# freq_div_ctrl

==> freq_div_ctrl/clock_wires.png <==
Scale: 3 px per µm.
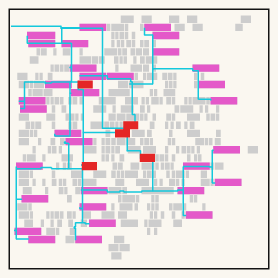
==> freq_div_ctrl/gates.png <==
Scale: 3 px per µm.
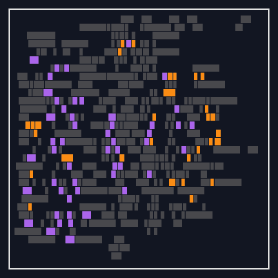
File: config.mk
export PLATFORM = sky130hd
export DESIGN_NAME = freq_div_ctrl
export DESIGN_NICKNAME = d
export VERILOG_FILES = /design/src/rtl/freq_div_ctrl.sv
export SDC_FILE = /design/constraint.sdc
export NUM_CORES = 1
export LEC_CHECK = 0
export ABC_AREA = 1
export ABC_CLOCK_PERIOD_IN_PS = 4300
export CORE_UTILIZATION = 35
export DETAILED_ROUTE_END_ITERATION = 12
export PLACE_DENSITY = 0.58
export SYNTH_ARGS = -nofsm -noshare
export SYNTH_HDL_FRONTEND = slang
export SYNTH_SLANG_ARGS = --single-unit
File: constraint.sdc
create_clock -name clk -period 4.3 [get_ports clk]
set_clock_uncertainty 0.15 [all_clocks]
set_input_delay 0.86 -clock clk [delete_from_list [all_inputs] [get_ports clk]]
set_output_delay 0.86 -clock clk [all_outputs]
set_load 0.01 [all_outputs]
File: src/rtl/freq_div_ctrl.sv
// Programmable clock-enable frequency divider: divide-by-N square wave plus period tick,
// with run/stop sequencing and glitch-free divisor changes at period boundaries.
module freq_div_ctrl #(
  parameter int unsigned WIDTH       = 8,
  parameter int unsigned DEFAULT_DIV = 2
) (
  input  logic             clk,
  input  logic             reset,
  input  logic             enable,
  input  logic             cfg_valid,
  input  logic [WIDTH-1:0] cfg_div,
  output logic             cfg_ready,
  output logic             cfg_err,
  output logic             frequency,
  output logic             tick,
  output logic             busy,
  output logic [WIDTH-1:0] active_div
);

  typedef enum logic [1:0] {
    IDLE = 2'd0,
    RUN  = 2'd1,
    STOP = 2'd2
  } state_e;

  state_e           state_q, state_d;
  logic [WIDTH-1:0] cnt_q, cnt_d;
  logic [WIDTH-1:0] active_div_q, active_div_d;
  logic [WIDTH-1:0] pend_div_q, pend_div_d;
  logic             pend_valid_q, pend_valid_d;
  logic             freq_q, freq_d;
  logic             tick_q, tick_d;
  logic             cfg_err_q, cfg_err_d;
  logic             cfg_ready_q, cfg_ready_d;
  logic             busy_q, busy_d;

  logic             xfer;
  logic             div_bad;
  logic             div_ok;
  logic             wrap;
  logic             load_pend;
  logic [WIDTH-1:0] cnt_inc;
  logic [WIDTH-1:0] high_n;

  assign xfer    = cfg_valid & cfg_ready_q;
  assign div_bad = (cfg_div < WIDTH'(2));
  assign div_ok  = xfer & ~div_bad;
  assign cnt_inc = cnt_q + WIDTH'(1);
  assign high_n  = active_div_q - (active_div_q >> 1);
  assign wrap    = (state_q != IDLE) && (cnt_q == (active_div_q - WIDTH'(1)));

  // Next-state, counter and divisor bookkeeping
  always_comb begin
    state_d      = state_q;
    cnt_d        = cnt_q;
    freq_d       = freq_q;
    tick_d       = 1'b0;
    pend_valid_d = pend_valid_q;
    pend_div_d   = pend_div_q;
    active_div_d = active_div_q;
    load_pend    = 1'b0;
    cfg_err_d    = xfer & div_bad;

    case (state_q)
      IDLE: begin
        cnt_d  = '0;
        freq_d = 1'b0;
        if (div_ok) begin
          active_div_d = cfg_div;
        end
        if (enable) begin
          state_d = RUN;
          freq_d  = 1'b1;
          tick_d  = 1'b1;
        end
      end
      RUN, STOP: begin
        if (wrap) begin
          // A write landing on the wrap edge governs the period starting here
          if (pend_valid_q) begin
            active_div_d = pend_div_q;
            pend_valid_d = 1'b0;
            load_pend    = 1'b1;
          end else if (div_ok) begin
            active_div_d = cfg_div;
          end
          cnt_d = '0;
          if ((state_q == RUN) && enable) begin
            freq_d = 1'b1;
            tick_d = 1'b1;
          end else begin
            state_d = IDLE;
            freq_d  = 1'b0;
          end
        end else begin
          cnt_d   = cnt_inc;
          freq_d  = (cnt_inc < high_n);
          state_d = enable ? RUN : STOP;
          if (div_ok) begin
            pend_valid_d = 1'b1;
            pend_div_d   = cfg_div;
          end
        end
      end
      default: begin
        state_d = IDLE;
        cnt_d   = '0;
        freq_d  = 1'b0;
      end
    endcase

    // Ready reopens one cycle after a pending divisor is consumed
    cfg_ready_d = ~pend_valid_d & ~load_pend;
    busy_d      = (state_d != IDLE);
  end

  always_ff @(posedge clk or negedge reset) begin
    if (!reset) begin
      state_q      <= IDLE;
      cnt_q        <= '0;
      active_div_q <= WIDTH'(DEFAULT_DIV);
      pend_div_q   <= '0;
      pend_valid_q <= 1'b0;
      freq_q       <= 1'b0;
      tick_q       <= 1'b0;
      cfg_err_q    <= 1'b0;
      cfg_ready_q  <= 1'b1;
      busy_q       <= 1'b0;
    end else begin
      state_q      <= state_d;
      cnt_q        <= cnt_d;
      active_div_q <= active_div_d;
      pend_div_q   <= pend_div_d;
      pend_valid_q <= pend_valid_d;
      freq_q       <= freq_d;
      tick_q       <= tick_d;
      cfg_err_q    <= cfg_err_d;
      cfg_ready_q  <= cfg_ready_d;
      busy_q       <= busy_d;
    end
  end

  assign frequency  = freq_q;
  assign tick       = tick_q;
  assign cfg_err    = cfg_err_q;
  assign cfg_ready  = cfg_ready_q;
  assign busy       = busy_q;
  assign active_div = active_div_q;

endmodule
==> impl_table.tex <==
% Synthesis and place-and-route results
\begin{tabular}{lr}
\hline
Metric & Value \\
\hline
\multicolumn{2}{l}{\textbf{Routing}} \\
DR WL/cell & 11.8 µm \\
Routed length on met3 & 149 µm \\
Detailed Route WL & 5360 µm \\
Overall via count from detail\_route & 2098 \\
Total DRC errors in the routed layout & 0 \\
Met2 Routed Length & 2470 µm \\
\multicolumn{2}{l}{\textbf{Global route}} \\
Remaining Overflow, GRT & 0 \\
Largest net degree at the start of global routing & 33 \\
Met2 Track Usage GR & 0.266 \\
GR Util All Layers & 0.162 \\
\multicolumn{2}{l}{\textbf{Synthesis}} \\
Biggest area consumer among synthesized cells & sky130\_fd\_sc\_hd\_\_dfrtp\_1 \\
Post-synthesis share of cell area spent on and, or, nand and nor gates & 0.263 \\
Logic family by area & simple AND/OR/NAND/NOR gates \\
Synth top area share & 0.304 \\
Multiplexer fraction of the synthesized cell area & 0.00456 \\
Part of the Yosys area used for sequential elements & 0.325 \\
\multicolumn{2}{l}{\textbf{Final layout}} \\
Number of sequential cells in the layout & 32 \\
P\&R area growth vs syn & 18.3\% \\
Most instantiated logic cell after routing & sky130\_fd\_sc\_hd\_\_nand2\_1 \\
Number of nets at the end of the flow & 397 \\
\multicolumn{2}{l}{\textbf{Die}} \\
Core area & 6790 µm² \\
Num tapcells & 96 \\
\multicolumn{2}{l}{\textbf{Timing}} \\
Post-route minimum period & 3.00 ns \\
\multicolumn{2}{l}{\textbf{Clock tree}} \\
TritonCTS clock tree & yes \\
Clk buf depth & 2 \\
\multicolumn{2}{l}{\textbf{Run status}} \\
Status & finished, final reports clean \\
\multicolumn{2}{l}{\textbf{Pwr}} \\
Sequential power share & 0.231 \\
PnR Total Power & 0.00220 W \\
\multicolumn{2}{l}{\textbf{Place}} \\
Number of buffer cells added on primary ports & 24 \\
GP Congestion & 0.790 \\
\multicolumn{2}{l}{\textbf{Min path}} \\
Source of the worst hold timing path & pend\_valid\_q \\
Worst hold path depth & 2 \\
\hline
\end{tabular}
Notes on freq_div_ctrl/clock_wires.png above:
magenta -> flip-flops  # count 32
red -> clock-net drivers  # count 5
cyan -> clock wires  # length 518 µm
flops lie = widely spread

Notes on freq_div_ctrl/gates.png above:
orange -> nor cells  # cells 30
purple -> aoi and oai cells  # cells 51


# cbus_rr_arbiter

==> cbus_rr_arbiter/clock_wires.png <==
Scale: 2 px per µm.
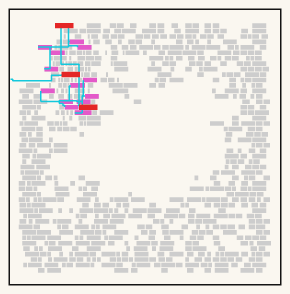
==> cbus_rr_arbiter/layers.png <==
Scale: 3 px per µm.
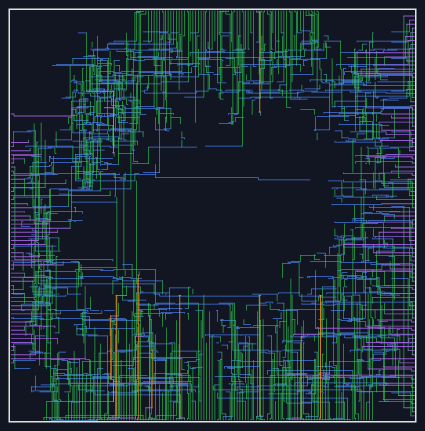
===== src/rtl/cbus_rr_arbiter.sv =====
// Round-robin arbiter sharing one cbus port among NUM_INPUTS cache masters.
// The grant is held for a whole burst; beats are counted against the burst length.
package cbus_pkg;
    typedef logic [7:0] mlen_t;  // burst length in beats-1
    localparam mlen_t MLEN1   = 8'd0;
    localparam mlen_t MLEN2   = 8'd1;
    localparam mlen_t MLEN4   = 8'd3;
    localparam mlen_t MLEN8   = 8'd7;
    localparam mlen_t MLEN16  = 8'd15;
    localparam mlen_t MLEN256 = 8'd255;

    typedef struct packed {
        logic        valid;
        logic        is_write;
        logic [31:0] addr;
        mlen_t       len;
        logic [3:0]  strobe;
        logic [31:0] data;
    } cbus_req_t;

    typedef struct packed {
        logic        ready;
        logic        last;
        logic [31:0] data;
    } cbus_resp_t;
endpackage

module cbus_rr_arbiter
    import cbus_pkg::*;
#(
    parameter  int NUM_INPUTS = 2,
    localparam int IDX_W      = (NUM_INPUTS > 1) ? $clog2(NUM_INPUTS) : 1
) (
    input  logic                        clk,
    input  logic                        reset,
    input  cbus_req_t [NUM_INPUTS-1:0]  ireqs,
    output cbus_resp_t [NUM_INPUTS-1:0] iresps,
    output cbus_req_t                   oreq,
    input  cbus_resp_t                  oresp,
    output logic                        busy,
    output logic [IDX_W-1:0]            grant_idx,
    output logic                        proto_err
);
    typedef enum logic {IDLE, BUSY} state_e;

    state_e             state_q, state_d;
    logic [IDX_W-1:0]   grant_q, grant_d;
    logic [IDX_W-1:0]   ptr_q,   ptr_d;
    logic [8:0]         beat_q,  beat_d;
    logic               err_q,   err_d;

    logic               found;
    logic [IDX_W-1:0]   pick;
    logic [IDX_W-1:0]   cand;
    logic               len_match;

    // First valid requester at or after ptr_q, wrapping modulo NUM_INPUTS.
    always_comb begin
        found = 1'b0;
        pick  = '0;
        cand  = '0;
        for (int k = 0; k < NUM_INPUTS; k++) begin
            cand = IDX_W'((int'(ptr_q) + k) % NUM_INPUTS);
            if (!found && ireqs[cand].valid) begin
                found = 1'b1;
                pick  = cand;
            end
        end
    end

    always_comb begin
        state_d   = state_q;
        grant_d   = grant_q;
        ptr_d     = ptr_q;
        beat_d    = beat_q;
        err_d     = err_q;
        oreq      = '0;
        iresps    = '0;
        len_match = 1'b0;
        case (state_q)
            IDLE: begin
                if (found) begin
                    state_d = BUSY;
                    grant_d = pick;
                    beat_d  = '0;
                end
            end
            BUSY: begin
                oreq            = ireqs[grant_q];
                iresps[grant_q] = oresp;
                // A count of 256 or more can never match an 8-bit length.
                len_match = !beat_q[8] && (beat_q[7:0] == oreq.len);
                if (oresp.ready) begin
                    beat_d = (beat_q == '1) ? beat_q : beat_q + 9'd1;
                    if (oresp.last) begin
                        state_d = IDLE;
                        ptr_d   = (grant_q == IDX_W'(NUM_INPUTS - 1)) ? '0 : grant_q + 1'b1;
                        if (!len_match) err_d = 1'b1;
                    end else if (len_match) begin
                        err_d = 1'b1;
                    end
                end
            end
            default: state_d = IDLE;
        endcase
    end

    always_ff @(posedge clk) begin
        if (reset) begin
            state_q <= IDLE;
            grant_q <= '0;
            ptr_q   <= '0;
            beat_q  <= '0;
            err_q   <= 1'b0;
        end else begin
            state_q <= state_d;
            grant_q <= grant_d;
            ptr_q   <= ptr_d;
            beat_q  <= beat_d;
            err_q   <= err_d;
        end
    end

    assign busy      = (state_q == BUSY);
    assign grant_idx = grant_q;
    assign proto_err = err_q;
endmodule


===== config.mk =====
export PLATFORM = sky130hd
export DESIGN_NAME = cbus_rr_arbiter
export DESIGN_NICKNAME = d
export VERILOG_FILES = /design/src/rtl/cbus_rr_arbiter.sv
export SDC_FILE = /design/constraint.sdc
export NUM_CORES = 1
export LEC_CHECK = 0
export CAP_MARGIN = 40
export CORE_AREA = 4 4 131 133
export DETAILED_ROUTE_END_ITERATION = 8
export DIE_AREA = 0 0 135 137
export HOLD_SLACK_MARGIN = 0.06
export SLEW_MARGIN = 20
export SYNTH_ARGS = -nofsm -noshare
export SYNTH_HDL_FRONTEND = slang
export SYNTH_SLANG_ARGS = --single-unit

===== constraint.sdc =====
create_clock -name clk -period 1.95 [get_ports clk]
set_input_delay 0.195 -clock clk [delete_from_list [all_inputs] [get_ports clk]]
set_output_delay 0.195 -clock clk [all_outputs]
set_load 0.05 [all_outputs]

==> impl_table.tex <==
% Synthesis and place-and-route results
\begin{tabular}{lr}
\hline
Metric & Value \\
\hline
\multicolumn{2}{l}{\textbf{Run status}} \\
Status & finished, final reports clean \\
\multicolumn{2}{l}{\textbf{Routing}} \\
Total DRC errors in the routed layout & 0 \\
Routed length on met3 & 1480 µm \\
DR WL/cell & 17.6 µm \\
Met2 Routed Length & 8090 µm \\
\multicolumn{2}{l}{\textbf{Synthesis}} \\
Synth top area cells & sky130\_fd\_sc\_hd\_\_mux2i\_1 33\%, sky130\_fd\_sc\_hd\_\_nor2\_1 15\%, sky130\_fd\_sc\_hd\_\_dfxtp\_1 11\% \\
Post-synth tally of flip-flops with integrated enable & 0 \\
Ys async rst share & 0 \\
Number of cell instances after yosys synthesis & 333 \\
Summed standard-cell area reported by yosys & 2340 µm² \\
Yosys top cell by instances & sky130\_fd\_sc\_hd\_\_nor2\_1 \\
YS warnings & 0 \\
Biggest area consumer among synthesized cells & sky130\_fd\_sc\_hd\_\_mux2i\_1 \\
\multicolumn{2}{l}{\textbf{Final layout}} \\
Share of the final layout cell area in multi-input gates & 0.278 \\
Number of sequential cells in the layout & 13 \\
Most frequently placed logic cells in the final layout & 192 x sky130\_fd\_sc\_hd\_\_clkdlybuf4s50\_1, 152 x sky130\_fd\_sc\_hd\_\_buf\_12, 76 x sky130\_fd\_sc\_hd\_\_mux2i\_1 \\
Clock tree buffer count of the final layout & 3 \\
Combined area of the multi-input logic cells & 2190 µm² \\
Combinational gate count & 287 \\
\multicolumn{2}{l}{\textbf{Timing}} \\
Number of pins with negative max-slew slack in the final report & 0 \\
Final period util & 0.929 \\
Final Hold Vio Count & 0 \\
\multicolumn{2}{l}{\textbf{Clock tree}} \\
Post-cts hold buffer count & 0 \\
Postcts setup bufs & 2 \\
Clk pin slew, worst setup/hold paths & 0.05 ns \\
\multicolumn{2}{l}{\textbf{Pwr}} \\
Biggest power consumer among the groups & combinational logic \\
PnR Total Power & 0.00310 W \\
Pleak & 3.03 nW \\
Combinational cell fraction of total power & 0.783 \\
\multicolumn{2}{l}{\textbf{Die}} \\
Num tapcells & 216 \\
Core utilization at floorplan & 0.148 \\
Core area & 15800 µm² \\
Die Y & 137 µm \\
\multicolumn{2}{l}{\textbf{Place}} \\
Setup Slack @ Placement & 0.111 ns \\
\multicolumn{2}{l}{\textbf{Global route}} \\
GR Util All Layers & 0.155 \\
Most utilized layer in the global route result & met2 \\
Global-route wire length before repair & 22800 µm \\
Met3 routing resource usage after global routing & 0.0489 \\
Antenna violations before repair & 0 \\
Met2 Track Usage GR & 0.293 \\
\multicolumn{2}{l}{\textbf{Job}} \\
Total of max-cap violations & 0 \\
\multicolumn{2}{l}{\textbf{Worst setup path}} \\
Critical Path End Type & output pin \\
Peak per-stage delay on the critical path & 0.52 ns \\
Worst setup path class & reg2out \\
\multicolumn{2}{l}{\textbf{Min path}} \\
Hold crit path type & reg2reg \\
\hline
\end{tabular}
Notes on cbus_rr_arbiter/clock_wires.png above:
cyan -> clock wires  # length 199 µm
magenta -> flip-flops  # count 13
red -> clock-net drivers  # count 3
routed clock nets = 4

Notes on cbus_rr_arbiter/layers.png above:
blue -> M1  # wire length 5480 µm
purple -> M3  # wire length 1480 µm
green -> M2  # wire length 8090 µm
orange -> M4  # wire length 400 µm


# pattern_seq_detector

`config.mk`:
```
export PLATFORM = sky130hd
export DESIGN_NAME = pattern_seq_detector
export DESIGN_NICKNAME = d
export VERILOG_FILES = /design/src/rtl/pattern_seq_detector_pkg.sv /design/src/rtl/pattern_seq_detector_sat_counter.sv /design/src/rtl/pattern_seq_detector.sv
export SDC_FILE = /design/constraint.sdc
export NUM_CORES = 1
export LEC_CHECK = 0
export ABC_AREA = 1
export CAP_MARGIN = 20
export CORE_ASPECT_RATIO = 1.1
export CORE_MARGIN = 1.5
export CORE_UTILIZATION = 30
export CTS_BUF_LIST = sky130_fd_sc_hd__clkbuf_16
export DETAILED_ROUTE_END_ITERATION = 10
export PLACE_DENSITY = 0.56
export SLEW_MARGIN = 5
export SYNTH_ARGS = -nofsm -noshare
export SYNTH_HDL_FRONTEND = slang
export SYNTH_SLANG_ARGS = --single-unit
```
`constraint.sdc`:
```
create_clock -name clk_i -period 1.7 [get_ports clk_i]
set_input_delay 0.34 -clock clk_i [delete_from_list [all_inputs] [get_ports clk_i]]
set_output_delay 0.34 -clock clk_i [all_outputs]
set_load 0.02 [all_outputs]
```
`src/rtl/pattern_seq_detector_pkg.sv`:
```
// Shared types and helpers for the serial pattern detector.
// Latency: n/a (types and a combinational helper only).
// Backpressure: n/a.
// Contents: state_t FSM encoding, PAT_MAX_W helper width, pat_match() compare.
package pattern_seq_detector_pkg;

  typedef enum logic [1:0] {
    IDLE = 2'd0,
    FILL = 2'd1,
    RUN  = 2'd2
  } state_t;

  // Widest pattern pat_match() can compare; callers zero-extend narrower
  // operands, and the zeroed mask bits make the extension harmless.
  localparam int PAT_MAX_W = 32;

  // True when every masked bit of the window equals the pattern.
  function automatic logic pat_match(input logic [PAT_MAX_W-1:0] shreg,
                                     input logic [PAT_MAX_W-1:0] pattern,
                                     input logic [PAT_MAX_W-1:0] mask);
    return ((shreg ^ pattern) & mask) == '0;
  endfunction

endpackage

```
`src/rtl/pattern_seq_detector_sat_counter.sv`:
```
// Saturating up-counter with a synchronous clear that beats increment.
// Latency: 1 cycle from inc_i/clr_i to cnt_o.
// Backpressure: none; holds at all-ones instead of wrapping.
// Ports: clk_i, reset_i (sync, active-high), inc_i, clr_i, cnt_o[COUNT_W-1:0].
module sat_counter #(
  parameter int COUNT_W = 16
) (
  input  logic               clk_i,
  input  logic               reset_i,
  input  logic               inc_i,
  input  logic               clr_i,
  output logic [COUNT_W-1:0] cnt_o
);

  always_ff @(posedge clk_i) begin
    if (reset_i || clr_i) begin
      cnt_o <= '0;
    end else if (inc_i && (cnt_o != '1)) begin
      cnt_o <= cnt_o + COUNT_W'(1);
    end
  end

endmodule

```
`src/rtl/pattern_seq_detector.sv`:
```
// Maskable, runtime-loadable serial pattern detector with a saturating match counter.
// Latency: detected_o pulses for one cycle, registered off the accepting edge.
// Backpressure: none; samples arriving while idle or during cfg_load_i are dropped.
// Ports: clk_i, reset_i (sync, active-high), enable_i, in_valid_i, in_i, cfg_load_i,
//        pattern_i, mask_i, overlap_i, cnt_clr_i -> detected_o, match_cnt_o, busy_o.
module pattern_seq_detector
  import pattern_seq_detector_pkg::*;
#(
  parameter int                   PATTERN_W = 4,
  parameter int                   COUNT_W   = 16,
  parameter logic [PATTERN_W-1:0] RST_PAT   = PATTERN_W'(4'hB)
) (
  input  logic                 clk_i,
  input  logic                 reset_i,
  input  logic                 enable_i,
  input  logic                 in_valid_i,
  input  logic                 in_i,
  input  logic                 cfg_load_i,
  input  logic [PATTERN_W-1:0] pattern_i,
  input  logic [PATTERN_W-1:0] mask_i,
  input  logic                 overlap_i,
  input  logic                 cnt_clr_i,
  output logic                 detected_o,
  output logic [COUNT_W-1:0]   match_cnt_o,
  output logic                 busy_o
);

  localparam int                FILL_W    = $clog2(PATTERN_W + 1);
  localparam logic [FILL_W-1:0] FILL_FULL = FILL_W'(PATTERN_W);

  state_t               state, state_nxt;
  logic [PATTERN_W-1:0] shreg, shreg_nxt, shifted;
  logic [FILL_W-1:0]    fill, fill_nxt, fill_inc;
  logic [PATTERN_W-1:0] pattern, mask;
  logic                 overlap;
  logic                 match;

  always_comb begin
    state_nxt = state;
    shreg_nxt = shreg;
    fill_nxt  = fill;
    match     = 1'b0;
    shifted   = {shreg[PATTERN_W-2:0], in_i};
    fill_inc  = (fill == FILL_FULL) ? fill : fill + FILL_W'(1);

    if (cfg_load_i) begin
      // New configuration starts from an empty window; the concurrent sample is discarded.
      shreg_nxt = '0;
      fill_nxt  = '0;
      state_nxt = enable_i ? FILL : IDLE;
    end else if (!enable_i) begin
      shreg_nxt = '0;
      fill_nxt  = '0;
      state_nxt = IDLE;
    end else begin
      case (state)
        IDLE: state_nxt = FILL;
        default: begin
          if (in_valid_i) begin
            shreg_nxt = shifted;
            fill_nxt  = fill_inc;
            if (fill_inc == FILL_FULL) begin
              match = pat_match(PAT_MAX_W'(shifted), PAT_MAX_W'(pattern), PAT_MAX_W'(mask));
              // Non-overlapping mode restarts the fill so the next hit needs a full fresh window.
              if (match && !overlap) begin
                fill_nxt  = '0;
                state_nxt = FILL;
              end else begin
                state_nxt = RUN;
              end
            end
          end
        end
      endcase
    end
  end

  always_ff @(posedge clk_i) begin
    if (reset_i) begin
      state      <= IDLE;
      shreg      <= '0;
      fill       <= '0;
      pattern    <= RST_PAT;
      mask       <= '1;
      overlap    <= 1'b1;
      detected_o <= 1'b0;
      busy_o     <= 1'b0;
    end else begin
      state      <= state_nxt;
      shreg      <= shreg_nxt;
      fill       <= fill_nxt;
      detected_o <= match;
      // Tracks the registered state so busy_o == (state != IDLE) every cycle.
      busy_o     <= (state_nxt != IDLE);
      if (cfg_load_i) begin
        pattern <= pattern_i;
        mask    <= mask_i;
        overlap <= overlap_i;
      end
    end
  end

  sat_counter #(
    .COUNT_W (COUNT_W)
  ) u_cnt (
    .clk_i   (clk_i),
    .reset_i (reset_i),
    .inc_i   (match),
    .clr_i   (cnt_clr_i),
    .cnt_o   (match_cnt_o)
  );

endmodule
```
==> impl_table.tex <==
% Synthesis and place-and-route results
\begin{tabular}{lr}
\hline
Metric & Value \\
\hline
\multicolumn{2}{l}{\textbf{Timing}} \\
Worst slew margin & 0.650 \\
Post-route minimum period & 1.66 ns \\
Final setup violation count & 0 \\
Final Hold Vio Count & 0 \\
Final setup skew & 0.00334 ns \\
\multicolumn{2}{l}{\textbf{Synthesis}} \\
Most numerous cell types in the synthesized netlist & 90 x sky130\_fd\_sc\_hd\_\_nand2\_1, 39 x sky130\_fd\_sc\_hd\_\_inv\_1, 35 x sky130\_fd\_sc\_hd\_\_dfxtp\_1, 30 x sky130\_fd\_sc\_hd\_\_nor2\_1, 26 x sky130\_fd\_sc\_hd\_\_a21oi\_1 \\
Yosys top cell by instances & sky130\_fd\_sc\_hd\_\_nand2\_1 \\
Number of instances in the synthesized netlist & 302 \\
Synth top area share & 0.355 \\
Logic family by area & simple AND/OR/NAND/NOR gates \\
Biggest area consumer among synthesized cells & sky130\_fd\_sc\_hd\_\_dfxtp\_1 \\
\multicolumn{2}{l}{\textbf{Pwr}} \\
PnR Total Power & 0.00186 W \\
Clock distribution power & 0.000857 W \\
Biggest power consumer among the groups & clock \\
\multicolumn{2}{l}{\textbf{Final layout}} \\
Share of the final layout cell area in multi-input gates & 0.427 \\
Proportion of cell area occupied by registers & 0.257 \\
Number of sequential cells in the layout & 35 \\
Register area & 707 µm² \\
\multicolumn{2}{l}{\textbf{Run status}} \\
Status & finished, final reports clean \\
\multicolumn{2}{l}{\textbf{Worst setup path}} \\
Reg2Reg Depth & 10 \\
Critical path origin & u\_cnt.cnt\_o[6] \\
\multicolumn{2}{l}{\textbf{Min path}} \\
Hold worst-path end & busy\_o \\
Worst hold path depth & 3 \\
\multicolumn{2}{l}{\textbf{Routing}} \\
Routed length on met3 & 226 µm \\
Via-per-instance ratio & 4.70 \\
DR WL/cell & 11.7 µm \\
Detailed Route WL & 5120 µm \\
Overall via count from detail\_route & 2049 \\
\multicolumn{2}{l}{\textbf{Global route}} \\
Most utilized layer in the global route result & met2 \\
Largest net degree at the start of global routing & 18 \\
\multicolumn{2}{l}{\textbf{Job}} \\
Total of max-cap violations & 0 \\
\multicolumn{2}{l}{\textbf{Place}} \\
Number of buffer cells added on primary ports & 33 \\
Placement Cell Area & 2500 µm² \\
\multicolumn{2}{l}{\textbf{Clock tree}} \\
Root cell of the clock tree & sky130\_fd\_sc\_hd\_\_clkbuf\_16 \\
\hline
\end{tabular}
==> pattern_seq_detector/clock_nets.png <==
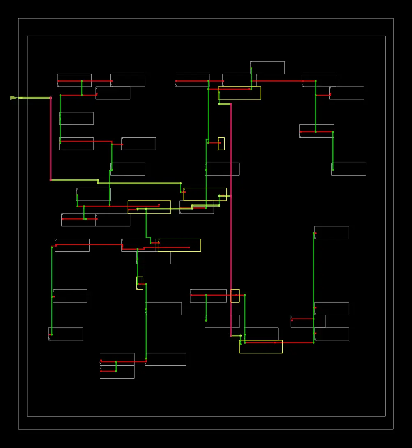
number of sinks driven by the clock tree: 35
CTS buffer count: 5

==> pattern_seq_detector/floorplan.png <==
Scale: 4 px per µm. Pins as bars on the die edge.
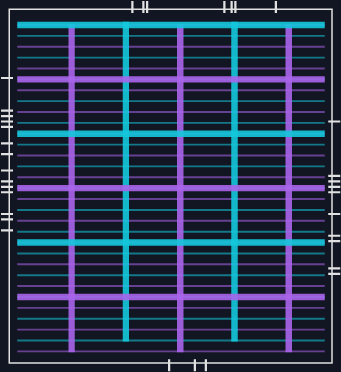
purple -> VSS
cyan -> VDD
rows = 30
met5 straps = 6
met4 straps = 5
met1 rails = 31
signal pins = 34

==> pattern_seq_detector/layers.png <==
Scale: 6 px per µm.
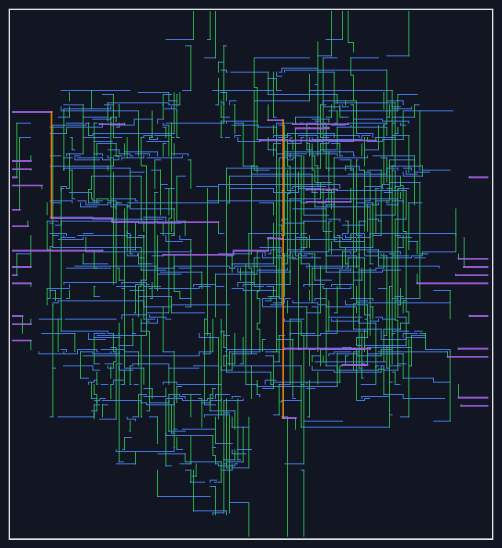
blue -> M1  # wire length 2350 µm
purple -> M3  # wire length 226 µm
green -> M2  # wire length 2480 µm
orange -> M4  # wire length 67.3 µm


# vga_cell_fetch_flat

==> vga_cell_fetch_flat/clock_wires.png <==
Scale: 4 px per µm.
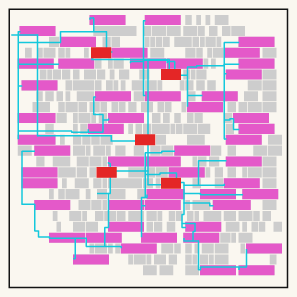
==> vga_cell_fetch_flat/gates.png <==
Scale: 4 px per µm.
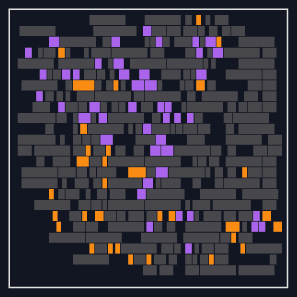
==> vga_cell_fetch_flat/floorplan.png <==
Scale: 6 px per µm. Pins as bars on the die edge.
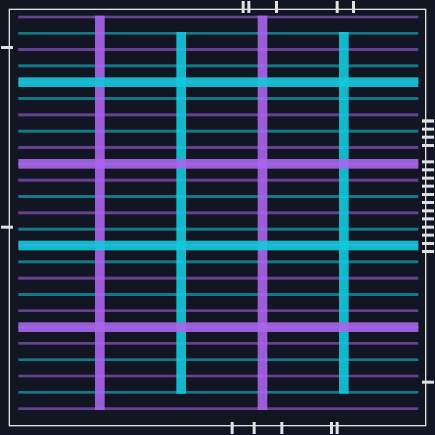
$ cat config.mk
export PLATFORM = sky130hd
export DESIGN_NAME = vga_cell_fetch_flat
export DESIGN_NICKNAME = d
export VERILOG_FILES = /design/src/rtl/vga_cell_fetch_if.sv /design/src/rtl/vga_cell_fetch.sv /design/src/flat_wrapper.sv
export SDC_FILE = /design/constraint.sdc
export NUM_CORES = 1
export LEC_CHECK = 0
export ABC_AREA = 0
export CAP_MARGIN = 20
export CORE_MARGIN = 1
export CORE_UTILIZATION = 60
export DETAILED_ROUTE_END_ITERATION = 16
export PLACE_DENSITY = 0.87
export SETUP_SLACK_MARGIN = 0.15
export SLEW_MARGIN = 20
export SYNTH_ARGS = -nofsm -noshare
export SYNTH_HDL_FRONTEND = slang
export SYNTH_SLANG_ARGS = --single-unit
$ cat constraint.sdc
create_clock -name i_clk -period 3.41 [get_ports i_clk]
set_clock_uncertainty 0.15 [all_clocks]
set_input_delay 0.682 -clock i_clk [delete_from_list [all_inputs] [get_ports i_clk]]
set_output_delay 0.682 -clock i_clk [all_outputs]
set_load 0.01 [all_outputs]
$ cat src/rtl/vga_cell_fetch_if.sv
// vga_cell_fetch_if
// Bundles the display-side signals of vga_cell_fetch: the cell RAM read
// port (address out, data back one cycle later) and the VGA pin outputs.
//
// Signals:
//   o_addr        10  RAM read address {row[4:0], col[4:0]}
//   i_data         4  RAM read data, valid one cycle after o_addr
//   o_hsync        1  active-low horizontal sync
//   o_vsync        1  active-low vertical sync
//   o_red/grn/blu  3  pixel colour
//   o_frame_start  1  one-cycle pulse with output pixel (0,0)
//
// Modports:
//   master  the fetch block (drives address and pins, reads RAM data)
//   slave   RAM model / monitor side
//
// There is no valid/ready handshake on this bus: the RAM read port is a
// fixed one-cycle-latency pipe, so i_data in cycle n+1 always belongs to
// the o_addr presented in cycle n. Nothing can stall it.
interface vga_cell_fetch_if;
  logic [9:0] o_addr;
  logic [3:0] i_data;
  logic       o_hsync;
  logic       o_vsync;
  logic [2:0] o_red;
  logic [2:0] o_grn;
  logic [2:0] o_blu;
  logic       o_frame_start;

  modport master (
    output o_addr, o_hsync, o_vsync, o_red, o_grn, o_blu, o_frame_start,
    input  i_data
  );

  modport slave (
    input  o_addr, o_hsync, o_vsync, o_red, o_grn, o_blu, o_frame_start,
    output i_data
  );
endinterface

$ cat src/rtl/vga_cell_fetch.sv
// vga_cell_fetch
// Scans 640x480@60 VGA timing, addresses a 32x32 grid of 4-bit cells held
// in an external RAM (each cell covers CELL_W x CELL_H pixels), absorbs the
// RAM's one-cycle read latency and maps each word to 3-bit-per-channel RGB.
//
// Ports:
//   i_clk     pixel clock, single clock domain
//   i_rst_n   asynchronous active-low reset
//   i_enable  high = scan; low = counters held at origin, outputs blank
//   vga       vga_cell_fetch_if.master (RAM read port + VGA pins)
//
// Pipeline:
//   stage 0  h/v and cell counters; o_addr = {row, col} combinationally
//   stage 1  active / sync / frame flags from stage 0, lined up with i_data
//   stage 2  registered colour, syncs and frame pulse
// Every output therefore shows pixel (h,v) two cycles after the counters
// sat at (h,v).
module vga_cell_fetch #(
  parameter int H_ACTIVE = 640,
  parameter int H_FP     = 16,
  parameter int H_SYNC   = 96,
  parameter int H_BP     = 48,
  parameter int V_ACTIVE = 480,
  parameter int V_FP     = 10,
  parameter int V_SYNC   = 2,
  parameter int V_BP     = 33,
  parameter int CELL_W   = 20,
  parameter int CELL_H   = 15
) (
  input  logic             i_clk,
  input  logic             i_rst_n,
  input  logic             i_enable,
  vga_cell_fetch_if.master vga
);

  localparam int H_TOTAL = H_ACTIVE + H_FP + H_SYNC + H_BP;
  localparam int V_TOTAL = V_ACTIVE + V_FP + V_SYNC + V_BP;
  localparam int HW  = $clog2(H_TOTAL);
  localparam int VW  = $clog2(V_TOTAL);
  localparam int CWW = (CELL_W > 1) ? $clog2(CELL_W) : 1;
  localparam int CHW = (CELL_H > 1) ? $clog2(CELL_H) : 1;

  localparam logic [HW-1:0]  H_LAST   = HW'(H_TOTAL - 1);
  localparam logic [HW-1:0]  H_ACT    = HW'(H_ACTIVE);
  localparam logic [HW-1:0]  H_SS     = HW'(H_ACTIVE + H_FP);
  localparam logic [HW-1:0]  H_SE     = HW'(H_ACTIVE + H_FP + H_SYNC);
  localparam logic [HW-1:0]  H_ONE    = HW'(1);
  localparam logic [VW-1:0]  V_LAST   = VW'(V_TOTAL - 1);
  localparam logic [VW-1:0]  V_ACT    = VW'(V_ACTIVE);
  localparam logic [VW-1:0]  V_SS     = VW'(V_ACTIVE + V_FP);
  localparam logic [VW-1:0]  V_SE     = VW'(V_ACTIVE + V_FP + V_SYNC);
  localparam logic [VW-1:0]  V_ONE    = VW'(1);
  localparam logic [CWW-1:0] CW_LAST  = CWW'(CELL_W - 1);
  localparam logic [CWW-1:0] CW_ONE   = CWW'(1);
  localparam logic [CHW-1:0] CH_LAST  = CHW'(CELL_H - 1);
  localparam logic [CHW-1:0] CH_ONE   = CHW'(1);

  // stage 0
  logic [HW-1:0]  h;
  logic [VW-1:0]  v;
  logic [CWW-1:0] col_sub;
  logic [4:0]     col;
  logic [CHW-1:0] row_sub;
  logic [4:0]     row;

  // stage 1
  logic active_s1;
  logic hsync_s1;
  logic vsync_s1;
  logic frame_s1;

  // stage 2
  logic       hsync_q;
  logic       vsync_q;
  logic       frame_q;
  logic [2:0] red_q;
  logic [2:0] grn_q;
  logic [2:0] blu_q;

  logic [2:0] level;

  // Cell position is tracked with sub-counters instead of dividing h/v.
  // col/row are 5 bits, so the wrap after cell 31 happens for free.
  always_ff @(posedge i_clk or negedge i_rst_n) begin
    if (!i_rst_n) begin
      h       <= '0;
      v       <= '0;
      col_sub <= '0;
      col     <= '0;
      row_sub <= '0;
      row     <= '0;
    end else if (!i_enable) begin
      h       <= '0;
      v       <= '0;
      col_sub <= '0;
      col     <= '0;
      row_sub <= '0;
      row     <= '0;
    end else if (h == H_LAST) begin
      h       <= '0;
      col_sub <= '0;
      col     <= '0;
      if (v == V_LAST) begin
        v       <= '0;
        row_sub <= '0;
        row     <= '0;
      end else begin
        v <= v + V_ONE;
        // Only visible lines advance the row; after line V_ACTIVE-1 the
        // row has wrapped to 0 and stays there through vertical blanking.
        if (v < V_ACT) begin
          if (row_sub == CH_LAST) begin
            row_sub <= '0;
            row     <= row + 5'd1;
          end else begin
            row_sub <= row_sub + CH_ONE;
          end
        end
      end
    end else begin
      h <= h + H_ONE;
      if (h < H_ACT) begin
        if (col_sub == CW_LAST) begin
          col_sub <= '0;
          col     <= col + 5'd1;
        end else begin
          col_sub <= col_sub + CW_ONE;
        end
      end
    end
  end

  // Stage 1: flags for the pixel whose RAM word arrives next cycle.
  always_ff @(posedge i_clk or negedge i_rst_n) begin
    if (!i_rst_n) begin
      active_s1 <= 1'b0;
      hsync_s1  <= 1'b1;
      vsync_s1  <= 1'b1;
      frame_s1  <= 1'b0;
    end else if (!i_enable) begin
      active_s1 <= 1'b0;
      hsync_s1  <= 1'b1;
      vsync_s1  <= 1'b1;
      frame_s1  <= 1'b0;
    end else begin
      active_s1 <= (h < H_ACT) && (v < V_ACT);
      hsync_s1  <= !((h >= H_SS) && (h < H_SE));
      vsync_s1  <= !((v >= V_SS) && (v < V_SE));
      frame_s1  <= (h == '0) && (v == '0);
    end
  end

  // Bright bit selects full (7) or dim (4) intensity for every lit channel.
  assign level = vga.i_data[3] ? 3'd7 : 3'd4;

  // Stage 2: output registers.
  always_ff @(posedge i_clk or negedge i_rst_n) begin
    if (!i_rst_n) begin
      hsync_q <= 1'b1;
      vsync_q <= 1'b1;
      frame_q <= 1'b0;
      red_q   <= 3'd0;
      grn_q   <= 3'd0;
      blu_q   <= 3'd0;
    end else if (!i_enable) begin
      hsync_q <= 1'b1;
      vsync_q <= 1'b1;
      frame_q <= 1'b0;
      red_q   <= 3'd0;
      grn_q   <= 3'd0;
      blu_q   <= 3'd0;
    end else begin
      hsync_q <= hsync_s1;
      vsync_q <= vsync_s1;
      frame_q <= frame_s1;
      if (active_s1) begin
        red_q <= vga.i_data[2] ? level : 3'd0;
        grn_q <= vga.i_data[1] ? level : 3'd0;
        blu_q <= vga.i_data[0] ? level : 3'd0;
      end else begin
        red_q <= 3'd0;
        grn_q <= 3'd0;
        blu_q <= 3'd0;
      end
    end
  end

  assign vga.o_addr        = {row, col};
  assign vga.o_hsync       = hsync_q;
  assign vga.o_vsync       = vsync_q;
  assign vga.o_frame_start = frame_q;
  assign vga.o_red         = red_q;
  assign vga.o_grn         = grn_q;
  assign vga.o_blu         = blu_q;

endmodule

$ cat src/flat_wrapper.sv
// flat-port wrapper written by rule: the top's interface ports become plain ports
module vga_cell_fetch_flat 
#(
  parameter int H_ACTIVE = 640,
  parameter int H_FP     = 16,
  parameter int H_SYNC   = 96,
  parameter int H_BP     = 48,
  parameter int V_ACTIVE = 480,
  parameter int V_FP     = 10,
  parameter int V_SYNC   = 2,
  parameter int V_BP     = 33,
  parameter int CELL_W   = 20,
  parameter int CELL_H   = 15
)
  (i_clk, i_rst_n, i_enable, vga_o_addr, vga_o_hsync, vga_o_vsync, vga_o_red, vga_o_grn, vga_o_blu, vga_o_frame_start, vga_i_data);
  vga_cell_fetch_if vga_i ();
  input  logic i_clk;
  input  logic i_rst_n;
  input  logic i_enable;
  output wire logic [$bits(vga_i.o_addr)-1:0] vga_o_addr;
  output wire logic [$bits(vga_i.o_hsync)-1:0] vga_o_hsync;
  output wire logic [$bits(vga_i.o_vsync)-1:0] vga_o_vsync;
  output wire logic [$bits(vga_i.o_red)-1:0] vga_o_red;
  output wire logic [$bits(vga_i.o_grn)-1:0] vga_o_grn;
  output wire logic [$bits(vga_i.o_blu)-1:0] vga_o_blu;
  output wire logic [$bits(vga_i.o_frame_start)-1:0] vga_o_frame_start;
  input wire logic [$bits(vga_i.i_data)-1:0] vga_i_data;
  assign vga_o_addr = vga_i.o_addr;
  assign vga_o_hsync = vga_i.o_hsync;
  assign vga_o_vsync = vga_i.o_vsync;
  assign vga_o_red = vga_i.o_red;
  assign vga_o_grn = vga_i.o_grn;
  assign vga_o_blu = vga_i.o_blu;
  assign vga_o_frame_start = vga_i.o_frame_start;
  assign vga_i.i_data = vga_i_data;
  vga_cell_fetch #(.H_ACTIVE(H_ACTIVE), .H_FP(H_FP), .H_SYNC(H_SYNC), .H_BP(H_BP), .V_ACTIVE(V_ACTIVE), .V_FP(V_FP), .V_SYNC(V_SYNC), .V_BP(V_BP), .CELL_W(CELL_W), .CELL_H(CELL_H)) u_core (.i_clk(i_clk), .i_rst_n(i_rst_n), .i_enable(i_enable), .vga(vga_i));
endmodule
==> impl_table.tex <==
% Synthesis and place-and-route results
\begin{tabular}{lr}
\hline
Metric & Value \\
\hline
\multicolumn{2}{l}{\textbf{Worst setup path}} \\
Largest driver fanout on the critical path & 9 \\
Ordered cell list for the critical path & clkdlybuf4s50\_1 -> clkinv\_1 -> a31oi\_1 -> nand2\_1 -> o31ai\_1 \\
Beginning of the worst register-to-register path & u\_core.v[1] \\
Total buffers and inverters traversed by the critical path & 2 \\
Family of cells with the greatest summed delay on the critical path & buffers and inverters \\
\multicolumn{2}{l}{\textbf{Synthesis}} \\
Most used flip-flop cell after synthesis & sky130\_fd\_sc\_hd\_\_dfrtp\_1 \\
Post-synthesis share of cell area spent on and-or and or-and gates & 0.118 \\
Post-synth tally of flip-flops with integrated enable & 0 \\
Most numerous cell types in the synthesized netlist & 48 x sky130\_fd\_sc\_hd\_\_dfrtp\_1, 25 x sky130\_fd\_sc\_hd\_\_nand2\_1, 21 x sky130\_fd\_sc\_hd\_\_nor2\_1, 16 x sky130\_fd\_sc\_hd\_\_nand3\_1, 12 x sky130\_fd\_sc\_hd\_\_nand4\_1 \\
Unique cell type count in the Yosys netlist & 49 \\
Ys async rst share & 1.00 \\
\multicolumn{2}{l}{\textbf{Final layout}} \\
Proportion of cell area occupied by registers & 0.421 \\
Register area & 1310 µm² \\
Clock tree buffer count of the final layout & 5 \\
Share of the final layout cell area in multi-input gates & 0.408 \\
Combinational gate count & 195 \\
Number of nets at the end of the flow & 314 \\
Filler cell count & 327 \\
Fin cells & 351 \\
Number of sequential cells in the layout & 52 \\
\multicolumn{2}{l}{\textbf{Pwr}} \\
Internal power contribution & 0.000880 W \\
Logic power comb & 0.0000797 W \\
Clock distribution power & 0.000419 W \\
Pleak & 1.35 nW \\
Clock Power Share & 0.367 \\
\multicolumn{2}{l}{\textbf{Global route}} \\
GRT met1 Usage & 0.340 \\
Remaining Overflow, GRT & 0 \\
Largest net degree at the start of global routing & 36 \\
GR Util All Layers & 0.243 \\
\multicolumn{2}{l}{\textbf{Die}} \\
Core area & 4350 µm² \\
I/O pins & 29 \\
Core utilization at floorplan & 0.622 \\
\multicolumn{2}{l}{\textbf{Routing}} \\
Total DRC errors in the routed layout & 0 \\
First drt pass iteration count & 4 \\
DR WL/cell & 15.4 µm \\
Remaining antenna violation count after routing & 0 \\
Overall via count from detail\_route & 2132 \\
\multicolumn{2}{l}{\textbf{Clock tree}} \\
Postcts setup bufs & 0 \\
Clk buf depth & 2 \\
Number of levels in the clock H-tree & 2 \\
\multicolumn{2}{l}{\textbf{Run status}} \\
Status & finished, final reports clean \\
\multicolumn{2}{l}{\textbf{Timing}} \\
Achievable frequency & 428 MHz \\
Final period util & 0.685 \\
\multicolumn{2}{l}{\textbf{Place}} \\
Placed insts & 343 \\
HPWL reported at the end of detailed placement & 3710 µm \\
\hline
\end{tabular}
## Picture notes: vga_cell_fetch_flat/clock_wires.png
cyan -> clock wires  # length 571 µm
magenta -> flip-flops  # count 52
red -> clock-net drivers  # count 5
routed clock nets = 6
flops lie = widely spread

## Picture notes: vga_cell_fetch_flat/gates.png
purple -> aoi and oai cells  # cells 45
orange -> nor cells  # cells 32

## Picture notes: vga_cell_fetch_flat/floorplan.png
cyan -> VDD
purple -> VSS
rows = 24
met4 straps = 4
signal pins = 29


# shifter_sched

==> shifter_sched/floorplan.png <==
Scale: 8 px per µm. Pins as bars on the die edge.
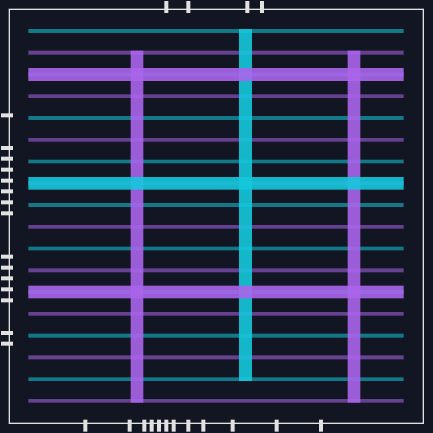
==> shifter_sched/layers.png <==
Scale: 10 px per µm.
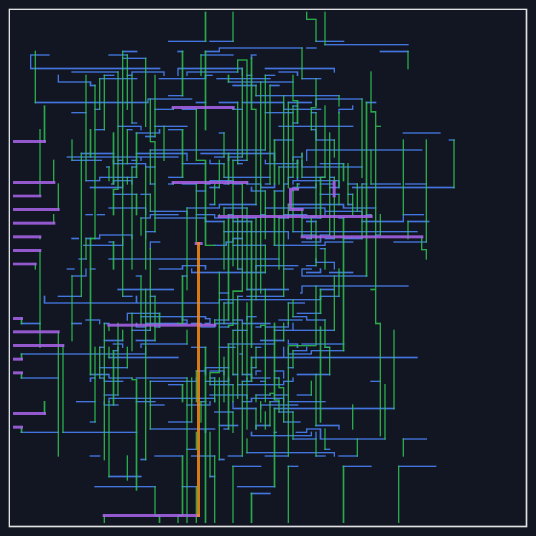
### src/rtl/shifter_sched.sv
// Two-requester scheduler owning a WIDTH-bit bidirectional shift register.
// Build option: SHIFT_SCHED_RR_EN selects round-robin arbitration (default: fixed priority, A first).
module shifter_sched #(
  parameter int unsigned WIDTH = 4,
  parameter int unsigned CW    = 3
) (
  input  logic             clk1,
  input  logic             Reset,
  input  logic             req_a,
  input  logic             req_b,
  input  logic [WIDTH-1:0] data_a,
  input  logic [WIDTH-1:0] data_b,
  input  logic             dir_a,
  input  logic             dir_b,
  input  logic [CW-1:0]    cnt_a,
  input  logic [CW-1:0]    cnt_b,
  input  logic             fill_a,
  input  logic             fill_b,
  output logic             gnt_a,
  output logic             gnt_b,
  output logic             done_a,
  output logic             done_b,
  output logic [WIDTH-1:0] q,
  output logic             busy
);

  typedef enum logic [1:0] {
    IDLE  = 2'd0,
    SHIFT = 2'd1,
    DONE  = 2'd2
  } state_t;

  state_t           r_state;
  state_t           w_state_nxt;
  logic [WIDTH-1:0] r_q;
  logic [WIDTH-1:0] w_q_nxt;
  logic [CW-1:0]    r_cnt;
  logic [CW-1:0]    w_cnt_nxt;
  logic             r_dir;
  logic             w_dir_nxt;
  logic             r_fill;
  logic             w_fill_nxt;
  logic             r_own_b;
  logic             w_own_b_nxt;
  logic             r_gnt_a;
  logic             r_gnt_b;
  logic             r_done_a;
  logic             r_done_b;
  logic             r_busy;
  logic             w_gnt_a_nxt;
  logic             w_gnt_b_nxt;
  logic             w_done_a_nxt;
  logic             w_done_b_nxt;
  logic             w_busy_nxt;
  logic             w_any_req;
  logic             w_pick_b;
  logic [WIDTH-1:0] w_sel_data;
  logic [CW-1:0]    w_sel_cnt;
  logic             w_sel_dir;
  logic             w_sel_fill;

  assign w_any_req = req_a | req_b;

`ifdef SHIFT_SCHED_RR_EN
  // r_last_b set means B was granted most recently; reset value hands first contention to A
  logic r_last_b;

  assign w_pick_b = req_b & (~req_a | ~r_last_b);

  always_ff @(posedge clk1 or negedge Reset) begin
    if (!Reset) begin
      r_last_b <= 1'b1;
    end else if (r_state == IDLE && w_any_req) begin
      r_last_b <= w_pick_b;
    end
  end
`else
  assign w_pick_b = req_b & ~req_a;
`endif

  assign w_sel_data = w_pick_b ? data_b : data_a;
  assign w_sel_cnt  = w_pick_b ? cnt_b  : cnt_a;
  assign w_sel_dir  = w_pick_b ? dir_b  : dir_a;
  assign w_sel_fill = w_pick_b ? fill_b : fill_a;

  // State and datapath registers
  always_ff @(posedge clk1 or negedge Reset) begin
    if (!Reset) begin
      r_state  <= IDLE;
      r_q      <= '0;
      r_cnt    <= '0;
      r_dir    <= 1'b0;
      r_fill   <= 1'b0;
      r_own_b  <= 1'b0;
      r_gnt_a  <= 1'b0;
      r_gnt_b  <= 1'b0;
      r_done_a <= 1'b0;
      r_done_b <= 1'b0;
      r_busy   <= 1'b0;
    end else begin
      r_state  <= w_state_nxt;
      r_q      <= w_q_nxt;
      r_cnt    <= w_cnt_nxt;
      r_dir    <= w_dir_nxt;
      r_fill   <= w_fill_nxt;
      r_own_b  <= w_own_b_nxt;
      r_gnt_a  <= w_gnt_a_nxt;
      r_gnt_b  <= w_gnt_b_nxt;
      r_done_a <= w_done_a_nxt;
      r_done_b <= w_done_b_nxt;
      r_busy   <= w_busy_nxt;
    end
  end

  // Next-state, datapath and pulse decode
  always_comb begin
    w_state_nxt = r_state;
    w_q_nxt     = r_q;
    w_cnt_nxt   = r_cnt;
    w_dir_nxt   = r_dir;
    w_fill_nxt  = r_fill;
    w_own_b_nxt = r_own_b;
    w_gnt_a_nxt = 1'b0;
    w_gnt_b_nxt = 1'b0;

    case (r_state)
      IDLE: begin
        if (w_any_req) begin
          w_own_b_nxt = w_pick_b;
          w_q_nxt     = w_sel_data;
          w_cnt_nxt   = w_sel_cnt;
          w_dir_nxt   = w_sel_dir;
          w_fill_nxt  = w_sel_fill;
          w_gnt_a_nxt = ~w_pick_b;
          w_gnt_b_nxt = w_pick_b;
          w_state_nxt = (w_sel_cnt != '0) ? SHIFT : DONE;
        end
      end
      SHIFT: begin
        w_q_nxt   = r_dir ? {r_q[WIDTH-2:0], r_fill} : {r_fill, r_q[WIDTH-1:1]};
        w_cnt_nxt = r_cnt - CW'(1);
        if (r_cnt <= CW'(1)) begin
          w_state_nxt = DONE;
        end
      end
      DONE: begin
        w_state_nxt = IDLE;
      end
      default: begin
        w_state_nxt = IDLE;
      end
    endcase

    // DONE is only ever entered for a single cycle, so this yields a one-cycle pulse
    w_done_a_nxt = (w_state_nxt == DONE) & ~w_own_b_nxt;
    w_done_b_nxt = (w_state_nxt == DONE) &  w_own_b_nxt;
    w_busy_nxt   = (w_state_nxt != IDLE);
  end

  assign gnt_a  = r_gnt_a;
  assign gnt_b  = r_gnt_b;
  assign done_a = r_done_a;
  assign done_b = r_done_b;
  assign q      = r_q;
  assign busy   = r_busy;

endmodule

### config.mk
export PLATFORM = sky130hd
export DESIGN_NAME = shifter_sched
export DESIGN_NICKNAME = d
export VERILOG_FILES = /design/src/rtl/shifter_sched.sv
export SDC_FILE = /design/constraint.sdc
export NUM_CORES = 1
export LEC_CHECK = 0
export ABC_AREA = 1
export CAP_MARGIN = 20
export CORE_MARGIN = 2
export CORE_UTILIZATION = 42
export CTS_BUF_LIST = sky130_fd_sc_hd__clkbuf_4 sky130_fd_sc_hd__clkbuf_8
export CTS_CLUSTER_DIAMETER = 200
export DETAILED_ROUTE_END_ITERATION = 7
export HOLD_SLACK_MARGIN = 0.02
export PLACE_DENSITY = 0.81
export SYNTH_ARGS = -nofsm -noshare
export SYNTH_HDL_FRONTEND = slang
export SYNTH_SLANG_ARGS = --single-unit
### constraint.sdc
create_clock -name clk1 -period 1.05 [get_ports clk1]
set_input_delay 0.105 -clock clk1 [delete_from_list [all_inputs] [get_ports clk1]]
set_output_delay 0.105 -clock clk1 [all_outputs]
set_load 0.005 [all_outputs]
==> impl_table.tex <==
% Synthesis and place-and-route results
\begin{tabular}{lr}
\hline
Metric & Value \\
\hline
\multicolumn{2}{l}{\textbf{Run status}} \\
Violations in the final reports & setup timing \\
Status & finished with violations \\
\multicolumn{2}{l}{\textbf{Global route}} \\
Number of global-route vias before repair & 892 \\
Remaining Overflow, GRT & 0 \\
\multicolumn{2}{l}{\textbf{Clock tree}} \\
Clk Latency, worst-skew pair & 0.28 ns \\
Root cell of the clock tree & sky130\_fd\_sc\_hd\_\_clkbuf\_4 \\
TritonCTS clock tree & yes \\
Post-cts hold buffer count & 0 \\
\multicolumn{2}{l}{\textbf{Job}} \\
Tool Warnings & 30 \\
\multicolumn{2}{l}{\textbf{Final layout}} \\
Clock tree buffer count of the final layout & 4 \\
Fin util & 0.689 \\
Inserted Diodes & 0 \\
Largest cell class & combinational gates \\
Combinational gate count & 82 \\
\multicolumn{2}{l}{\textbf{Pwr}} \\
Logic power comb & 0.00222 W \\
Combinational cell fraction of total power & 0.591 \\
Worst IR Drop VDD & 1.78 mV \\
\multicolumn{2}{l}{\textbf{Routing}} \\
Remaining antenna violation count after routing & 0 \\
First drt pass iteration count & 4 \\
Highest routed layer & met4 \\
\multicolumn{2}{l}{\textbf{Synthesis}} \\
Most used flip-flop cell after synthesis & sky130\_fd\_sc\_hd\_\_dfrtp\_1 \\
Post-synthesis average cell area & 7.99 µm² \\
\multicolumn{2}{l}{\textbf{Worst setup path}} \\
Family of cells with the greatest summed delay on the critical path & simple AND/OR/NAND/NOR gates \\
CP arrival & 1.47 ns \\
\multicolumn{2}{l}{\textbf{Timing}} \\
Final Hold Vio Count & 0 \\
Final setup violation count & 15 \\
Worst Tran Pin Value & 0.283 ns \\
Achievable frequency & 796 MHz \\
Final setup slack of the worst path & -0.206 ns \\
\multicolumn{2}{l}{\textbf{Die}} \\
Site row count & 17 \\
\multicolumn{2}{l}{\textbf{Min path}} \\
Hold crit path type & in2async \\
\hline
\end{tabular}
## Picture notes: shifter_sched/floorplan.png
purple -> VSS
cyan -> VDD
met1 rails = 18
met5 straps = 3
signal pins = 31
rows = 17

## Picture notes: shifter_sched/layers.png
purple -> M3  # wire length 106 µm
green -> M2  # wire length 1190 µm
orange -> M4  # wire length 27.2 µm
blue -> M1  # wire length 976 µm


# hazard_ctrl

==> config.mk <==
export PLATFORM = sky130hd
export DESIGN_NAME = hazard_ctrl
export DESIGN_NICKNAME = d
export VERILOG_FILES = /design/src/rtl/hazard_ctrl.sv
export SDC_FILE = /design/constraint.sdc
export NUM_CORES = 1
export LEC_CHECK = 0
export CORE_ASPECT_RATIO = 0.8
export CORE_MARGIN = 3
export CORE_UTILIZATION = 47
export DETAILED_ROUTE_END_ITERATION = 6
export HOLD_SLACK_MARGIN = 0.12
export PLACE_DENSITY = 0.78
export SLEW_MARGIN = 0
export SYNTH_ARGS = -nofsm -noshare
export SYNTH_HDL_FRONTEND = slang
export SYNTH_SLANG_ARGS = --single-unit
==> constraint.sdc <==
create_clock -name clk -period 5.9 [get_ports clk]
set_input_delay 0.885 -clock clk [delete_from_list [all_inputs] [get_ports clk]]
set_output_delay 0.885 -clock clk [all_outputs]
set_load 0.02 [all_outputs]
==> src/rtl/hazard_ctrl.sv <==
// rtl/hazard_ctrl.sv - hazard/forwarding controller for a 3-stage pipeline
// Load-use and multi-cycle stalls, redirect flushes and a trap request/ack handshake.
module hazard_ctrl #(
  parameter int REG_AW      = 5,
  parameter int NUM_SRC     = 2,
  parameter int LOAD_LAT    = 1,
  parameter int FLUSH_DEPTH = 1,
  parameter int MCW         = 6
) (
  input  logic                        clk,
  input  logic                        rst_n,
  input  logic [NUM_SRC*REG_AW-1:0]   rs_i,
  input  logic [NUM_SRC-1:0]          src_used_i,
  input  logic [REG_AW-1:0]           rd_wb_i,
  input  logic                        reg_wr_wb_i,
  input  logic                        wb_is_load_i,
  input  logic                        br_taken_i,
  input  logic                        mc_start_i,
  input  logic [MCW-1:0]              mc_lat_i,
  input  logic                        trap_req_i,
  output logic                        trap_ack_o,
  output logic [2*NUM_SRC-1:0]        forward_o,
  output logic                        stall_s1_o,
  output logic                        stall_s2_o,
  output logic                        flush_s1_o,
  output logic                        flush_s2_o,
  output logic                        busy_o
);

  localparam int LLW = $clog2(LOAD_LAT);
  localparam int FDW = $clog2(FLUSH_DEPTH);
  localparam int CW  = (MCW >= LLW && MCW >= FDW) ? MCW : ((LLW >= FDW) ? LLW : FDW);

  localparam logic [CW-1:0] LD_INIT = CW'(LOAD_LAT - 1);
  localparam logic [CW-1:0] FL_INIT = (FLUSH_DEPTH > 1) ? CW'(FLUSH_DEPTH - 2) : '0;

  typedef enum logic [1:0] {IDLE, LD_STALL, MC_BUSY, FLUSH} state_t;

  state_t              state;
  logic [CW-1:0]       cnt;
  logic [REG_AW-1:0]   ld_rd_q;

  logic [NUM_SRC-1:0]  match;
  logic [NUM_SRC-1:0]  ld_match;
  logic [2*NUM_SRC-1:0] fwd;
  logic                done;
  logic                accept;
  logic                lu_hit;
  logic                ack;
  logic                mc_long;
  logic                stall;
  logic                br_go;

  always_comb begin
    match    = '0;
    ld_match = '0;
    for (int k = 0; k < NUM_SRC; k++) begin
      match[k] = src_used_i[k] & reg_wr_wb_i & (rd_wb_i != '0) &
                 (rs_i[k*REG_AW +: REG_AW] == rd_wb_i);
      ld_match[k] = src_used_i[k] & (rs_i[k*REG_AW +: REG_AW] == ld_rd_q);
    end
  end

  // Requests are only honoured when s2 is not held mid-sequence.
  assign done    = (cnt == '0);
  assign accept  = (state == IDLE) | (((state == LD_STALL) | (state == MC_BUSY)) & done);
  assign lu_hit  = (state == IDLE) & (|match) & wb_is_load_i;
  assign ack     = trap_req_i & accept & ~lu_hit;
  assign mc_long = accept & mc_start_i & ~ack & ~lu_hit & (mc_lat_i >= MCW'(2));
  assign stall   = lu_hit | mc_long |
                   (((state == LD_STALL) | (state == MC_BUSY)) & ~done);
  // A redirect seen while s2 is held is dropped; s2 presents it again later.
  assign br_go   = br_taken_i & accept & ~ack & ~stall;

  always_comb begin
    fwd = '0;
    for (int k = 0; k < NUM_SRC; k++) begin
      if (state == LD_STALL) begin
        fwd[2*k +: 2] = ld_match[k] ? 2'b10 : 2'b00;
      end else if (state != FLUSH) begin
        fwd[2*k +: 2] = (match[k] & ~wb_is_load_i) ? 2'b01 : 2'b00;
      end
    end
  end

  always_comb begin
    trap_ack_o = 1'b0;
    forward_o  = '0;
    stall_s1_o = 1'b0;
    stall_s2_o = 1'b0;
    flush_s1_o = 1'b0;
    flush_s2_o = 1'b0;
    busy_o     = 1'b0;
    if (rst_n) begin
      trap_ack_o = ack;
      forward_o  = fwd;
      stall_s1_o = stall;
      stall_s2_o = stall;
      flush_s1_o = ack | br_go | (state == FLUSH);
      flush_s2_o = ack;
      busy_o     = (state != IDLE);
    end
  end

  always_ff @(posedge clk) begin
    if (!rst_n) begin
      state   <= IDLE;
      cnt     <= '0;
      ld_rd_q <= '0;
    end else if (state == FLUSH) begin
      if (done) state <= IDLE;
      else      cnt   <= cnt - CW'(1);
    end else if (!accept) begin
      cnt <= cnt - CW'(1);
    end else if (ack | br_go) begin
      cnt   <= FL_INIT;
      state <= (FLUSH_DEPTH > 1) ? FLUSH : IDLE;
    end else if (lu_hit) begin
      ld_rd_q <= rd_wb_i;
      cnt     <= LD_INIT;
      state   <= LD_STALL;
    end else if (mc_long) begin
      cnt   <= CW'(mc_lat_i - MCW'(2));
      state <= MC_BUSY;
    end else begin
      state <= IDLE;
    end
  end

endmodule

==> hazard_ctrl/floorplan.png <==
Scale: 6 px per µm. Pins as bars on the die edge.
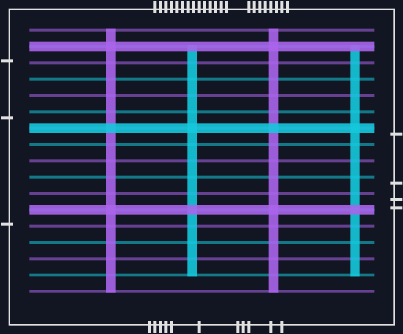
cyan -> VDD
purple -> VSS
signal pins = 40
met4 straps = 4
rows = 16
met5 straps = 3

==> impl_table.tex <==
% Synthesis and place-and-route results
\begin{tabular}{lr}
\hline
Metric & Value \\
\hline
\multicolumn{2}{l}{\textbf{Place}} \\
HPWL reported at the end of detailed placement & 2770 µm \\
GP Congestion & 0.865 \\
Placed insts & 229 \\
\multicolumn{2}{l}{\textbf{Final layout}} \\
Share of the final layout cell area in multi-input gates & 0.553 \\
P\&R area growth vs syn & 32.8\% \\
Final-layout non-clock buffer area share & 0.233 \\
Number of flip-flops under the largest register name & 6 \\
Number of sequential cells in the layout & 13 \\
Largest cell class & combinational gates \\
\multicolumn{2}{l}{\textbf{Run status}} \\
Status & finished, final reports clean \\
\multicolumn{2}{l}{\textbf{Job}} \\
Total of max-cap violations & 0 \\
\multicolumn{2}{l}{\textbf{Clock tree}} \\
Clk buf depth & 2 \\
CTS buffer count & 3 \\
\multicolumn{2}{l}{\textbf{Routing}} \\
DR WL/cell & 14.5 µm \\
Detailed Route WL & 3370 µm \\
\multicolumn{2}{l}{\textbf{Timing}} \\
RSZ-0062 raised after global routing & false \\
Final period util & 0.738 \\
\multicolumn{2}{l}{\textbf{Pwr}} \\
Clock distribution power & 0.0000594 W \\
Pleak & 0.610 nW \\
Clock Power Share & 0.226 \\
\multicolumn{2}{l}{\textbf{Synthesis}} \\
Biggest area consumer among synthesized cells & sky130\_fd\_sc\_hd\_\_dfxtp\_1 \\
Nets at Floorplan & 196 \\
\multicolumn{2}{l}{\textbf{Worst setup path}} \\
Critical Path Stages & 9 \\
Critical Path End Type & output pin \\
\multicolumn{2}{l}{\textbf{Die}} \\
Die Y & 52.3 µm \\
\hline
\end{tabular}
==> hazard_ctrl/layers.png <==
Scale: 8 px per µm.
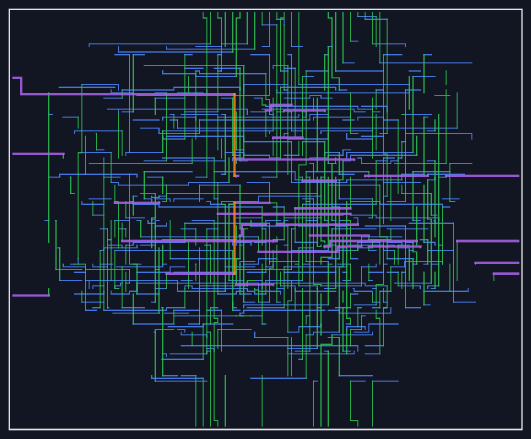
green -> M2  # wire length 1570 µm
blue -> M1  # wire length 1560 µm
purple -> M3  # wire length 225 µm
orange -> M4  # wire length 19.0 µm


# port_packet_fifo

### src/rtl/port_packet_fifo.sv
// Per-output-port packet FIFO: DEPTH x (DW+1) entries, each a byte plus its last-byte tag.
// Latency: written byte readable the cycle after the write; rdata/rlast registered one cycle after rinc.
// Backpressure: wfull rejects and counts dropped writes; walmost_full warns early; reads ignored when empty.
module port_packet_fifo #(
    parameter int DW        = 8,
    parameter int AW        = 4,
    parameter int AF_MARGIN = 2
) (
    input  logic          clk1,
    input  logic          rst,
    input  logic          winc,
    input  logic [DW-1:0] wdata,
    input  logic          wlast,
    output logic          wfull,
    output logic          walmost_full,
    input  logic          rinc,
    output logic [DW-1:0] rdata,
    output logic          rlast,
    output logic          rempty,
    output logic          pkt_avail,
    output logic [7:0]    drop_cnt
);

    localparam int         DEPTH  = 1 << AW;
    localparam logic [AW:0] FULL_LVL = (AW+1)'(DEPTH);
    localparam logic [AW:0] AF_LVL   = (AW+1)'(DEPTH - AF_MARGIN);

    // Storage: {last tag, byte}. Not reset; the pointers and count define validity.
    logic [DW:0]   mem_q [DEPTH];

    logic [AW-1:0] wptr_q, wptr_d;
    logic [AW-1:0] rptr_q, rptr_d;
    logic [AW:0]   count_q, count_d;
    logic [AW:0]   pkt_cnt_q, pkt_cnt_d;
    logic [7:0]    drop_q, drop_d;
    logic [DW-1:0] rdata_q, rdata_d;
    logic          rlast_q, rlast_d;

    logic          wr_acc;
    logic          rd_acc;
    logic          pkt_in;
    logic          pkt_out;
    logic [DW:0]   rd_entry;

    // Status flags come only from the registered occupancy count.
    assign wfull        = (count_q == FULL_LVL);
    assign rempty       = (count_q == '0);
    assign walmost_full = (count_q >= AF_LVL);
    assign pkt_avail    = (pkt_cnt_q != '0);
    assign drop_cnt     = drop_q;
    assign rdata        = rdata_q;
    assign rlast        = rlast_q;

    // When full, a simultaneous read does not free space for the write in the same
    // cycle; when empty, a simultaneous write is not bypassed to the read port.
    assign wr_acc   = winc && !wfull;
    assign rd_acc   = rinc && !rempty;
    assign rd_entry = mem_q[rptr_q];
    assign pkt_in   = wr_acc && wlast;
    assign pkt_out  = rd_acc && rd_entry[DW];

    // Next-state for pointers, counters and the registered read port.
    always_comb begin
        wptr_d    = wptr_q;
        rptr_d    = rptr_q;
        count_d   = count_q;
        pkt_cnt_d = pkt_cnt_q;
        drop_d    = drop_q;
        rdata_d   = rdata_q;
        rlast_d   = rlast_q;

        if (wr_acc) begin
            wptr_d = wptr_q + 1'b1;
        end

        if (rd_acc) begin
            rptr_d  = rptr_q + 1'b1;
            rdata_d = rd_entry[DW-1:0];
            rlast_d = rd_entry[DW];
        end

        case ({wr_acc, rd_acc})
            2'b10:   count_d = count_q + 1'b1;
            2'b01:   count_d = count_q - 1'b1;
            default: count_d = count_q;
        endcase

        case ({pkt_in, pkt_out})
            2'b10:   pkt_cnt_d = pkt_cnt_q + 1'b1;
            2'b01:   pkt_cnt_d = pkt_cnt_q - 1'b1;
            default: pkt_cnt_d = pkt_cnt_q;
        endcase

        if (winc && wfull && (drop_q != 8'hFF)) begin
            drop_d = drop_q + 1'b1;
        end
    end

    // State registers with synchronous active-low reset taking priority over traffic.
    always_ff @(posedge clk1) begin
        if (!rst) begin
            wptr_q    <= '0;
            rptr_q    <= '0;
            count_q   <= '0;
            pkt_cnt_q <= '0;
            drop_q    <= '0;
            rdata_q   <= '0;
            rlast_q   <= 1'b0;
        end else begin
            wptr_q    <= wptr_d;
            rptr_q    <= rptr_d;
            count_q   <= count_d;
            pkt_cnt_q <= pkt_cnt_d;
            drop_q    <= drop_d;
            rdata_q   <= rdata_d;
            rlast_q   <= rlast_d;
        end
    end

    // Memory write; suppressed during reset so a reset cycle never stores a byte.
    always_ff @(posedge clk1) begin
        if (rst && wr_acc) begin
            mem_q[wptr_q] <= {wlast, wdata};
        end
    end

endmodule

### config.mk
export PLATFORM = sky130hd
export DESIGN_NAME = port_packet_fifo
export DESIGN_NICKNAME = d
export VERILOG_FILES = /design/src/rtl/port_packet_fifo.sv
export SDC_FILE = /design/constraint.sdc
export NUM_CORES = 1
export LEC_CHECK = 0
export ABC_CLOCK_PERIOD_IN_PS = 3400
export CAP_MARGIN = 20
export CORE_ASPECT_RATIO = 1.1
export CORE_UTILIZATION = 60
export DETAILED_ROUTE_END_ITERATION = 12
export GPL_TIMING_DRIVEN = 0
export PLACE_DENSITY = 0.77
export SETUP_SLACK_MARGIN = 0.2
export SLEW_MARGIN = 5
export SYNTH_ARGS = -nofsm -noshare
export SYNTH_HDL_FRONTEND = slang
export SYNTH_SLANG_ARGS = --single-unit
### constraint.sdc
create_clock -name clk1 -period 3.4 [get_ports clk1]
set_input_delay 0.51 -clock clk1 [delete_from_list [all_inputs] [get_ports clk1]]
set_output_delay 0.51 -clock clk1 [all_outputs]
set_load 0.02 [all_outputs]
==> port_packet_fifo/clock_nets.png <==
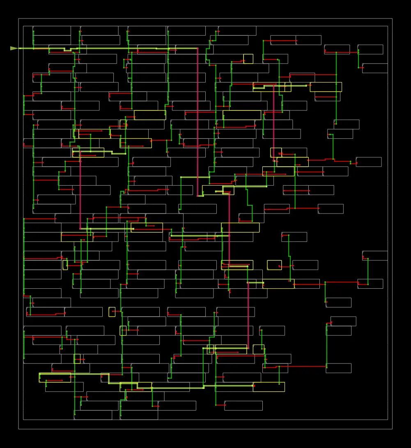
Clk Latency, worst-skew pair: 0.43 ns
clock distribution power: 0.00187 W
number of sinks driven by the clock tree: 183

==> port_packet_fifo/floorplan.png <==
Scale: 3 px per µm. Pins as bars on the die edge.
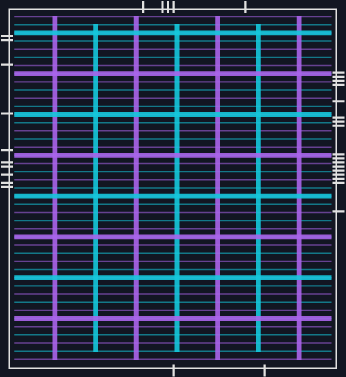
cyan -> VDD
purple -> VSS
met4 straps = 7
signal pins = 34

==> port_packet_fifo/layers.png <==
Scale: 4 px per µm.
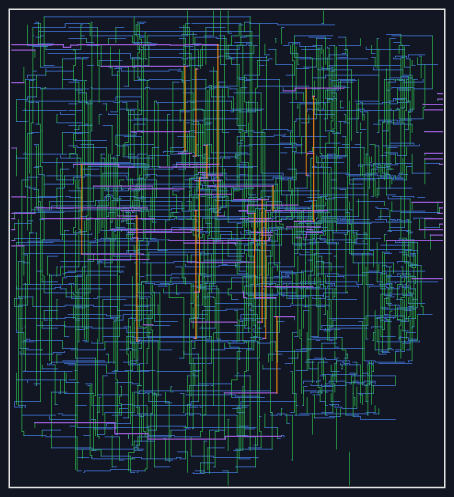
green -> M2  # wire length 7790 µm
blue -> M1  # wire length 5770 µm
purple -> M3  # wire length 716 µm
orange -> M4  # wire length 370 µm

==> impl_table.tex <==
% Synthesis and place-and-route results
\begin{tabular}{lr}
\hline
Metric & Value \\
\hline
\multicolumn{2}{l}{\textbf{Pwr}} \\
Sequential power share & 0.473 \\
Worst IR Drop VDD & 0.462 mV \\
Cell Pwr Density & 654 nW/µm² \\
\multicolumn{2}{l}{\textbf{Worst setup path}} \\
Critical Path Stages & 13 \\
Critical Path End Type & flip-flop \\
Capture instance of the worst register-to-register path & pkt\_cnt\_q[4] \\
Critical path's most frequent cell & sky130\_fd\_sc\_hd\_\_mux2i\_1 \\
\multicolumn{2}{l}{\textbf{Place}} \\
HPWL reported at the end of detailed placement & 9480 µm \\
\multicolumn{2}{l}{\textbf{Clock tree}} \\
Postcts setup bufs & 0 \\
Root cell of the clock tree & sky130\_fd\_sc\_hd\_\_clkbuf\_16 \\
\multicolumn{2}{l}{\textbf{Final layout}} \\
Largest cell class & registers \\
Buffers excl. clock & 54 \\
Final-layout non-clock buffer area share & 0.0529 \\
Most instantiated logic cell after routing & sky130\_fd\_sc\_hd\_\_edfxtp\_1 \\
Share of the final layout cell area in multi-input gates & 0.261 \\
\multicolumn{2}{l}{\textbf{Synthesis}} \\
Part of the Yosys area used for sequential elements & 0.682 \\
Logic family by area & multiplexers \\
YS warnings & 0 \\
\multicolumn{2}{l}{\textbf{Global route}} \\
Global-route wire length before repair & 22500 µm \\
Largest net degree at the start of global routing & 18 \\
\multicolumn{2}{l}{\textbf{Routing}} \\
Routed length on met3 & 715 µm \\
Detailed Route WL & 14600 µm \\
\multicolumn{2}{l}{\textbf{Run status}} \\
Status & finished, final reports clean \\
\hline
\end{tabular}

# apb_rr_master

**src/rtl/apb_rr_pkg.sv**
```systemverilog
// rtl/apb_rr_pkg.sv - shared state encoding and default sizes for the round-robin APB master
package apb_rr_pkg;

    typedef enum logic [1:0] {
        ST_IDLE   = 2'd0,
        ST_SETUP  = 2'd1,
        ST_ACCESS = 2'd2
    } apb_state_t;

    localparam int APB_AW_DEF      = 3;
    localparam int APB_DW_DEF      = 32;
    localparam int APB_TIMEOUT_DEF = 16;

    // Timeout counter is never narrower than 5 bits so TIMEOUT=16 fits with headroom.
    function automatic int tmo_cnt_width(input int tmo);
        return ($clog2(tmo + 1) > 5) ? $clog2(tmo + 1) : 5;
    endfunction

endpackage

```
**src/rtl/rr_arbiter.sv**
```systemverilog
// rtl/rr_arbiter.sv - rotating-priority arbiter that owns the round-robin pointer
module rr_arbiter #(
    parameter int NREQ = 2,
    parameter int IW   = $clog2(NREQ)
) (
    input  logic            clk,
    input  logic            rst_n,
    input  logic [NREQ-1:0] i_req,
    input  logic            i_en,
    input  logic            i_advance,
    input  logic [IW-1:0]   i_last,
    output logic [NREQ-1:0] o_grant,
    output logic [IW-1:0]   o_grant_idx,
    output logic            o_any
);

    logic [IW-1:0] r_ptr;
    logic [IW:0]   w_cand;
    logic          w_found;
    logic [IW-1:0] w_idx;

    // Pointer moves one past whoever was just served, wrapping at NREQ-1.
    always_ff @(posedge clk or negedge rst_n) begin
        if (!rst_n) begin
            r_ptr <= '0;
        end else if (i_advance) begin
            r_ptr <= (i_last == IW'(NREQ - 1)) ? '0 : i_last + 1'b1;
        end
    end

    always_comb begin
        w_found = 1'b0;
        w_idx   = '0;
        w_cand  = '0;
        for (int k = 0; k < NREQ; k++) begin
            w_cand = {1'b0, r_ptr} + (IW + 1)'(k);
            if (w_cand >= (IW + 1)'(NREQ)) begin
                w_cand = w_cand - (IW + 1)'(NREQ);
            end
            if (!w_found && i_req[w_cand[IW-1:0]]) begin
                w_found = 1'b1;
                w_idx   = w_cand[IW-1:0];
            end
        end
    end

    assign o_any       = i_en && w_found;
    assign o_grant     = o_any ? (NREQ'(1) << w_idx) : '0;
    assign o_grant_idx = w_idx;

endmodule

```
**src/rtl/apb_rr_master.sv**
```systemverilog
// rtl/apb_rr_master.sv - round-robin APB master sharing one slave among NREQ requesters
// Optional ACCESS timeout is enabled by defining APB_RR_TIMEOUT_EN.
module apb_rr_master
    import apb_rr_pkg::*;
#(
    parameter int NREQ    = 2,
    parameter int AW      = APB_AW_DEF,
    parameter int DW      = APB_DW_DEF,
    parameter int TIMEOUT = APB_TIMEOUT_DEF
) (
    input  logic               PCLK,
    input  logic               PRESETn,
    input  logic [NREQ-1:0]    req_valid,
    input  logic [NREQ-1:0]    req_write,
    input  logic [NREQ*AW-1:0] req_addr,
    input  logic [NREQ*DW-1:0] req_wdata,
    output logic [NREQ-1:0]    req_ready,
    output logic [NREQ-1:0]    rsp_valid,
    output logic [DW-1:0]      rsp_rdata,
    output logic               rsp_err,
    output logic               PSEL,
    output logic               PENABLE,
    output logic               PWRITE,
    output logic [AW-1:0]      PADDR,
    output logic [DW-1:0]      PWDATA,
    input  logic [DW-1:0]      PRDATA,
    input  logic               PREADY
);

    localparam int IW = $clog2(NREQ);

    apb_state_t      r_state;
    apb_state_t      w_next_state;
    logic            r_pwrite;
    logic [AW-1:0]   r_paddr;
    logic [DW-1:0]   r_pwdata;
    logic [IW-1:0]   r_winner;
    logic [NREQ-1:0] r_rsp_valid;
    logic [DW-1:0]   r_rsp_rdata;

    logic            w_arb_en;
    logic            w_any;
    logic [NREQ-1:0] w_grant;
    logic [IW-1:0]   w_grant_idx;
    logic            w_done;
    logic            w_finish;

    // Gating with PRESETn keeps req_ready low while the block is held in reset.
    assign w_arb_en = (r_state == ST_IDLE) && PRESETn;
    assign w_done   = (r_state == ST_ACCESS) && PREADY;

    rr_arbiter #(
        .NREQ (NREQ),
        .IW   (IW)
    ) u_arb (
        .clk         (PCLK),
        .rst_n       (PRESETn),
        .i_req       (req_valid),
        .i_en        (w_arb_en),
        .i_advance   (w_finish),
        .i_last      (r_winner),
        .o_grant     (w_grant),
        .o_grant_idx (w_grant_idx),
        .o_any       (w_any)
    );

`ifdef APB_RR_TIMEOUT_EN
    localparam int CW = tmo_cnt_width(TIMEOUT);

    logic [CW-1:0] r_tcnt;
    logic          r_rsp_err;
    logic          w_abort;

    assign w_abort  = (r_state == ST_ACCESS) && !PREADY && (r_tcnt == CW'(TIMEOUT - 1));
    assign w_finish = w_done || w_abort;
    assign rsp_err  = r_rsp_err;

    always_ff @(posedge PCLK or negedge PRESETn) begin
        if (!PRESETn) begin
            r_tcnt    <= '0;
            r_rsp_err <= 1'b0;
        end else begin
            r_rsp_err <= w_abort;
            if (r_state == ST_SETUP) begin
                r_tcnt <= '0;
            end else if ((r_state == ST_ACCESS) && !PREADY) begin
                r_tcnt <= r_tcnt + 1'b1;
            end
        end
    end
`else
    assign w_finish = w_done;
    assign rsp_err  = 1'b0;
`endif

    always_comb begin
        w_next_state = r_state;
        PSEL         = 1'b0;
        PENABLE      = 1'b0;
        case (r_state)
            ST_IDLE: begin
                if (w_any) w_next_state = ST_SETUP;
            end
            ST_SETUP: begin
                PSEL         = 1'b1;
                w_next_state = ST_ACCESS;
            end
            ST_ACCESS: begin
                PSEL    = 1'b1;
                PENABLE = 1'b1;
                if (w_finish) w_next_state = ST_IDLE;
            end
            default: w_next_state = ST_IDLE;
        endcase
    end

    // Request fields are captured only on the accept edge; later changes are ignored.
    always_ff @(posedge PCLK or negedge PRESETn) begin
        if (!PRESETn) begin
            r_state     <= ST_IDLE;
            r_pwrite    <= 1'b0;
            r_paddr     <= '0;
            r_pwdata    <= '0;
            r_winner    <= '0;
            r_rsp_valid <= '0;
            r_rsp_rdata <= '0;
        end else begin
            r_state     <= w_next_state;
            r_rsp_valid <= '0;
            r_rsp_rdata <= '0;
            if (w_any) begin
                r_pwrite <= req_write[w_grant_idx];
                r_paddr  <= req_addr[w_grant_idx*AW +: AW];
                r_pwdata <= req_wdata[w_grant_idx*DW +: DW];
                r_winner <= w_grant_idx;
            end
            if (w_finish) begin
                r_rsp_valid <= NREQ'(1) << r_winner;
                r_rsp_rdata <= (w_done && !r_pwrite) ? PRDATA : '0;
            end
        end
    end

    assign req_ready = w_grant;
    assign rsp_valid = r_rsp_valid;
    assign rsp_rdata = r_rsp_rdata;
    assign PWRITE    = r_pwrite;
    assign PADDR     = r_paddr;
    assign PWDATA    = r_pwdata;

endmodule

```
**config.mk**
```make
export PLATFORM = sky130hd
export DESIGN_NAME = apb_rr_master
export DESIGN_NICKNAME = d
export VERILOG_FILES = /design/src/rtl/apb_rr_pkg.sv /design/src/rtl/rr_arbiter.sv /design/src/rtl/apb_rr_master.sv
export SDC_FILE = /design/constraint.sdc
export NUM_CORES = 1
export LEC_CHECK = 0
export ABC_AREA = 1
export CAP_MARGIN = 30
export CORE_MARGIN = 10
export CORE_UTILIZATION = 40
export CTS_CLUSTER_DIAMETER = 80
export CTS_CLUSTER_SIZE = 40
export DETAILED_ROUTE_END_ITERATION = 7
export PLACE_DENSITY = 0.85
export SETUP_SLACK_MARGIN = 0.15
export SLEW_MARGIN = 40
export SYNTH_ARGS = -nofsm -noshare
export SYNTH_HDL_FRONTEND = slang
export SYNTH_SLANG_ARGS = --single-unit
```
**constraint.sdc**
```tcl
create_clock -name PCLK -period 1.83 [get_ports PCLK]
set_input_delay 0.183 -clock PCLK [delete_from_list [all_inputs] [get_ports PCLK]]
set_output_delay 0.183 -clock PCLK [all_outputs]
set_load 0.1 [all_outputs]
```
==> apb_rr_master/clock_wires.png <==
Scale: 2 px per µm.
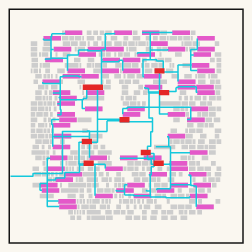
cyan -> clock wires  # length 964 µm
red -> clock-net drivers  # count 9
magenta -> flip-flops  # count 74
flops lie = widely spread
routed clock nets = 10

==> impl_table.tex <==
% Synthesis and place-and-route results
\begin{tabular}{lr}
\hline
Metric & Value \\
\hline
\multicolumn{2}{l}{\textbf{Run status}} \\
Status & finished with violations \\
Violations in the final reports & hold timing \\
\multicolumn{2}{l}{\textbf{Final layout}} \\
Final-layout non-clock buffer area share & 0.328 \\
Combinational gate count & 205 \\
\multicolumn{2}{l}{\textbf{Place}} \\
GP Congestion & 0.776 \\
\multicolumn{2}{l}{\textbf{Timing}} \\
Final-layout worst hold slack & -0.0167 ns \\
Final Hold Vio Count & 15 \\
\multicolumn{2}{l}{\textbf{Die}} \\
Site row count & 35 \\
\multicolumn{2}{l}{\textbf{Routing}} \\
Violation tally from detailed-route iteration zero & 114 \\
\multicolumn{2}{l}{\textbf{Synthesis}} \\
Post-synthesis share of cell area spent on and, or, nand and nor gates & 0.370 \\
Number of register bits inferred by synthesis & 74 \\
\multicolumn{2}{l}{\textbf{Worst setup path}} \\
Largest driver fanout on the critical path & 3 \\
Reg2Reg Depth & 7 \\
\multicolumn{2}{l}{\textbf{Clock tree}} \\
Number of sinks driven by the clock tree & 74 \\
TritonCTS clock tree & yes \\
\hline
\end{tabular}

# fir_input_sample_fifo

==> fir_input_sample_fifo/gates.png <==
Scale: 1.5 px per µm.
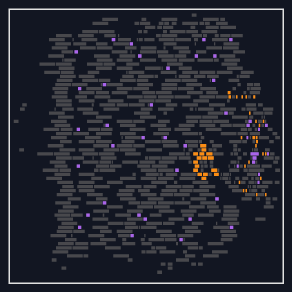
==> fir_input_sample_fifo/layers.png <==
Scale: 2 px per µm.
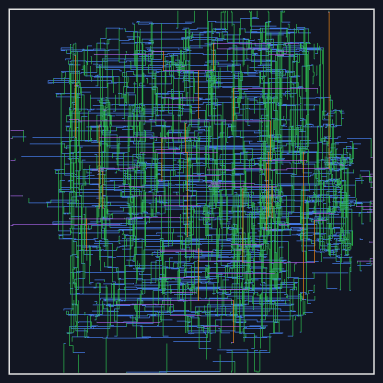
`src/rtl/fir_pkg.sv`:
```
// Shared constants for the FIR datapath: Q1.15 sample format and the default tap count,
// so the input FIFO and the filter agree on sample width and pacing.
package fir_pkg;
   localparam int WIDTH        = 16;
   localparam int Q_INT        = 1;
   localparam int Q_FRAC       = 15;
   localparam int DEFAULT_TAPS = 8;

   typedef logic signed [WIDTH-1:0] sample_t;

   localparam sample_t ZERO_SAMPLE = '0;
endpackage

```
`src/rtl/fir_sample_ram.sv`:
```
// DEPTH x WIDTH simple dual-port sample storage; synchronous write, asynchronous read.
// Read data follows rd_addr combinationally; no backpressure, the parent owns all flow control.
module fir_sample_ram #(
   parameter int  WIDTH = 16,
   parameter int  DEPTH = 16,
   localparam int AW    = $clog2(DEPTH)
) (
   input  logic             CLK,
   input  logic             wr_en,
   input  logic [AW-1:0]    wr_addr,
   input  logic [WIDTH-1:0] wr_dat,
   input  logic [AW-1:0]    rd_addr,
   output logic [WIDTH-1:0] rd_dat
);
   import fir_pkg::*;

   logic [WIDTH-1:0] mem [DEPTH];

   always_ff @(posedge CLK) begin
      if (wr_en) begin
         mem[wr_addr] <= wr_dat;
      end
   end

   assign rd_dat = mem[rd_addr];
endmodule

```
`src/rtl/fir_input_sample_fifo.sv`:
```
// Paced sample FIFO ahead of the single-MAC FIR: one sample (or a zero stuff) every TAPS cycles.
// Push-to-x_out latency >= 2 cycles; no backpressure, pushes into a full FIFO are dropped and flagged.
module fir_input_sample_fifo #(
   parameter int  WIDTH = fir_pkg::WIDTH,
   parameter int  TAPS  = fir_pkg::DEFAULT_TAPS,
   parameter int  DEPTH = 16,
   localparam int AW    = $clog2(DEPTH)
) (
   input  logic             CLK,
   input  logic             RST,
   input  logic [WIDTH-1:0] x_in,
   input  logic             x_in_valid,
   output logic [WIDTH-1:0] x_out,
   output logic             x_out_strobe,
   output logic [AW:0]      fifo_count,
   output logic             overflow_error,
   output logic             underrun
);
   import fir_pkg::*;

   localparam int            CW        = $clog2(TAPS);
   localparam logic [CW-1:0] LAST_SLOT = CW'(TAPS - 1);
   localparam logic [WIDTH-1:0] STUFF  = WIDTH'(ZERO_SAMPLE);

   logic [AW:0]      wr_ptr;
   logic [AW:0]      rd_ptr;
   logic [AW:0]      wr_ptr_nxt;
   logic [AW:0]      rd_ptr_nxt;
   logic [CW-1:0]    pace_cnt;
   logic             pop_slot;
   logic             empty;
   logic             full;
   logic             do_pop;
   logic             do_push;
   logic [WIDTH-1:0] rd_dat;

   assign pop_slot = (pace_cnt == LAST_SLOT);
   assign empty    = (wr_ptr == rd_ptr);
   assign full     = (wr_ptr[AW-1:0] == rd_ptr[AW-1:0]) && (wr_ptr[AW] != rd_ptr[AW]);
   assign do_pop   = pop_slot && !empty;
   // A pop in the same cycle frees the slot, so a push into a full FIFO is still accepted.
   assign do_push  = x_in_valid && (!full || do_pop);

   assign wr_ptr_nxt = do_push ? wr_ptr + 1'b1 : wr_ptr;
   assign rd_ptr_nxt = do_pop  ? rd_ptr + 1'b1 : rd_ptr;

   fir_sample_ram #(
      .WIDTH (WIDTH),
      .DEPTH (DEPTH)
   ) u_ram (
      .CLK     (CLK),
      .wr_en   (do_push && RST),
      .wr_addr (wr_ptr[AW-1:0]),
      .wr_dat  (x_in),
      .rd_addr (rd_ptr[AW-1:0]),
      .rd_dat  (rd_dat)
   );

   always_ff @(posedge CLK) begin
      if (!RST) begin
         wr_ptr         <= '0;
         rd_ptr         <= '0;
         pace_cnt       <= '0;
         fifo_count     <= '0;
         x_out          <= STUFF;
         x_out_strobe   <= 1'b0;
         underrun       <= 1'b0;
         overflow_error <= 1'b0;
      end else begin
         pace_cnt     <= pop_slot ? '0 : pace_cnt + 1'b1;
         wr_ptr       <= wr_ptr_nxt;
         rd_ptr       <= rd_ptr_nxt;
         fifo_count   <= wr_ptr_nxt - rd_ptr_nxt;
         x_out_strobe <= pop_slot;
         underrun     <= pop_slot && empty;
         // An empty slot still strobes a zero so the filter's sample timing never slips.
         if (pop_slot) begin
            x_out <= do_pop ? rd_dat : STUFF;
         end
         if (x_in_valid && full && !pop_slot) begin
            overflow_error <= 1'b1;
         end
      end
   end
endmodule

```
`config.mk`:
```
export PLATFORM = sky130hd
export DESIGN_NAME = fir_input_sample_fifo
export DESIGN_NICKNAME = d
export VERILOG_FILES = /design/src/rtl/fir_pkg.sv /design/src/rtl/fir_sample_ram.sv /design/src/rtl/fir_input_sample_fifo.sv
export SDC_FILE = /design/constraint.sdc
export NUM_CORES = 1
export LEC_CHECK = 0
export CORE_UTILIZATION = 35
export CTS_BUF_LIST = sky130_fd_sc_hd__clkbuf_16
export CTS_CLUSTER_DIAMETER = 80
export DETAILED_ROUTE_END_ITERATION = 8
export PLACE_DENSITY = 0.55
export SLEW_MARGIN = 20
export SYNTH_ARGS = -nofsm -noshare
export SYNTH_HDL_FRONTEND = slang
export SYNTH_SLANG_ARGS = --single-unit
```
`constraint.sdc`:
```
create_clock -name CLK -period 10 [get_ports CLK]
set_input_delay 2 -clock CLK [delete_from_list [all_inputs] [get_ports CLK]]
set_output_delay 2 -clock CLK [all_outputs]
set_load 0.005 [all_outputs]
```
==> impl_table.tex <==
% Synthesis and place-and-route results
\begin{tabular}{lr}
\hline
Metric & Value \\
\hline
\multicolumn{2}{l}{\textbf{Place}} \\
Setup Slack @ Placement & 5.30 ns \\
\multicolumn{2}{l}{\textbf{Timing}} \\
Final setup skew & 0.0111 ns \\
Worst slew margin & 0.291 \\
Final-layout worst hold slack & 0.429 ns \\
Achievable frequency & 228 MHz \\
\multicolumn{2}{l}{\textbf{Synthesis}} \\
Xor and xnor area share after synthesis & 0.0135 \\
Most numerous cell types in the synthesized netlist & 256 x sky130\_fd\_sc\_hd\_\_edfxtp\_1, 64 x sky130\_fd\_sc\_hd\_\_mux4\_2, 37 x sky130\_fd\_sc\_hd\_\_dfxtp\_1, 32 x sky130\_fd\_sc\_hd\_\_a22oi\_1, 26 x sky130\_fd\_sc\_hd\_\_nand2\_1 \\
YS warnings & 0 \\
Summed standard-cell area reported by yosys & 11300 µm² \\
Synth top area share & 0.681 \\
Yosys top cell by instances & sky130\_fd\_sc\_hd\_\_edfxtp\_1 \\
Logic family by area & multiplexers \\
\multicolumn{2}{l}{\textbf{Global route}} \\
GR Util All Layers & 0.163 \\
Met3 routing resource usage after global routing & 0.0231 \\
Largest net degree at the start of global routing & 69 \\
\multicolumn{2}{l}{\textbf{Pwr}} \\
Internal power contribution & 0.00208 W \\
Switching power share of the total & 0.196 \\
Clock Power Share & 0.453 \\
Power dissipated by switching net loads & 0.000507 W \\
\multicolumn{2}{l}{\textbf{Worst setup path}} \\
Critical Path Stages & 12 \\
Worst setup path class & reg2reg \\
Family of cells with the greatest summed delay on the critical path & AND-OR/OR-AND gates \\
Last element of the critical path & fifo\_count[4] \\
\multicolumn{2}{l}{\textbf{Final layout}} \\
Leading registers by flop count & u\_ram.mem: 256 flops, x\_out: 16 flops \\
Most instantiated logic cell after routing & sky130\_fd\_sc\_hd\_\_edfxtp\_1 \\
Buffers excl. clock & 65 \\
\multicolumn{2}{l}{\textbf{Run status}} \\
Status & finished, final reports clean \\
\multicolumn{2}{l}{\textbf{Routing}} \\
DR WL/cell & 24.5 µm \\
Total DRC errors in the routed layout & 0 \\
Routed length on met3 & 1240 µm \\
\multicolumn{2}{l}{\textbf{Clock tree}} \\
Clk pin slew, worst setup/hold paths & 0.06 ns \\
\hline
\end{tabular}
Notes on fir_input_sample_fifo/gates.png above:
orange -> nor cells  # cells 41, where right middle
purple -> aoi and oai cells  # cells 44, where widely spread

Notes on fir_input_sample_fifo/layers.png above:
purple -> M3  # wire length 1240 µm
orange -> M4  # wire length 615 µm
blue -> M1  # wire length 11000 µm
green -> M2  # wire length 13200 µm


# fft_seq_ctrl

$ cat src/rtl/fft_seq_ctrl.sv
// Address/strobe sequencer for one in-place radix-2 DIT pass of a 32-point FFT.
// Reads are issued stage by stage; write-back trails each read by BFLY_LAT cycles.
module fft_seq_ctrl #(
   parameter int ADDRSIZE    = 5,
   parameter int NUMADDR     = 32,
   parameter int NUMSTAGES   = 5,
   parameter int TW_ADDRSIZE = 4,
   parameter int BFLY_LAT    = 3
) (
   input  logic                   clk,
   input  logic                   rst_n,
   input  logic                   start,
   output logic                   busy,
   output logic                   done,
   output logic [2:0]             stage_num,
   output logic [3:0]             bfly_cnt,
   output logic                   rd_en,
   output logic [ADDRSIZE-1:0]    rd_addr_a,
   output logic [ADDRSIZE-1:0]    rd_addr_b,
   output logic                   tw_cs,
   output logic [TW_ADDRSIZE-1:0] tw_addr,
   output logic                   wr_en,
   output logic [ADDRSIZE-1:0]    wr_addr_a,
   output logic [ADDRSIZE-1:0]    wr_addr_b
);

   localparam int         DW         = (BFLY_LAT > 1) ? $clog2(BFLY_LAT) : 1;
   localparam logic [2:0] LAST_STAGE = 3'(NUMSTAGES - 1);
   localparam logic [3:0] LAST_BFLY  = 4'(NUMADDR / 2 - 1);

   typedef enum logic [1:0] {
      S_IDLE  = 2'd0,
      S_ISSUE = 2'd1,
      S_DRAIN = 2'd2,
      S_FIN   = 2'd3
   } state_t;

   state_t          r_state, w_state_nxt;
   logic [2:0]      r_stage, w_stage_nxt;
   logic [3:0]      r_j, w_j_nxt;
   logic [DW-1:0]   r_drain, w_drain_nxt;

   logic [BFLY_LAT-1:0] r_dl_v;
   logic [ADDRSIZE-1:0] r_dl_a [BFLY_LAT];
   logic [ADDRSIZE-1:0] r_dl_b [BFLY_LAT];

   function automatic logic [ADDRSIZE-1:0] f_pos(input logic [2:0] s, input logic [3:0] j);
      logic [ADDRSIZE-1:0] w_half;
      w_half = ADDRSIZE'(1) << s;
      return ADDRSIZE'(j) & (w_half - ADDRSIZE'(1));
   endfunction

   // Upper input address: group base (group * 2 * half) plus position inside the group.
   function automatic logic [ADDRSIZE-1:0] f_addr_a(input logic [2:0] s, input logic [3:0] j);
      return ((ADDRSIZE'(j) >> s) << (s + 3'd1)) | f_pos(s, j);
   endfunction

   function automatic logic [ADDRSIZE-1:0] f_addr_b(input logic [2:0] s, input logic [3:0] j);
      return f_addr_a(s, j) + (ADDRSIZE'(1) << s);
   endfunction

   function automatic logic [TW_ADDRSIZE-1:0] f_tw(input logic [2:0] s, input logic [3:0] j);
      return TW_ADDRSIZE'(f_pos(s, j) << (LAST_STAGE - s));
   endfunction

   assign stage_num = r_stage;
   assign bfly_cnt  = r_j;
   assign wr_en     = r_dl_v[BFLY_LAT-1];
   assign wr_addr_a = r_dl_a[BFLY_LAT-1];
   assign wr_addr_b = r_dl_b[BFLY_LAT-1];

   always_ff @(posedge clk or negedge rst_n) begin
      if (!rst_n) begin
         r_state <= S_IDLE;
         r_stage <= 3'd0;
         r_j     <= 4'd0;
         r_drain <= '0;
      end else begin
         r_state <= w_state_nxt;
         r_stage <= w_stage_nxt;
         r_j     <= w_j_nxt;
         r_drain <= w_drain_nxt;
      end
   end

   always_comb begin
      w_state_nxt = r_state;
      w_stage_nxt = r_stage;
      w_j_nxt     = r_j;
      w_drain_nxt = r_drain;
      case (r_state)
         S_IDLE: begin
            w_stage_nxt = 3'd0;
            w_j_nxt     = 4'd0;
            if (start) begin
               w_state_nxt = S_ISSUE;
            end else begin
               w_state_nxt = S_IDLE;
            end
         end
         S_ISSUE: begin
            if (r_j == LAST_BFLY) begin
               w_state_nxt = S_DRAIN;
               w_drain_nxt = DW'(BFLY_LAT - 1);
            end else begin
               w_j_nxt = r_j + 4'd1;
            end
         end
         // Drain keeps the next stage's reads behind this stage's last write-back.
         S_DRAIN: begin
            if (r_drain == '0) begin
               if (r_stage == LAST_STAGE) begin
                  w_state_nxt = S_FIN;
               end else begin
                  w_state_nxt = S_ISSUE;
                  w_stage_nxt = r_stage + 3'd1;
                  w_j_nxt     = 4'd0;
               end
            end else begin
               w_drain_nxt = r_drain - DW'(1);
            end
         end
         S_FIN: begin
            w_state_nxt = S_IDLE;
            w_stage_nxt = 3'd0;
            w_j_nxt     = 4'd0;
         end
         default: begin
            w_state_nxt = S_IDLE;
            w_stage_nxt = 3'd0;
            w_j_nxt     = 4'd0;
            w_drain_nxt = '0;
         end
      endcase
   end

   // Outputs are registered from the next-state values so they line up with r_state.
   always_ff @(posedge clk or negedge rst_n) begin
      if (!rst_n) begin
         busy      <= 1'b0;
         done      <= 1'b0;
         rd_en     <= 1'b0;
         tw_cs     <= 1'b0;
         rd_addr_a <= '0;
         rd_addr_b <= '0;
         tw_addr   <= '0;
      end else begin
         busy  <= (w_state_nxt == S_ISSUE) || (w_state_nxt == S_DRAIN);
         done  <= (w_state_nxt == S_FIN);
         rd_en <= (w_state_nxt == S_ISSUE);
         tw_cs <= (w_state_nxt == S_ISSUE);
         if (w_state_nxt == S_ISSUE) begin
            rd_addr_a <= f_addr_a(w_stage_nxt, w_j_nxt);
            rd_addr_b <= f_addr_b(w_stage_nxt, w_j_nxt);
            tw_addr   <= f_tw(w_stage_nxt, w_j_nxt);
         end else if (w_state_nxt == S_IDLE) begin
            rd_addr_a <= '0;
            rd_addr_b <= '0;
            tw_addr   <= '0;
         end else begin
            rd_addr_a <= rd_addr_a;
            rd_addr_b <= rd_addr_b;
            tw_addr   <= tw_addr;
         end
      end
   end

   // Write-back delay line: slot 0 captures the read issued in the current cycle.
   always_ff @(posedge clk or negedge rst_n) begin
      if (!rst_n) begin
         r_dl_v <= '0;
         for (int i = 0; i < BFLY_LAT; i++) begin
            r_dl_a[i] <= '0;
            r_dl_b[i] <= '0;
         end
      end else begin
         r_dl_v[0] <= rd_en;
         r_dl_a[0] <= rd_addr_a;
         r_dl_b[0] <= rd_addr_b;
         for (int i = 1; i < BFLY_LAT; i++) begin
            r_dl_v[i] <= r_dl_v[i-1];
            r_dl_a[i] <= r_dl_a[i-1];
            r_dl_b[i] <= r_dl_b[i-1];
         end
      end
   end

endmodule

$ cat config.mk
export PLATFORM = sky130hd
export DESIGN_NAME = fft_seq_ctrl
export DESIGN_NICKNAME = d
export VERILOG_FILES = /design/src/rtl/fft_seq_ctrl.sv
export SDC_FILE = /design/constraint.sdc
export NUM_CORES = 1
export LEC_CHECK = 0
export CELL_PAD_IN_SITES_DETAIL_PLACEMENT = 1
export CELL_PAD_IN_SITES_GLOBAL_PLACEMENT = 1
export CORE_MARGIN = 4
export CORE_UTILIZATION = 39
export CTS_CLUSTER_SIZE = 10
export DETAILED_ROUTE_END_ITERATION = 6
export PLACE_DENSITY = 0.75
export SLEW_MARGIN = 20
export SYNTH_ARGS = -nofsm -noshare
export SYNTH_HDL_FRONTEND = slang
export SYNTH_SLANG_ARGS = --single-unit
$ cat constraint.sdc
create_clock -name clk -period 3.3 [get_ports clk]
set_clock_uncertainty 0.05 [all_clocks]
set_input_delay 0.495 -clock clk [delete_from_list [all_inputs] [get_ports clk]]
set_output_delay 0.495 -clock clk [all_outputs]
set_load 0.02 [all_outputs]
==> fft_seq_ctrl/floorplan.png <==
Scale: 4 px per µm. Pins as bars on the die edge.
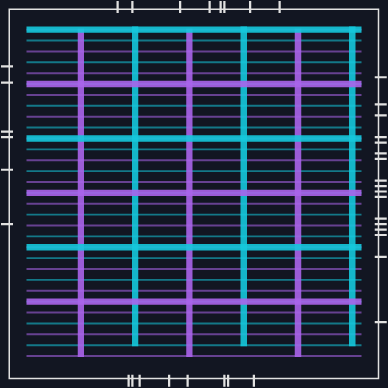
purple -> VSS
cyan -> VDD
signal pins = 39
met1 rails = 31

==> fft_seq_ctrl/layers.png <==
Scale: 4 px per µm.
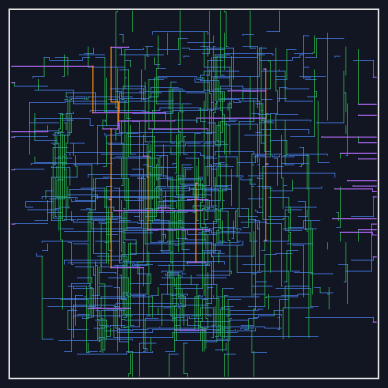
orange -> M4  # wire length 147 µm
blue -> M1  # wire length 3100 µm
green -> M2  # wire length 3540 µm
purple -> M3  # wire length 287 µm

==> impl_table.tex <==
% Synthesis and place-and-route results
\begin{tabular}{lr}
\hline
Metric & Value \\
\hline
\multicolumn{2}{l}{\textbf{Run status}} \\
Status & finished with violations \\
Violations in the final reports & setup timing \\
\multicolumn{2}{l}{\textbf{Synthesis}} \\
Summed standard-cell area reported by yosys & 2750 µm² \\
Post-synth tally of flip-flops with integrated enable & 0 \\
Biggest area consumer among synthesized cells & sky130\_fd\_sc\_hd\_\_dfrtp\_1 \\
YS warnings & 0 \\
Xor and xnor area share after synthesis & 0.0223 \\
Post-synthesis share of cell area spent on and-or and or-and gates & 0.147 \\
Part of the Yosys area used for sequential elements & 0.555 \\
\multicolumn{2}{l}{\textbf{Pwr}} \\
Cell Pwr Density & 756 nW/µm² \\
Worst IR Drop VDD & 0.294 mV \\
\multicolumn{2}{l}{\textbf{Timing}} \\
Final Hold Vio Count & 0 \\
Final-layout worst hold slack & 0.0322 ns \\
Achievable frequency & 287 MHz \\
Final setup slack of the worst path & -0.189 ns \\
Final setup violation count & 2 \\
Worst Tran Pin Value & 0.543 ns \\
\multicolumn{2}{l}{\textbf{Clock tree}} \\
TritonCTS clock tree & yes \\
CTS buffer count & 9 \\
\multicolumn{2}{l}{\textbf{Final layout}} \\
Post-route design area & 3960 µm² \\
Proportion of cell area occupied by registers & 0.386 \\
Non-clock inverter count & 13 \\
Final-layout non-clock buffer area share & 0.207 \\
Fin util & 0.580 \\
Most frequently placed logic cells in the final layout & 59 x sky130\_fd\_sc\_hd\_\_dfrtp\_1, 55 x sky130\_fd\_sc\_hd\_\_buf\_4, 37 x sky130\_fd\_sc\_hd\_\_clkdlybuf4s50\_1 \\
Number of sequential cells in the layout & 61 \\
Combined area of the multi-input logic cells & 1240 µm² \\
Most instantiated logic cell after routing & sky130\_fd\_sc\_hd\_\_dfrtp\_1 \\
\multicolumn{2}{l}{\textbf{Worst setup path}} \\
Critical Path End Type & flip-flop \\
CP arrival & 3.66 ns \\
Ordered cell list for the critical path & inv\_2 -> ha\_4 -> a21bo\_4 -> xnor2\_2 -> o21ai\_4 -> clkinv\_4 -> ha\_4 -> ha\_4 -> inv\_4 -> ha\_4 -> xnor2\_2 -> nor3\_2 -> o21bai\_4 -> ha\_4 -> a21o\_1 -> a21oi\_2 -> xnor2\_2 -> nand2b\_1 -> o211ai\_1 \\
Critical path origin & r\_drain[1] \\
Peak per-stage delay on the critical path & 0.38 ns \\
Largest driver fanout on the critical path & 4 \\
Register-to-register setup slack & -0.19 ns \\
Beginning of the worst register-to-register path & r\_drain[1] \\
\multicolumn{2}{l}{\textbf{Die}} \\
Num tapcells & 96 \\
Core utilization at floorplan & 0.402 \\
Core area & 6830 µm² \\
\multicolumn{2}{l}{\textbf{Global route}} \\
Number of global-route vias before repair & 2277 \\
GRT met1 Usage & 0.230 \\
Most utilized layer in the global route result & met2 \\
\multicolumn{2}{l}{\textbf{Routing}} \\
Detailed Route WL & 7070 µm \\
Overall via count from detail\_route & 2044 \\
\multicolumn{2}{l}{\textbf{Place}} \\
Number of buffer cells added on primary ports & 38 \\
\hline
\end{tabular}

# cntr_config_down

===== src/rtl/cntr_config_down_pkg.sv =====
// Shared definitions for the configurable down-counter: state encoding,
// step-decision encoding and the default count width.
package cntr_config_down_pkg;

  localparam int DEFAULT_WIDTH = 4;

  typedef enum logic [1:0] {
    IDLE  = 2'd0,
    COUNT = 2'd1,
    HIT   = 2'd2,
    MISS  = 2'd3
  } state_t;

  // Outcome of one COUNT-state evaluation.
  typedef enum logic [1:0] {
    STEP_DEC  = 2'd0,
    STEP_HIT  = 2'd1,
    STEP_MISS = 2'd2
  } step_t;

endpackage


===== src/rtl/cntr_config_down.sv =====
// Configurable down-counter: loads a start value, steps down by a latched
// decrement and reports whether the latched target is hit exactly or missed.
module cntr_config_down
  import cntr_config_down_pkg::*;
#(
  parameter int WIDTH = DEFAULT_WIDTH
) (
  input  logic             clk,
  input  logic             reset,
  input  logic             start,
  input  logic [WIDTH-1:0] cntr_start,
  input  logic [WIDTH-1:0] ind_val,
  input  logic [WIDTH-1:0] decr,
  output logic [WIDTH-1:0] cntr_out,
  output logic             ind,
  output logic             miss,
  output logic             busy
);

  state_t           state;
  logic [WIDTH-1:0] ind_val_q;
  logic [WIDTH-1:0] decr_q;

  step_t            step;
  logic [WIDTH:0]   diff;
  logic [WIDTH-1:0] next_cnt;

  // Step check on latched config; the extra bit keeps the remaining
  // distance honest so an overshooting step is caught instead of wrapping.
  always_comb begin
    // NOTE: every output of this block gets a default first so no path
    // leaves a value unassigned and no latch is inferred.
    step     = STEP_DEC;
    diff     = {1'b0, cntr_out} - {1'b0, ind_val_q};
    next_cnt = cntr_out - decr_q;
    if (cntr_out == ind_val_q)           step = STEP_HIT;
    else if (cntr_out < ind_val_q)       step = STEP_MISS;
    else if (decr_q == '0)               step = STEP_MISS;
    else if ({1'b0, decr_q} > diff)      step = STEP_MISS;
  end

  // NOTE: all state updates use non-blocking assignments so every register
  // samples the pre-edge values, independent of statement order.
  always_ff @(posedge clk) begin
    if (!reset) begin
      state     <= IDLE;
      cntr_out  <= '0;
      ind       <= 1'b0;
      miss      <= 1'b0;
      busy      <= 1'b0;
      ind_val_q <= '0;
      decr_q    <= '0;
    end else begin
      case (state)
        COUNT: begin
          case (step)
            STEP_HIT: begin
              ind   <= 1'b1;
              busy  <= 1'b0;
              state <= HIT;
            end
            STEP_MISS: begin
              miss  <= 1'b1;
              busy  <= 1'b0;
              state <= MISS;
            end
            default: cntr_out <= next_cnt;
          endcase
        end
        default: begin
          // IDLE, HIT and MISS all accept a new run; results hold otherwise.
          if (start) begin
            ind_val_q <= ind_val;
            decr_q    <= decr;
            cntr_out  <= cntr_start;
            ind       <= 1'b0;
            miss      <= 1'b0;
            busy      <= 1'b1;
            state     <= COUNT;
          end
        end
      endcase
    end
  end

endmodule

===== config.mk =====
export PLATFORM = sky130hd
export DESIGN_NAME = cntr_config_down
export DESIGN_NICKNAME = d
export VERILOG_FILES = /design/src/rtl/cntr_config_down_pkg.sv /design/src/rtl/cntr_config_down.sv
export SDC_FILE = /design/constraint.sdc
export NUM_CORES = 1
export LEC_CHECK = 0
export ABC_AREA = 1
export CAP_MARGIN = 20
export CORE_MARGIN = 2
export CORE_UTILIZATION = 41
export CTS_BUF_LIST = sky130_fd_sc_hd__clkbuf_2 sky130_fd_sc_hd__clkbuf_4 sky130_fd_sc_hd__clkbuf_8
export CTS_CLUSTER_SIZE = 25
export DETAILED_ROUTE_END_ITERATION = 7
export PLACE_DENSITY = 0.7
export SYNTH_ARGS = -nofsm -noshare
export SYNTH_HDL_FRONTEND = slang
export SYNTH_SLANG_ARGS = --single-unit

===== constraint.sdc =====
create_clock -name clk -period 2.1 [get_ports clk]
set_clock_uncertainty 0.15 [all_clocks]
set_input_delay 0.42 -clock clk [delete_from_list [all_inputs] [get_ports clk]]
set_output_delay 0.42 -clock clk [all_outputs]
set_load 0.005 [all_outputs]

==> cntr_config_down/clock_nets.png <==
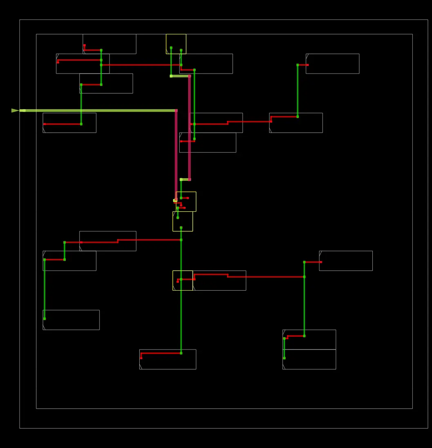
clock distribution power: 0.000189 W
number of sequential cells in the layout: 17
clock tree buffer count of the final layout: 4
CTS buffer count: 3

==> cntr_config_down/floorplan.png <==
Scale: 6 px per µm. Pins as bars on the die edge.
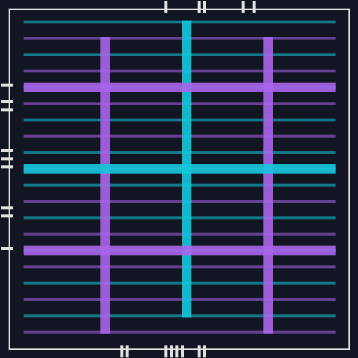
cyan -> VDD
purple -> VSS
rows = 19
signal pins = 22
met1 rails = 20
met4 straps = 3

==> impl_table.tex <==
% Synthesis and place-and-route results
\begin{tabular}{lr}
\hline
Metric & Value \\
\hline
\multicolumn{2}{l}{\textbf{Final layout}} \\
Combinational gate count & 107 \\
Fin util & 0.608 \\
Fraction of final layout cells with drive strength greater than 1 & 0.348 \\
Inserted Diodes & 0 \\
\multicolumn{2}{l}{\textbf{Timing}} \\
Final setup violation count & 7 \\
Final-layout worst hold slack & 0.321 ns \\
Final setup slack of the worst path & -0.322 ns \\
\multicolumn{2}{l}{\textbf{Worst setup path}} \\
Kind of launch point of the worst setup path & flip-flop \\
Worst setup path class & reg2reg \\
Family of cells with the greatest summed delay on the critical path & simple AND/OR/NAND/NOR gates \\
Critical Path End Type & flip-flop \\
\multicolumn{2}{l}{\textbf{Synthesis}} \\
Post-synth tally of flip-flops with integrated enable & 0 \\
Summed standard-cell area reported by yosys & 1130 µm² \\
\multicolumn{2}{l}{\textbf{Pwr}} \\
Logic power comb & 0.000988 W \\
Cell Pwr Density & 977 nW/µm² \\
\multicolumn{2}{l}{\textbf{Die}} \\
Horiz. Die Dim & 56.4 µm \\
Core area & 2690 µm² \\
\multicolumn{2}{l}{\textbf{Global route}} \\
GRT met1 Usage & 0.209 \\
Met3 routing resource usage after global routing & 0.0207 \\
\multicolumn{2}{l}{\textbf{Clock tree}} \\
Clk pin slew, worst setup/hold paths & 0.10 ns \\
\multicolumn{2}{l}{\textbf{Routing}} \\
Violation tally from detailed-route iteration zero & 6 \\
DR WL/cell & 12.4 µm \\
\multicolumn{2}{l}{\textbf{Place}} \\
Placed insts & 211 \\
\multicolumn{2}{l}{\textbf{Job}} \\
Total of max-cap violations & 0 \\
\multicolumn{2}{l}{\textbf{Run status}} \\
Status & finished with violations \\
Violations in the final reports & setup timing \\
\hline
\end{tabular}

# bcd_disp_ctrl_flat

$ cat config.mk
export PLATFORM = sky130hd
export DESIGN_NAME = bcd_disp_ctrl_flat
export DESIGN_NICKNAME = d
export VERILOG_FILES = /design/src/rtl/bcd_disp_ctrl_if.sv /design/src/rtl/bcd_disp_ctrl.sv /design/src/flat_wrapper.sv
export SDC_FILE = /design/constraint.sdc
export NUM_CORES = 1
export LEC_CHECK = 0
export CAP_MARGIN = 20
export CORE_UTILIZATION = 41
export CTS_BUF_LIST = sky130_fd_sc_hd__clkbuf_2 sky130_fd_sc_hd__clkbuf_4 sky130_fd_sc_hd__clkbuf_8
export DETAILED_ROUTE_END_ITERATION = 8
export PLACE_DENSITY = 0.65
export SYNTH_ARGS = -nofsm -noshare
export SYNTH_HDL_FRONTEND = slang
export SYNTH_SLANG_ARGS = --single-unit
$ cat constraint.sdc
create_clock -name clk -period 2.7 [get_ports clk]
set_input_delay 0.54 -clock clk [delete_from_list [all_inputs] [get_ports clk]]
set_output_delay 0.54 -clock clk [all_outputs]
set_load 0.1 [all_outputs]
$ cat src/rtl/bcd_disp_ctrl_if.sv
// Request/display bundle for bcd_disp_ctrl: start/bin in, conversion status and
// multiplexed digit drive out.
interface bcd_disp_ctrl_if #(parameter int W = 8);
  logic         start;
  logic [W-1:0] bin;
  logic         blank_lz;
  logic         busy;
  logic         done;
  logic [15:0]  bcd;
  logic [3:0]   EN;
  logic [3:0]   digit;

  modport master (output start, bin, blank_lz, input busy, done, bcd, EN, digit);
  modport slave  (input start, bin, blank_lz, output busy, done, bcd, EN, digit);
endinterface

$ cat src/rtl/bcd_disp_ctrl.sv
// Binary to packed-BCD converter (one shift-add-3 step per cycle) feeding a
// 4-digit multiplexed seven-segment scan with optional leading-zero blanking.
module bcd_disp_ctrl #(
  parameter int W         = 8,
  parameter int SCAN_BITS = 16
) (
  input  logic          clk,
  input  logic          clr,
  bcd_disp_ctrl_if.slave bus
);
  localparam int CW = $clog2(W + 1);

  typedef enum logic {IDLE, SHIFT} state_t;

  state_t                r_state;
  logic [W-1:0]          r_shift;
  logic [15:0]           r_scr;
  logic [15:0]           r_bcd;
  logic [CW-1:0]         r_cnt;
  logic                  r_busy;
  logic                  r_done;
  logic [SCAN_BITS-1:0]  r_scan;

  logic [15:0] w_adj;
  logic [15:0] w_scr_nxt;
  logic [1:0]  w_slot;
  logic [3:0]  w_en;
  logic [3:0]  w_digit;
  logic        w_blank;

  // Add-3 on every nibble >= 5, then shift the next binary bit in.
  always_comb begin
    w_adj = r_scr;
    for (int i = 0; i < 4; i++) begin
      if (r_scr[4*i +: 4] >= 4'd5) w_adj[4*i +: 4] = r_scr[4*i +: 4] + 4'd3;
    end
    w_scr_nxt = (w_adj << 1) | 16'(r_shift[W-1]);
  end

  always_ff @(posedge clk or posedge clr) begin
    if (clr) begin
      r_state <= IDLE;
      r_shift <= '0;
      r_scr   <= '0;
      r_bcd   <= '0;
      r_cnt   <= '0;
      r_busy  <= 1'b0;
      r_done  <= 1'b0;
      r_scan  <= '0;
    end else begin
      r_scan <= r_scan + SCAN_BITS'(1);
      r_done <= 1'b0;
      case (r_state)
        IDLE: begin
          if (bus.start) begin
            r_shift <= bus.bin;
            r_scr   <= '0;
            r_cnt   <= CW'(W);
            r_busy  <= 1'b1;
            r_state <= SHIFT;
          end
        end
        SHIFT: begin
          r_scr   <= w_scr_nxt;
          r_shift <= r_shift << 1;
          r_cnt   <= r_cnt - CW'(1);
          if (r_cnt == CW'(1)) begin
            r_bcd   <= w_scr_nxt;
            r_done  <= 1'b1;
            r_busy  <= 1'b0;
            r_state <= IDLE;
          end
        end
      endcase
    end
  end

  assign w_slot = r_scan[SCAN_BITS-1 -: 2];

  // A slot blanks only if it and every more significant nibble are zero.
  always_comb begin
    w_digit = r_bcd[3:0];
    w_blank = 1'b0;
    case (w_slot)
      2'd0: begin w_digit = r_bcd[15:12]; w_blank = (r_bcd[15:12] == 4'd0); end
      2'd1: begin w_digit = r_bcd[11:8];  w_blank = (r_bcd[15:8]  == 8'd0); end
      2'd2: begin w_digit = r_bcd[7:4];   w_blank = (r_bcd[15:4]  == 12'd0); end
      2'd3: begin w_digit = r_bcd[3:0];   w_blank = 1'b0; end
    endcase
    w_en = 4'b1000 >> w_slot;
    if (bus.blank_lz && w_blank) w_en = 4'b0000;
  end

  assign bus.busy  = r_busy;
  assign bus.done  = r_done;
  assign bus.bcd   = r_bcd;
  assign bus.EN    = w_en;
  assign bus.digit = w_digit;
endmodule

$ cat src/flat_wrapper.sv
// flat-port wrapper written by rule: the top's interface ports become plain ports
module bcd_disp_ctrl_flat 
#(
  parameter int W         = 8,
  parameter int SCAN_BITS = 16
)
  (clk, clr, bus_start, bus_bin, bus_blank_lz, bus_busy, bus_done, bus_bcd, bus_EN, bus_digit);
  bcd_disp_ctrl_if #(.W(W)) bus_i ();
  input  logic clk;
  input  logic clr;
  input wire logic [$bits(bus_i.start)-1:0] bus_start;
  input wire logic [$bits(bus_i.bin)-1:0] bus_bin;
  input wire logic [$bits(bus_i.blank_lz)-1:0] bus_blank_lz;
  output wire logic [$bits(bus_i.busy)-1:0] bus_busy;
  output wire logic [$bits(bus_i.done)-1:0] bus_done;
  output wire logic [$bits(bus_i.bcd)-1:0] bus_bcd;
  output wire logic [$bits(bus_i.EN)-1:0] bus_EN;
  output wire logic [$bits(bus_i.digit)-1:0] bus_digit;
  assign bus_i.start = bus_start;
  assign bus_i.bin = bus_bin;
  assign bus_i.blank_lz = bus_blank_lz;
  assign bus_busy = bus_i.busy;
  assign bus_done = bus_i.done;
  assign bus_bcd = bus_i.bcd;
  assign bus_EN = bus_i.EN;
  assign bus_digit = bus_i.digit;
  bcd_disp_ctrl #(.W(W), .SCAN_BITS(SCAN_BITS)) u_core (.clk(clk), .clr(clr), .bus(bus_i));
endmodule
==> bcd_disp_ctrl_flat/clock_nets.png <==
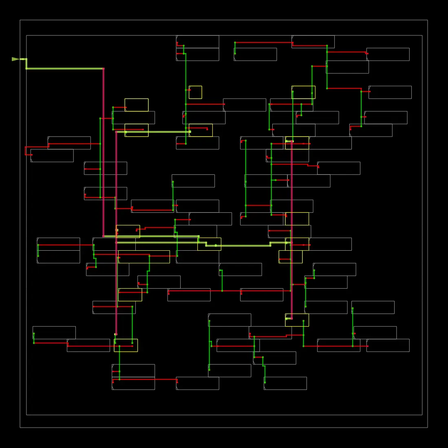
final setup skew: 0.00894 ns
clock tree buffer count of the final layout: 13
number of sequential cells in the layout: 63
CTS buffer count: 9
Clk Latency, worst-skew pair: 0.33 ns

==> impl_table.tex <==
% Synthesis and place-and-route results
\begin{tabular}{lr}
\hline
Metric & Value \\
\hline
\multicolumn{2}{l}{\textbf{Synthesis}} \\
Area fraction in full adders, half adders and majority gates & 0.0458 \\
Post-synth tally of flip-flops with integrated enable & 0 \\
Summed standard-cell area reported by yosys & 3010 µm² \\
Unique cell type count in the Yosys netlist & 29 \\
Post-synthesis share of cell area spent on and, or, nand and nor gates & 0.145 \\
Biggest area consumer among synthesized cells & sky130\_fd\_sc\_hd\_\_dfrtp\_1 \\
Part of the Yosys area used for sequential elements & 0.524 \\
Synth top area cells & sky130\_fd\_sc\_hd\_\_dfrtp\_1 52\%, sky130\_fd\_sc\_hd\_\_nand2\_1 5.5\%, sky130\_fd\_sc\_hd\_\_ha\_1 4.6\% \\
\multicolumn{2}{l}{\textbf{Timing}} \\
Post-route minimum period & 2.45 ns \\
\multicolumn{2}{l}{\textbf{Final layout}} \\
Buffers excl. clock & 43 \\
Share of the final layout cell area in multi-input gates & 0.358 \\
Proportion of cell area occupied by registers & 0.425 \\
\multicolumn{2}{l}{\textbf{Routing}} \\
Met2 Routed Length & 2580 µm \\
Remaining antenna violation count after routing & 0 \\
Detailed Route WL & 5880 µm \\
Length of routed wiring on met1 & 2900 µm \\
\multicolumn{2}{l}{\textbf{Min path}} \\
Hold worst-path end & u\_core.r\_scan[13] \\
Hold crit path type & reg2reg \\
\multicolumn{2}{l}{\textbf{Worst setup path}} \\
Kind of launch point of the worst setup path & flip-flop \\
Beginning of the worst register-to-register path & u\_core.r\_scr[0] \\
Ordered cell list for the critical path & nor4\_1 -> and3\_1 -> a21oi\_4 -> buf\_12 \\
CP arrival & 1.91 ns \\
Family of cells with the greatest summed delay on the critical path & simple AND/OR/NAND/NOR gates \\
Reg2Reg Depth & 6 \\
Peak per-stage delay on the critical path & 0.54 ns \\
\multicolumn{2}{l}{\textbf{Clock tree}} \\
Number of levels in the clock H-tree & 3 \\
TritonCTS clock tree & yes \\
Post-cts sizing count & 0 \\
\multicolumn{2}{l}{\textbf{Die}} \\
Core utilization at floorplan & 0.433 \\
\multicolumn{2}{l}{\textbf{Global route}} \\
Remaining Overflow, GRT & 0 \\
\multicolumn{2}{l}{\textbf{Place}} \\
HPWL reported at the end of detailed placement & 4190 µm \\
Placement Cell Area & 3490 µm² \\
Setup Slack @ Placement & 0.476 ns \\
\multicolumn{2}{l}{\textbf{Job}} \\
Total of max-cap violations & 0 \\
Tool Warnings & 32 \\
\multicolumn{2}{l}{\textbf{Run status}} \\
Status & finished, final reports clean \\
\hline
\end{tabular}


==> screenshots <==
Clock nets.
panel A
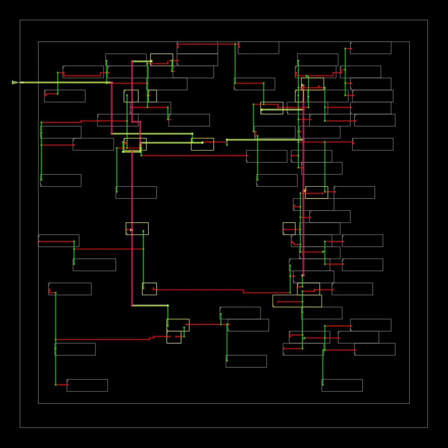
panel B
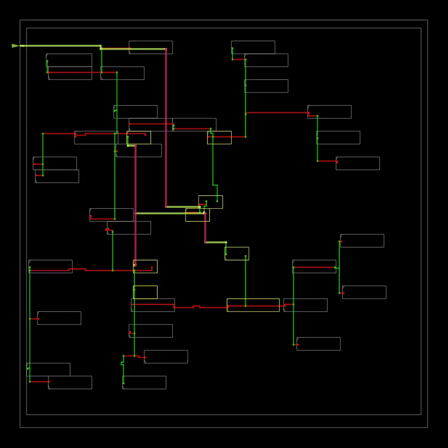
panel C
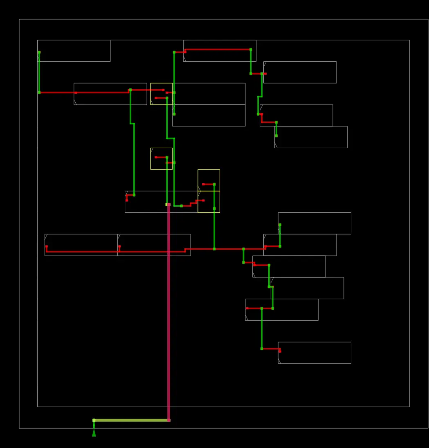
panel D
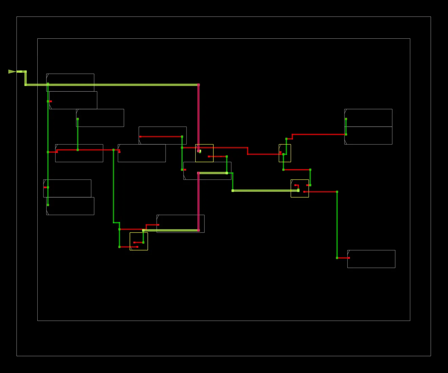
panel E
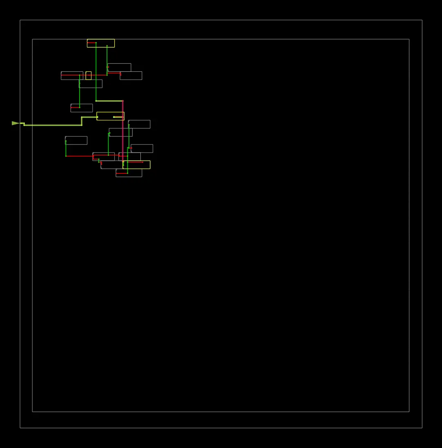
panel F
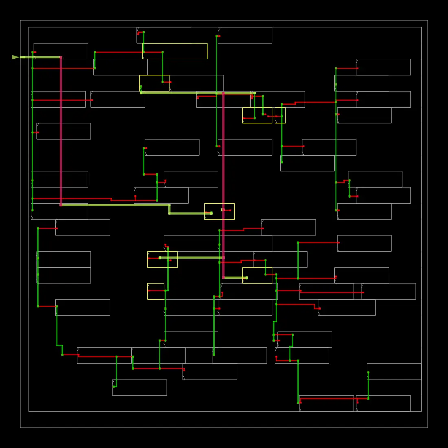
fft_seq_ctrl -> panel A
freq_div_ctrl -> panel B
cbus_rr_arbiter -> panel E
hazard_ctrl -> panel D
vga_cell_fetch_flat -> panel F
shifter_sched -> panel C


## Gallery

Metal layers overlaid.
(a)
Scale: 6 px per µm.
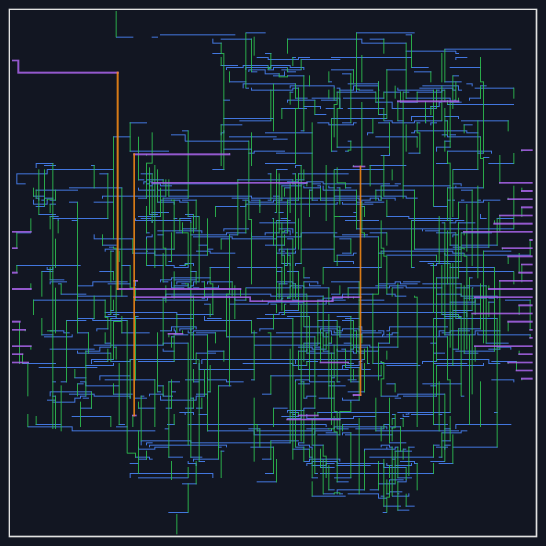
(b)
Scale: 4 px per µm.
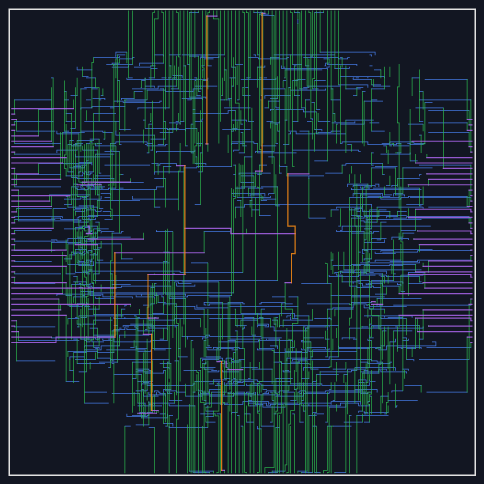
(c)
Scale: 6 px per µm.
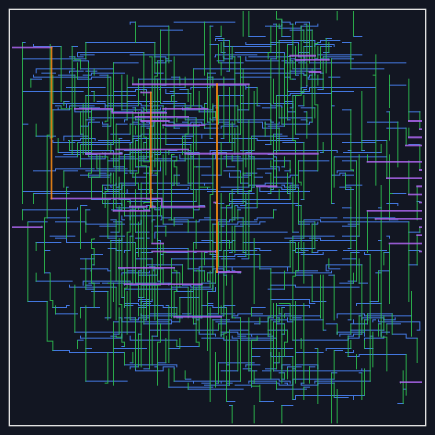
(d)
Scale: 8 px per µm.
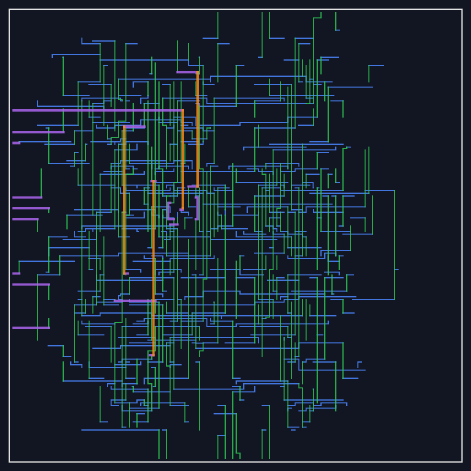
(e)
Scale: 6 px per µm.
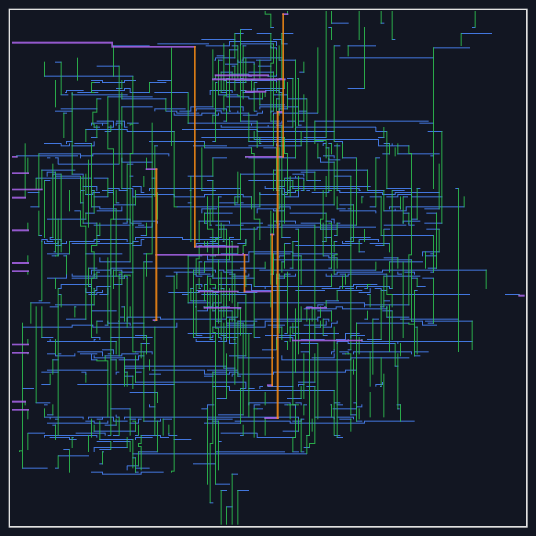
| picture | from |
|---|---|
| (a) | bcd_disp_ctrl_flat |
| (b) | apb_rr_master |
| (e) | freq_div_ctrl |
| (d) | cntr_config_down |
| (c) | vga_cell_fetch_flat |
Of these, most wire: (b)
Of these, least wire: (d)

Key to (e):
blue -> M1  # wire length 2570 µm
green -> M2  # wire length 2470 µm
purple -> M3  # wire length 149 µm
orange -> M4  # wire length 165 µm

Power and IR drop assume default switching activity.
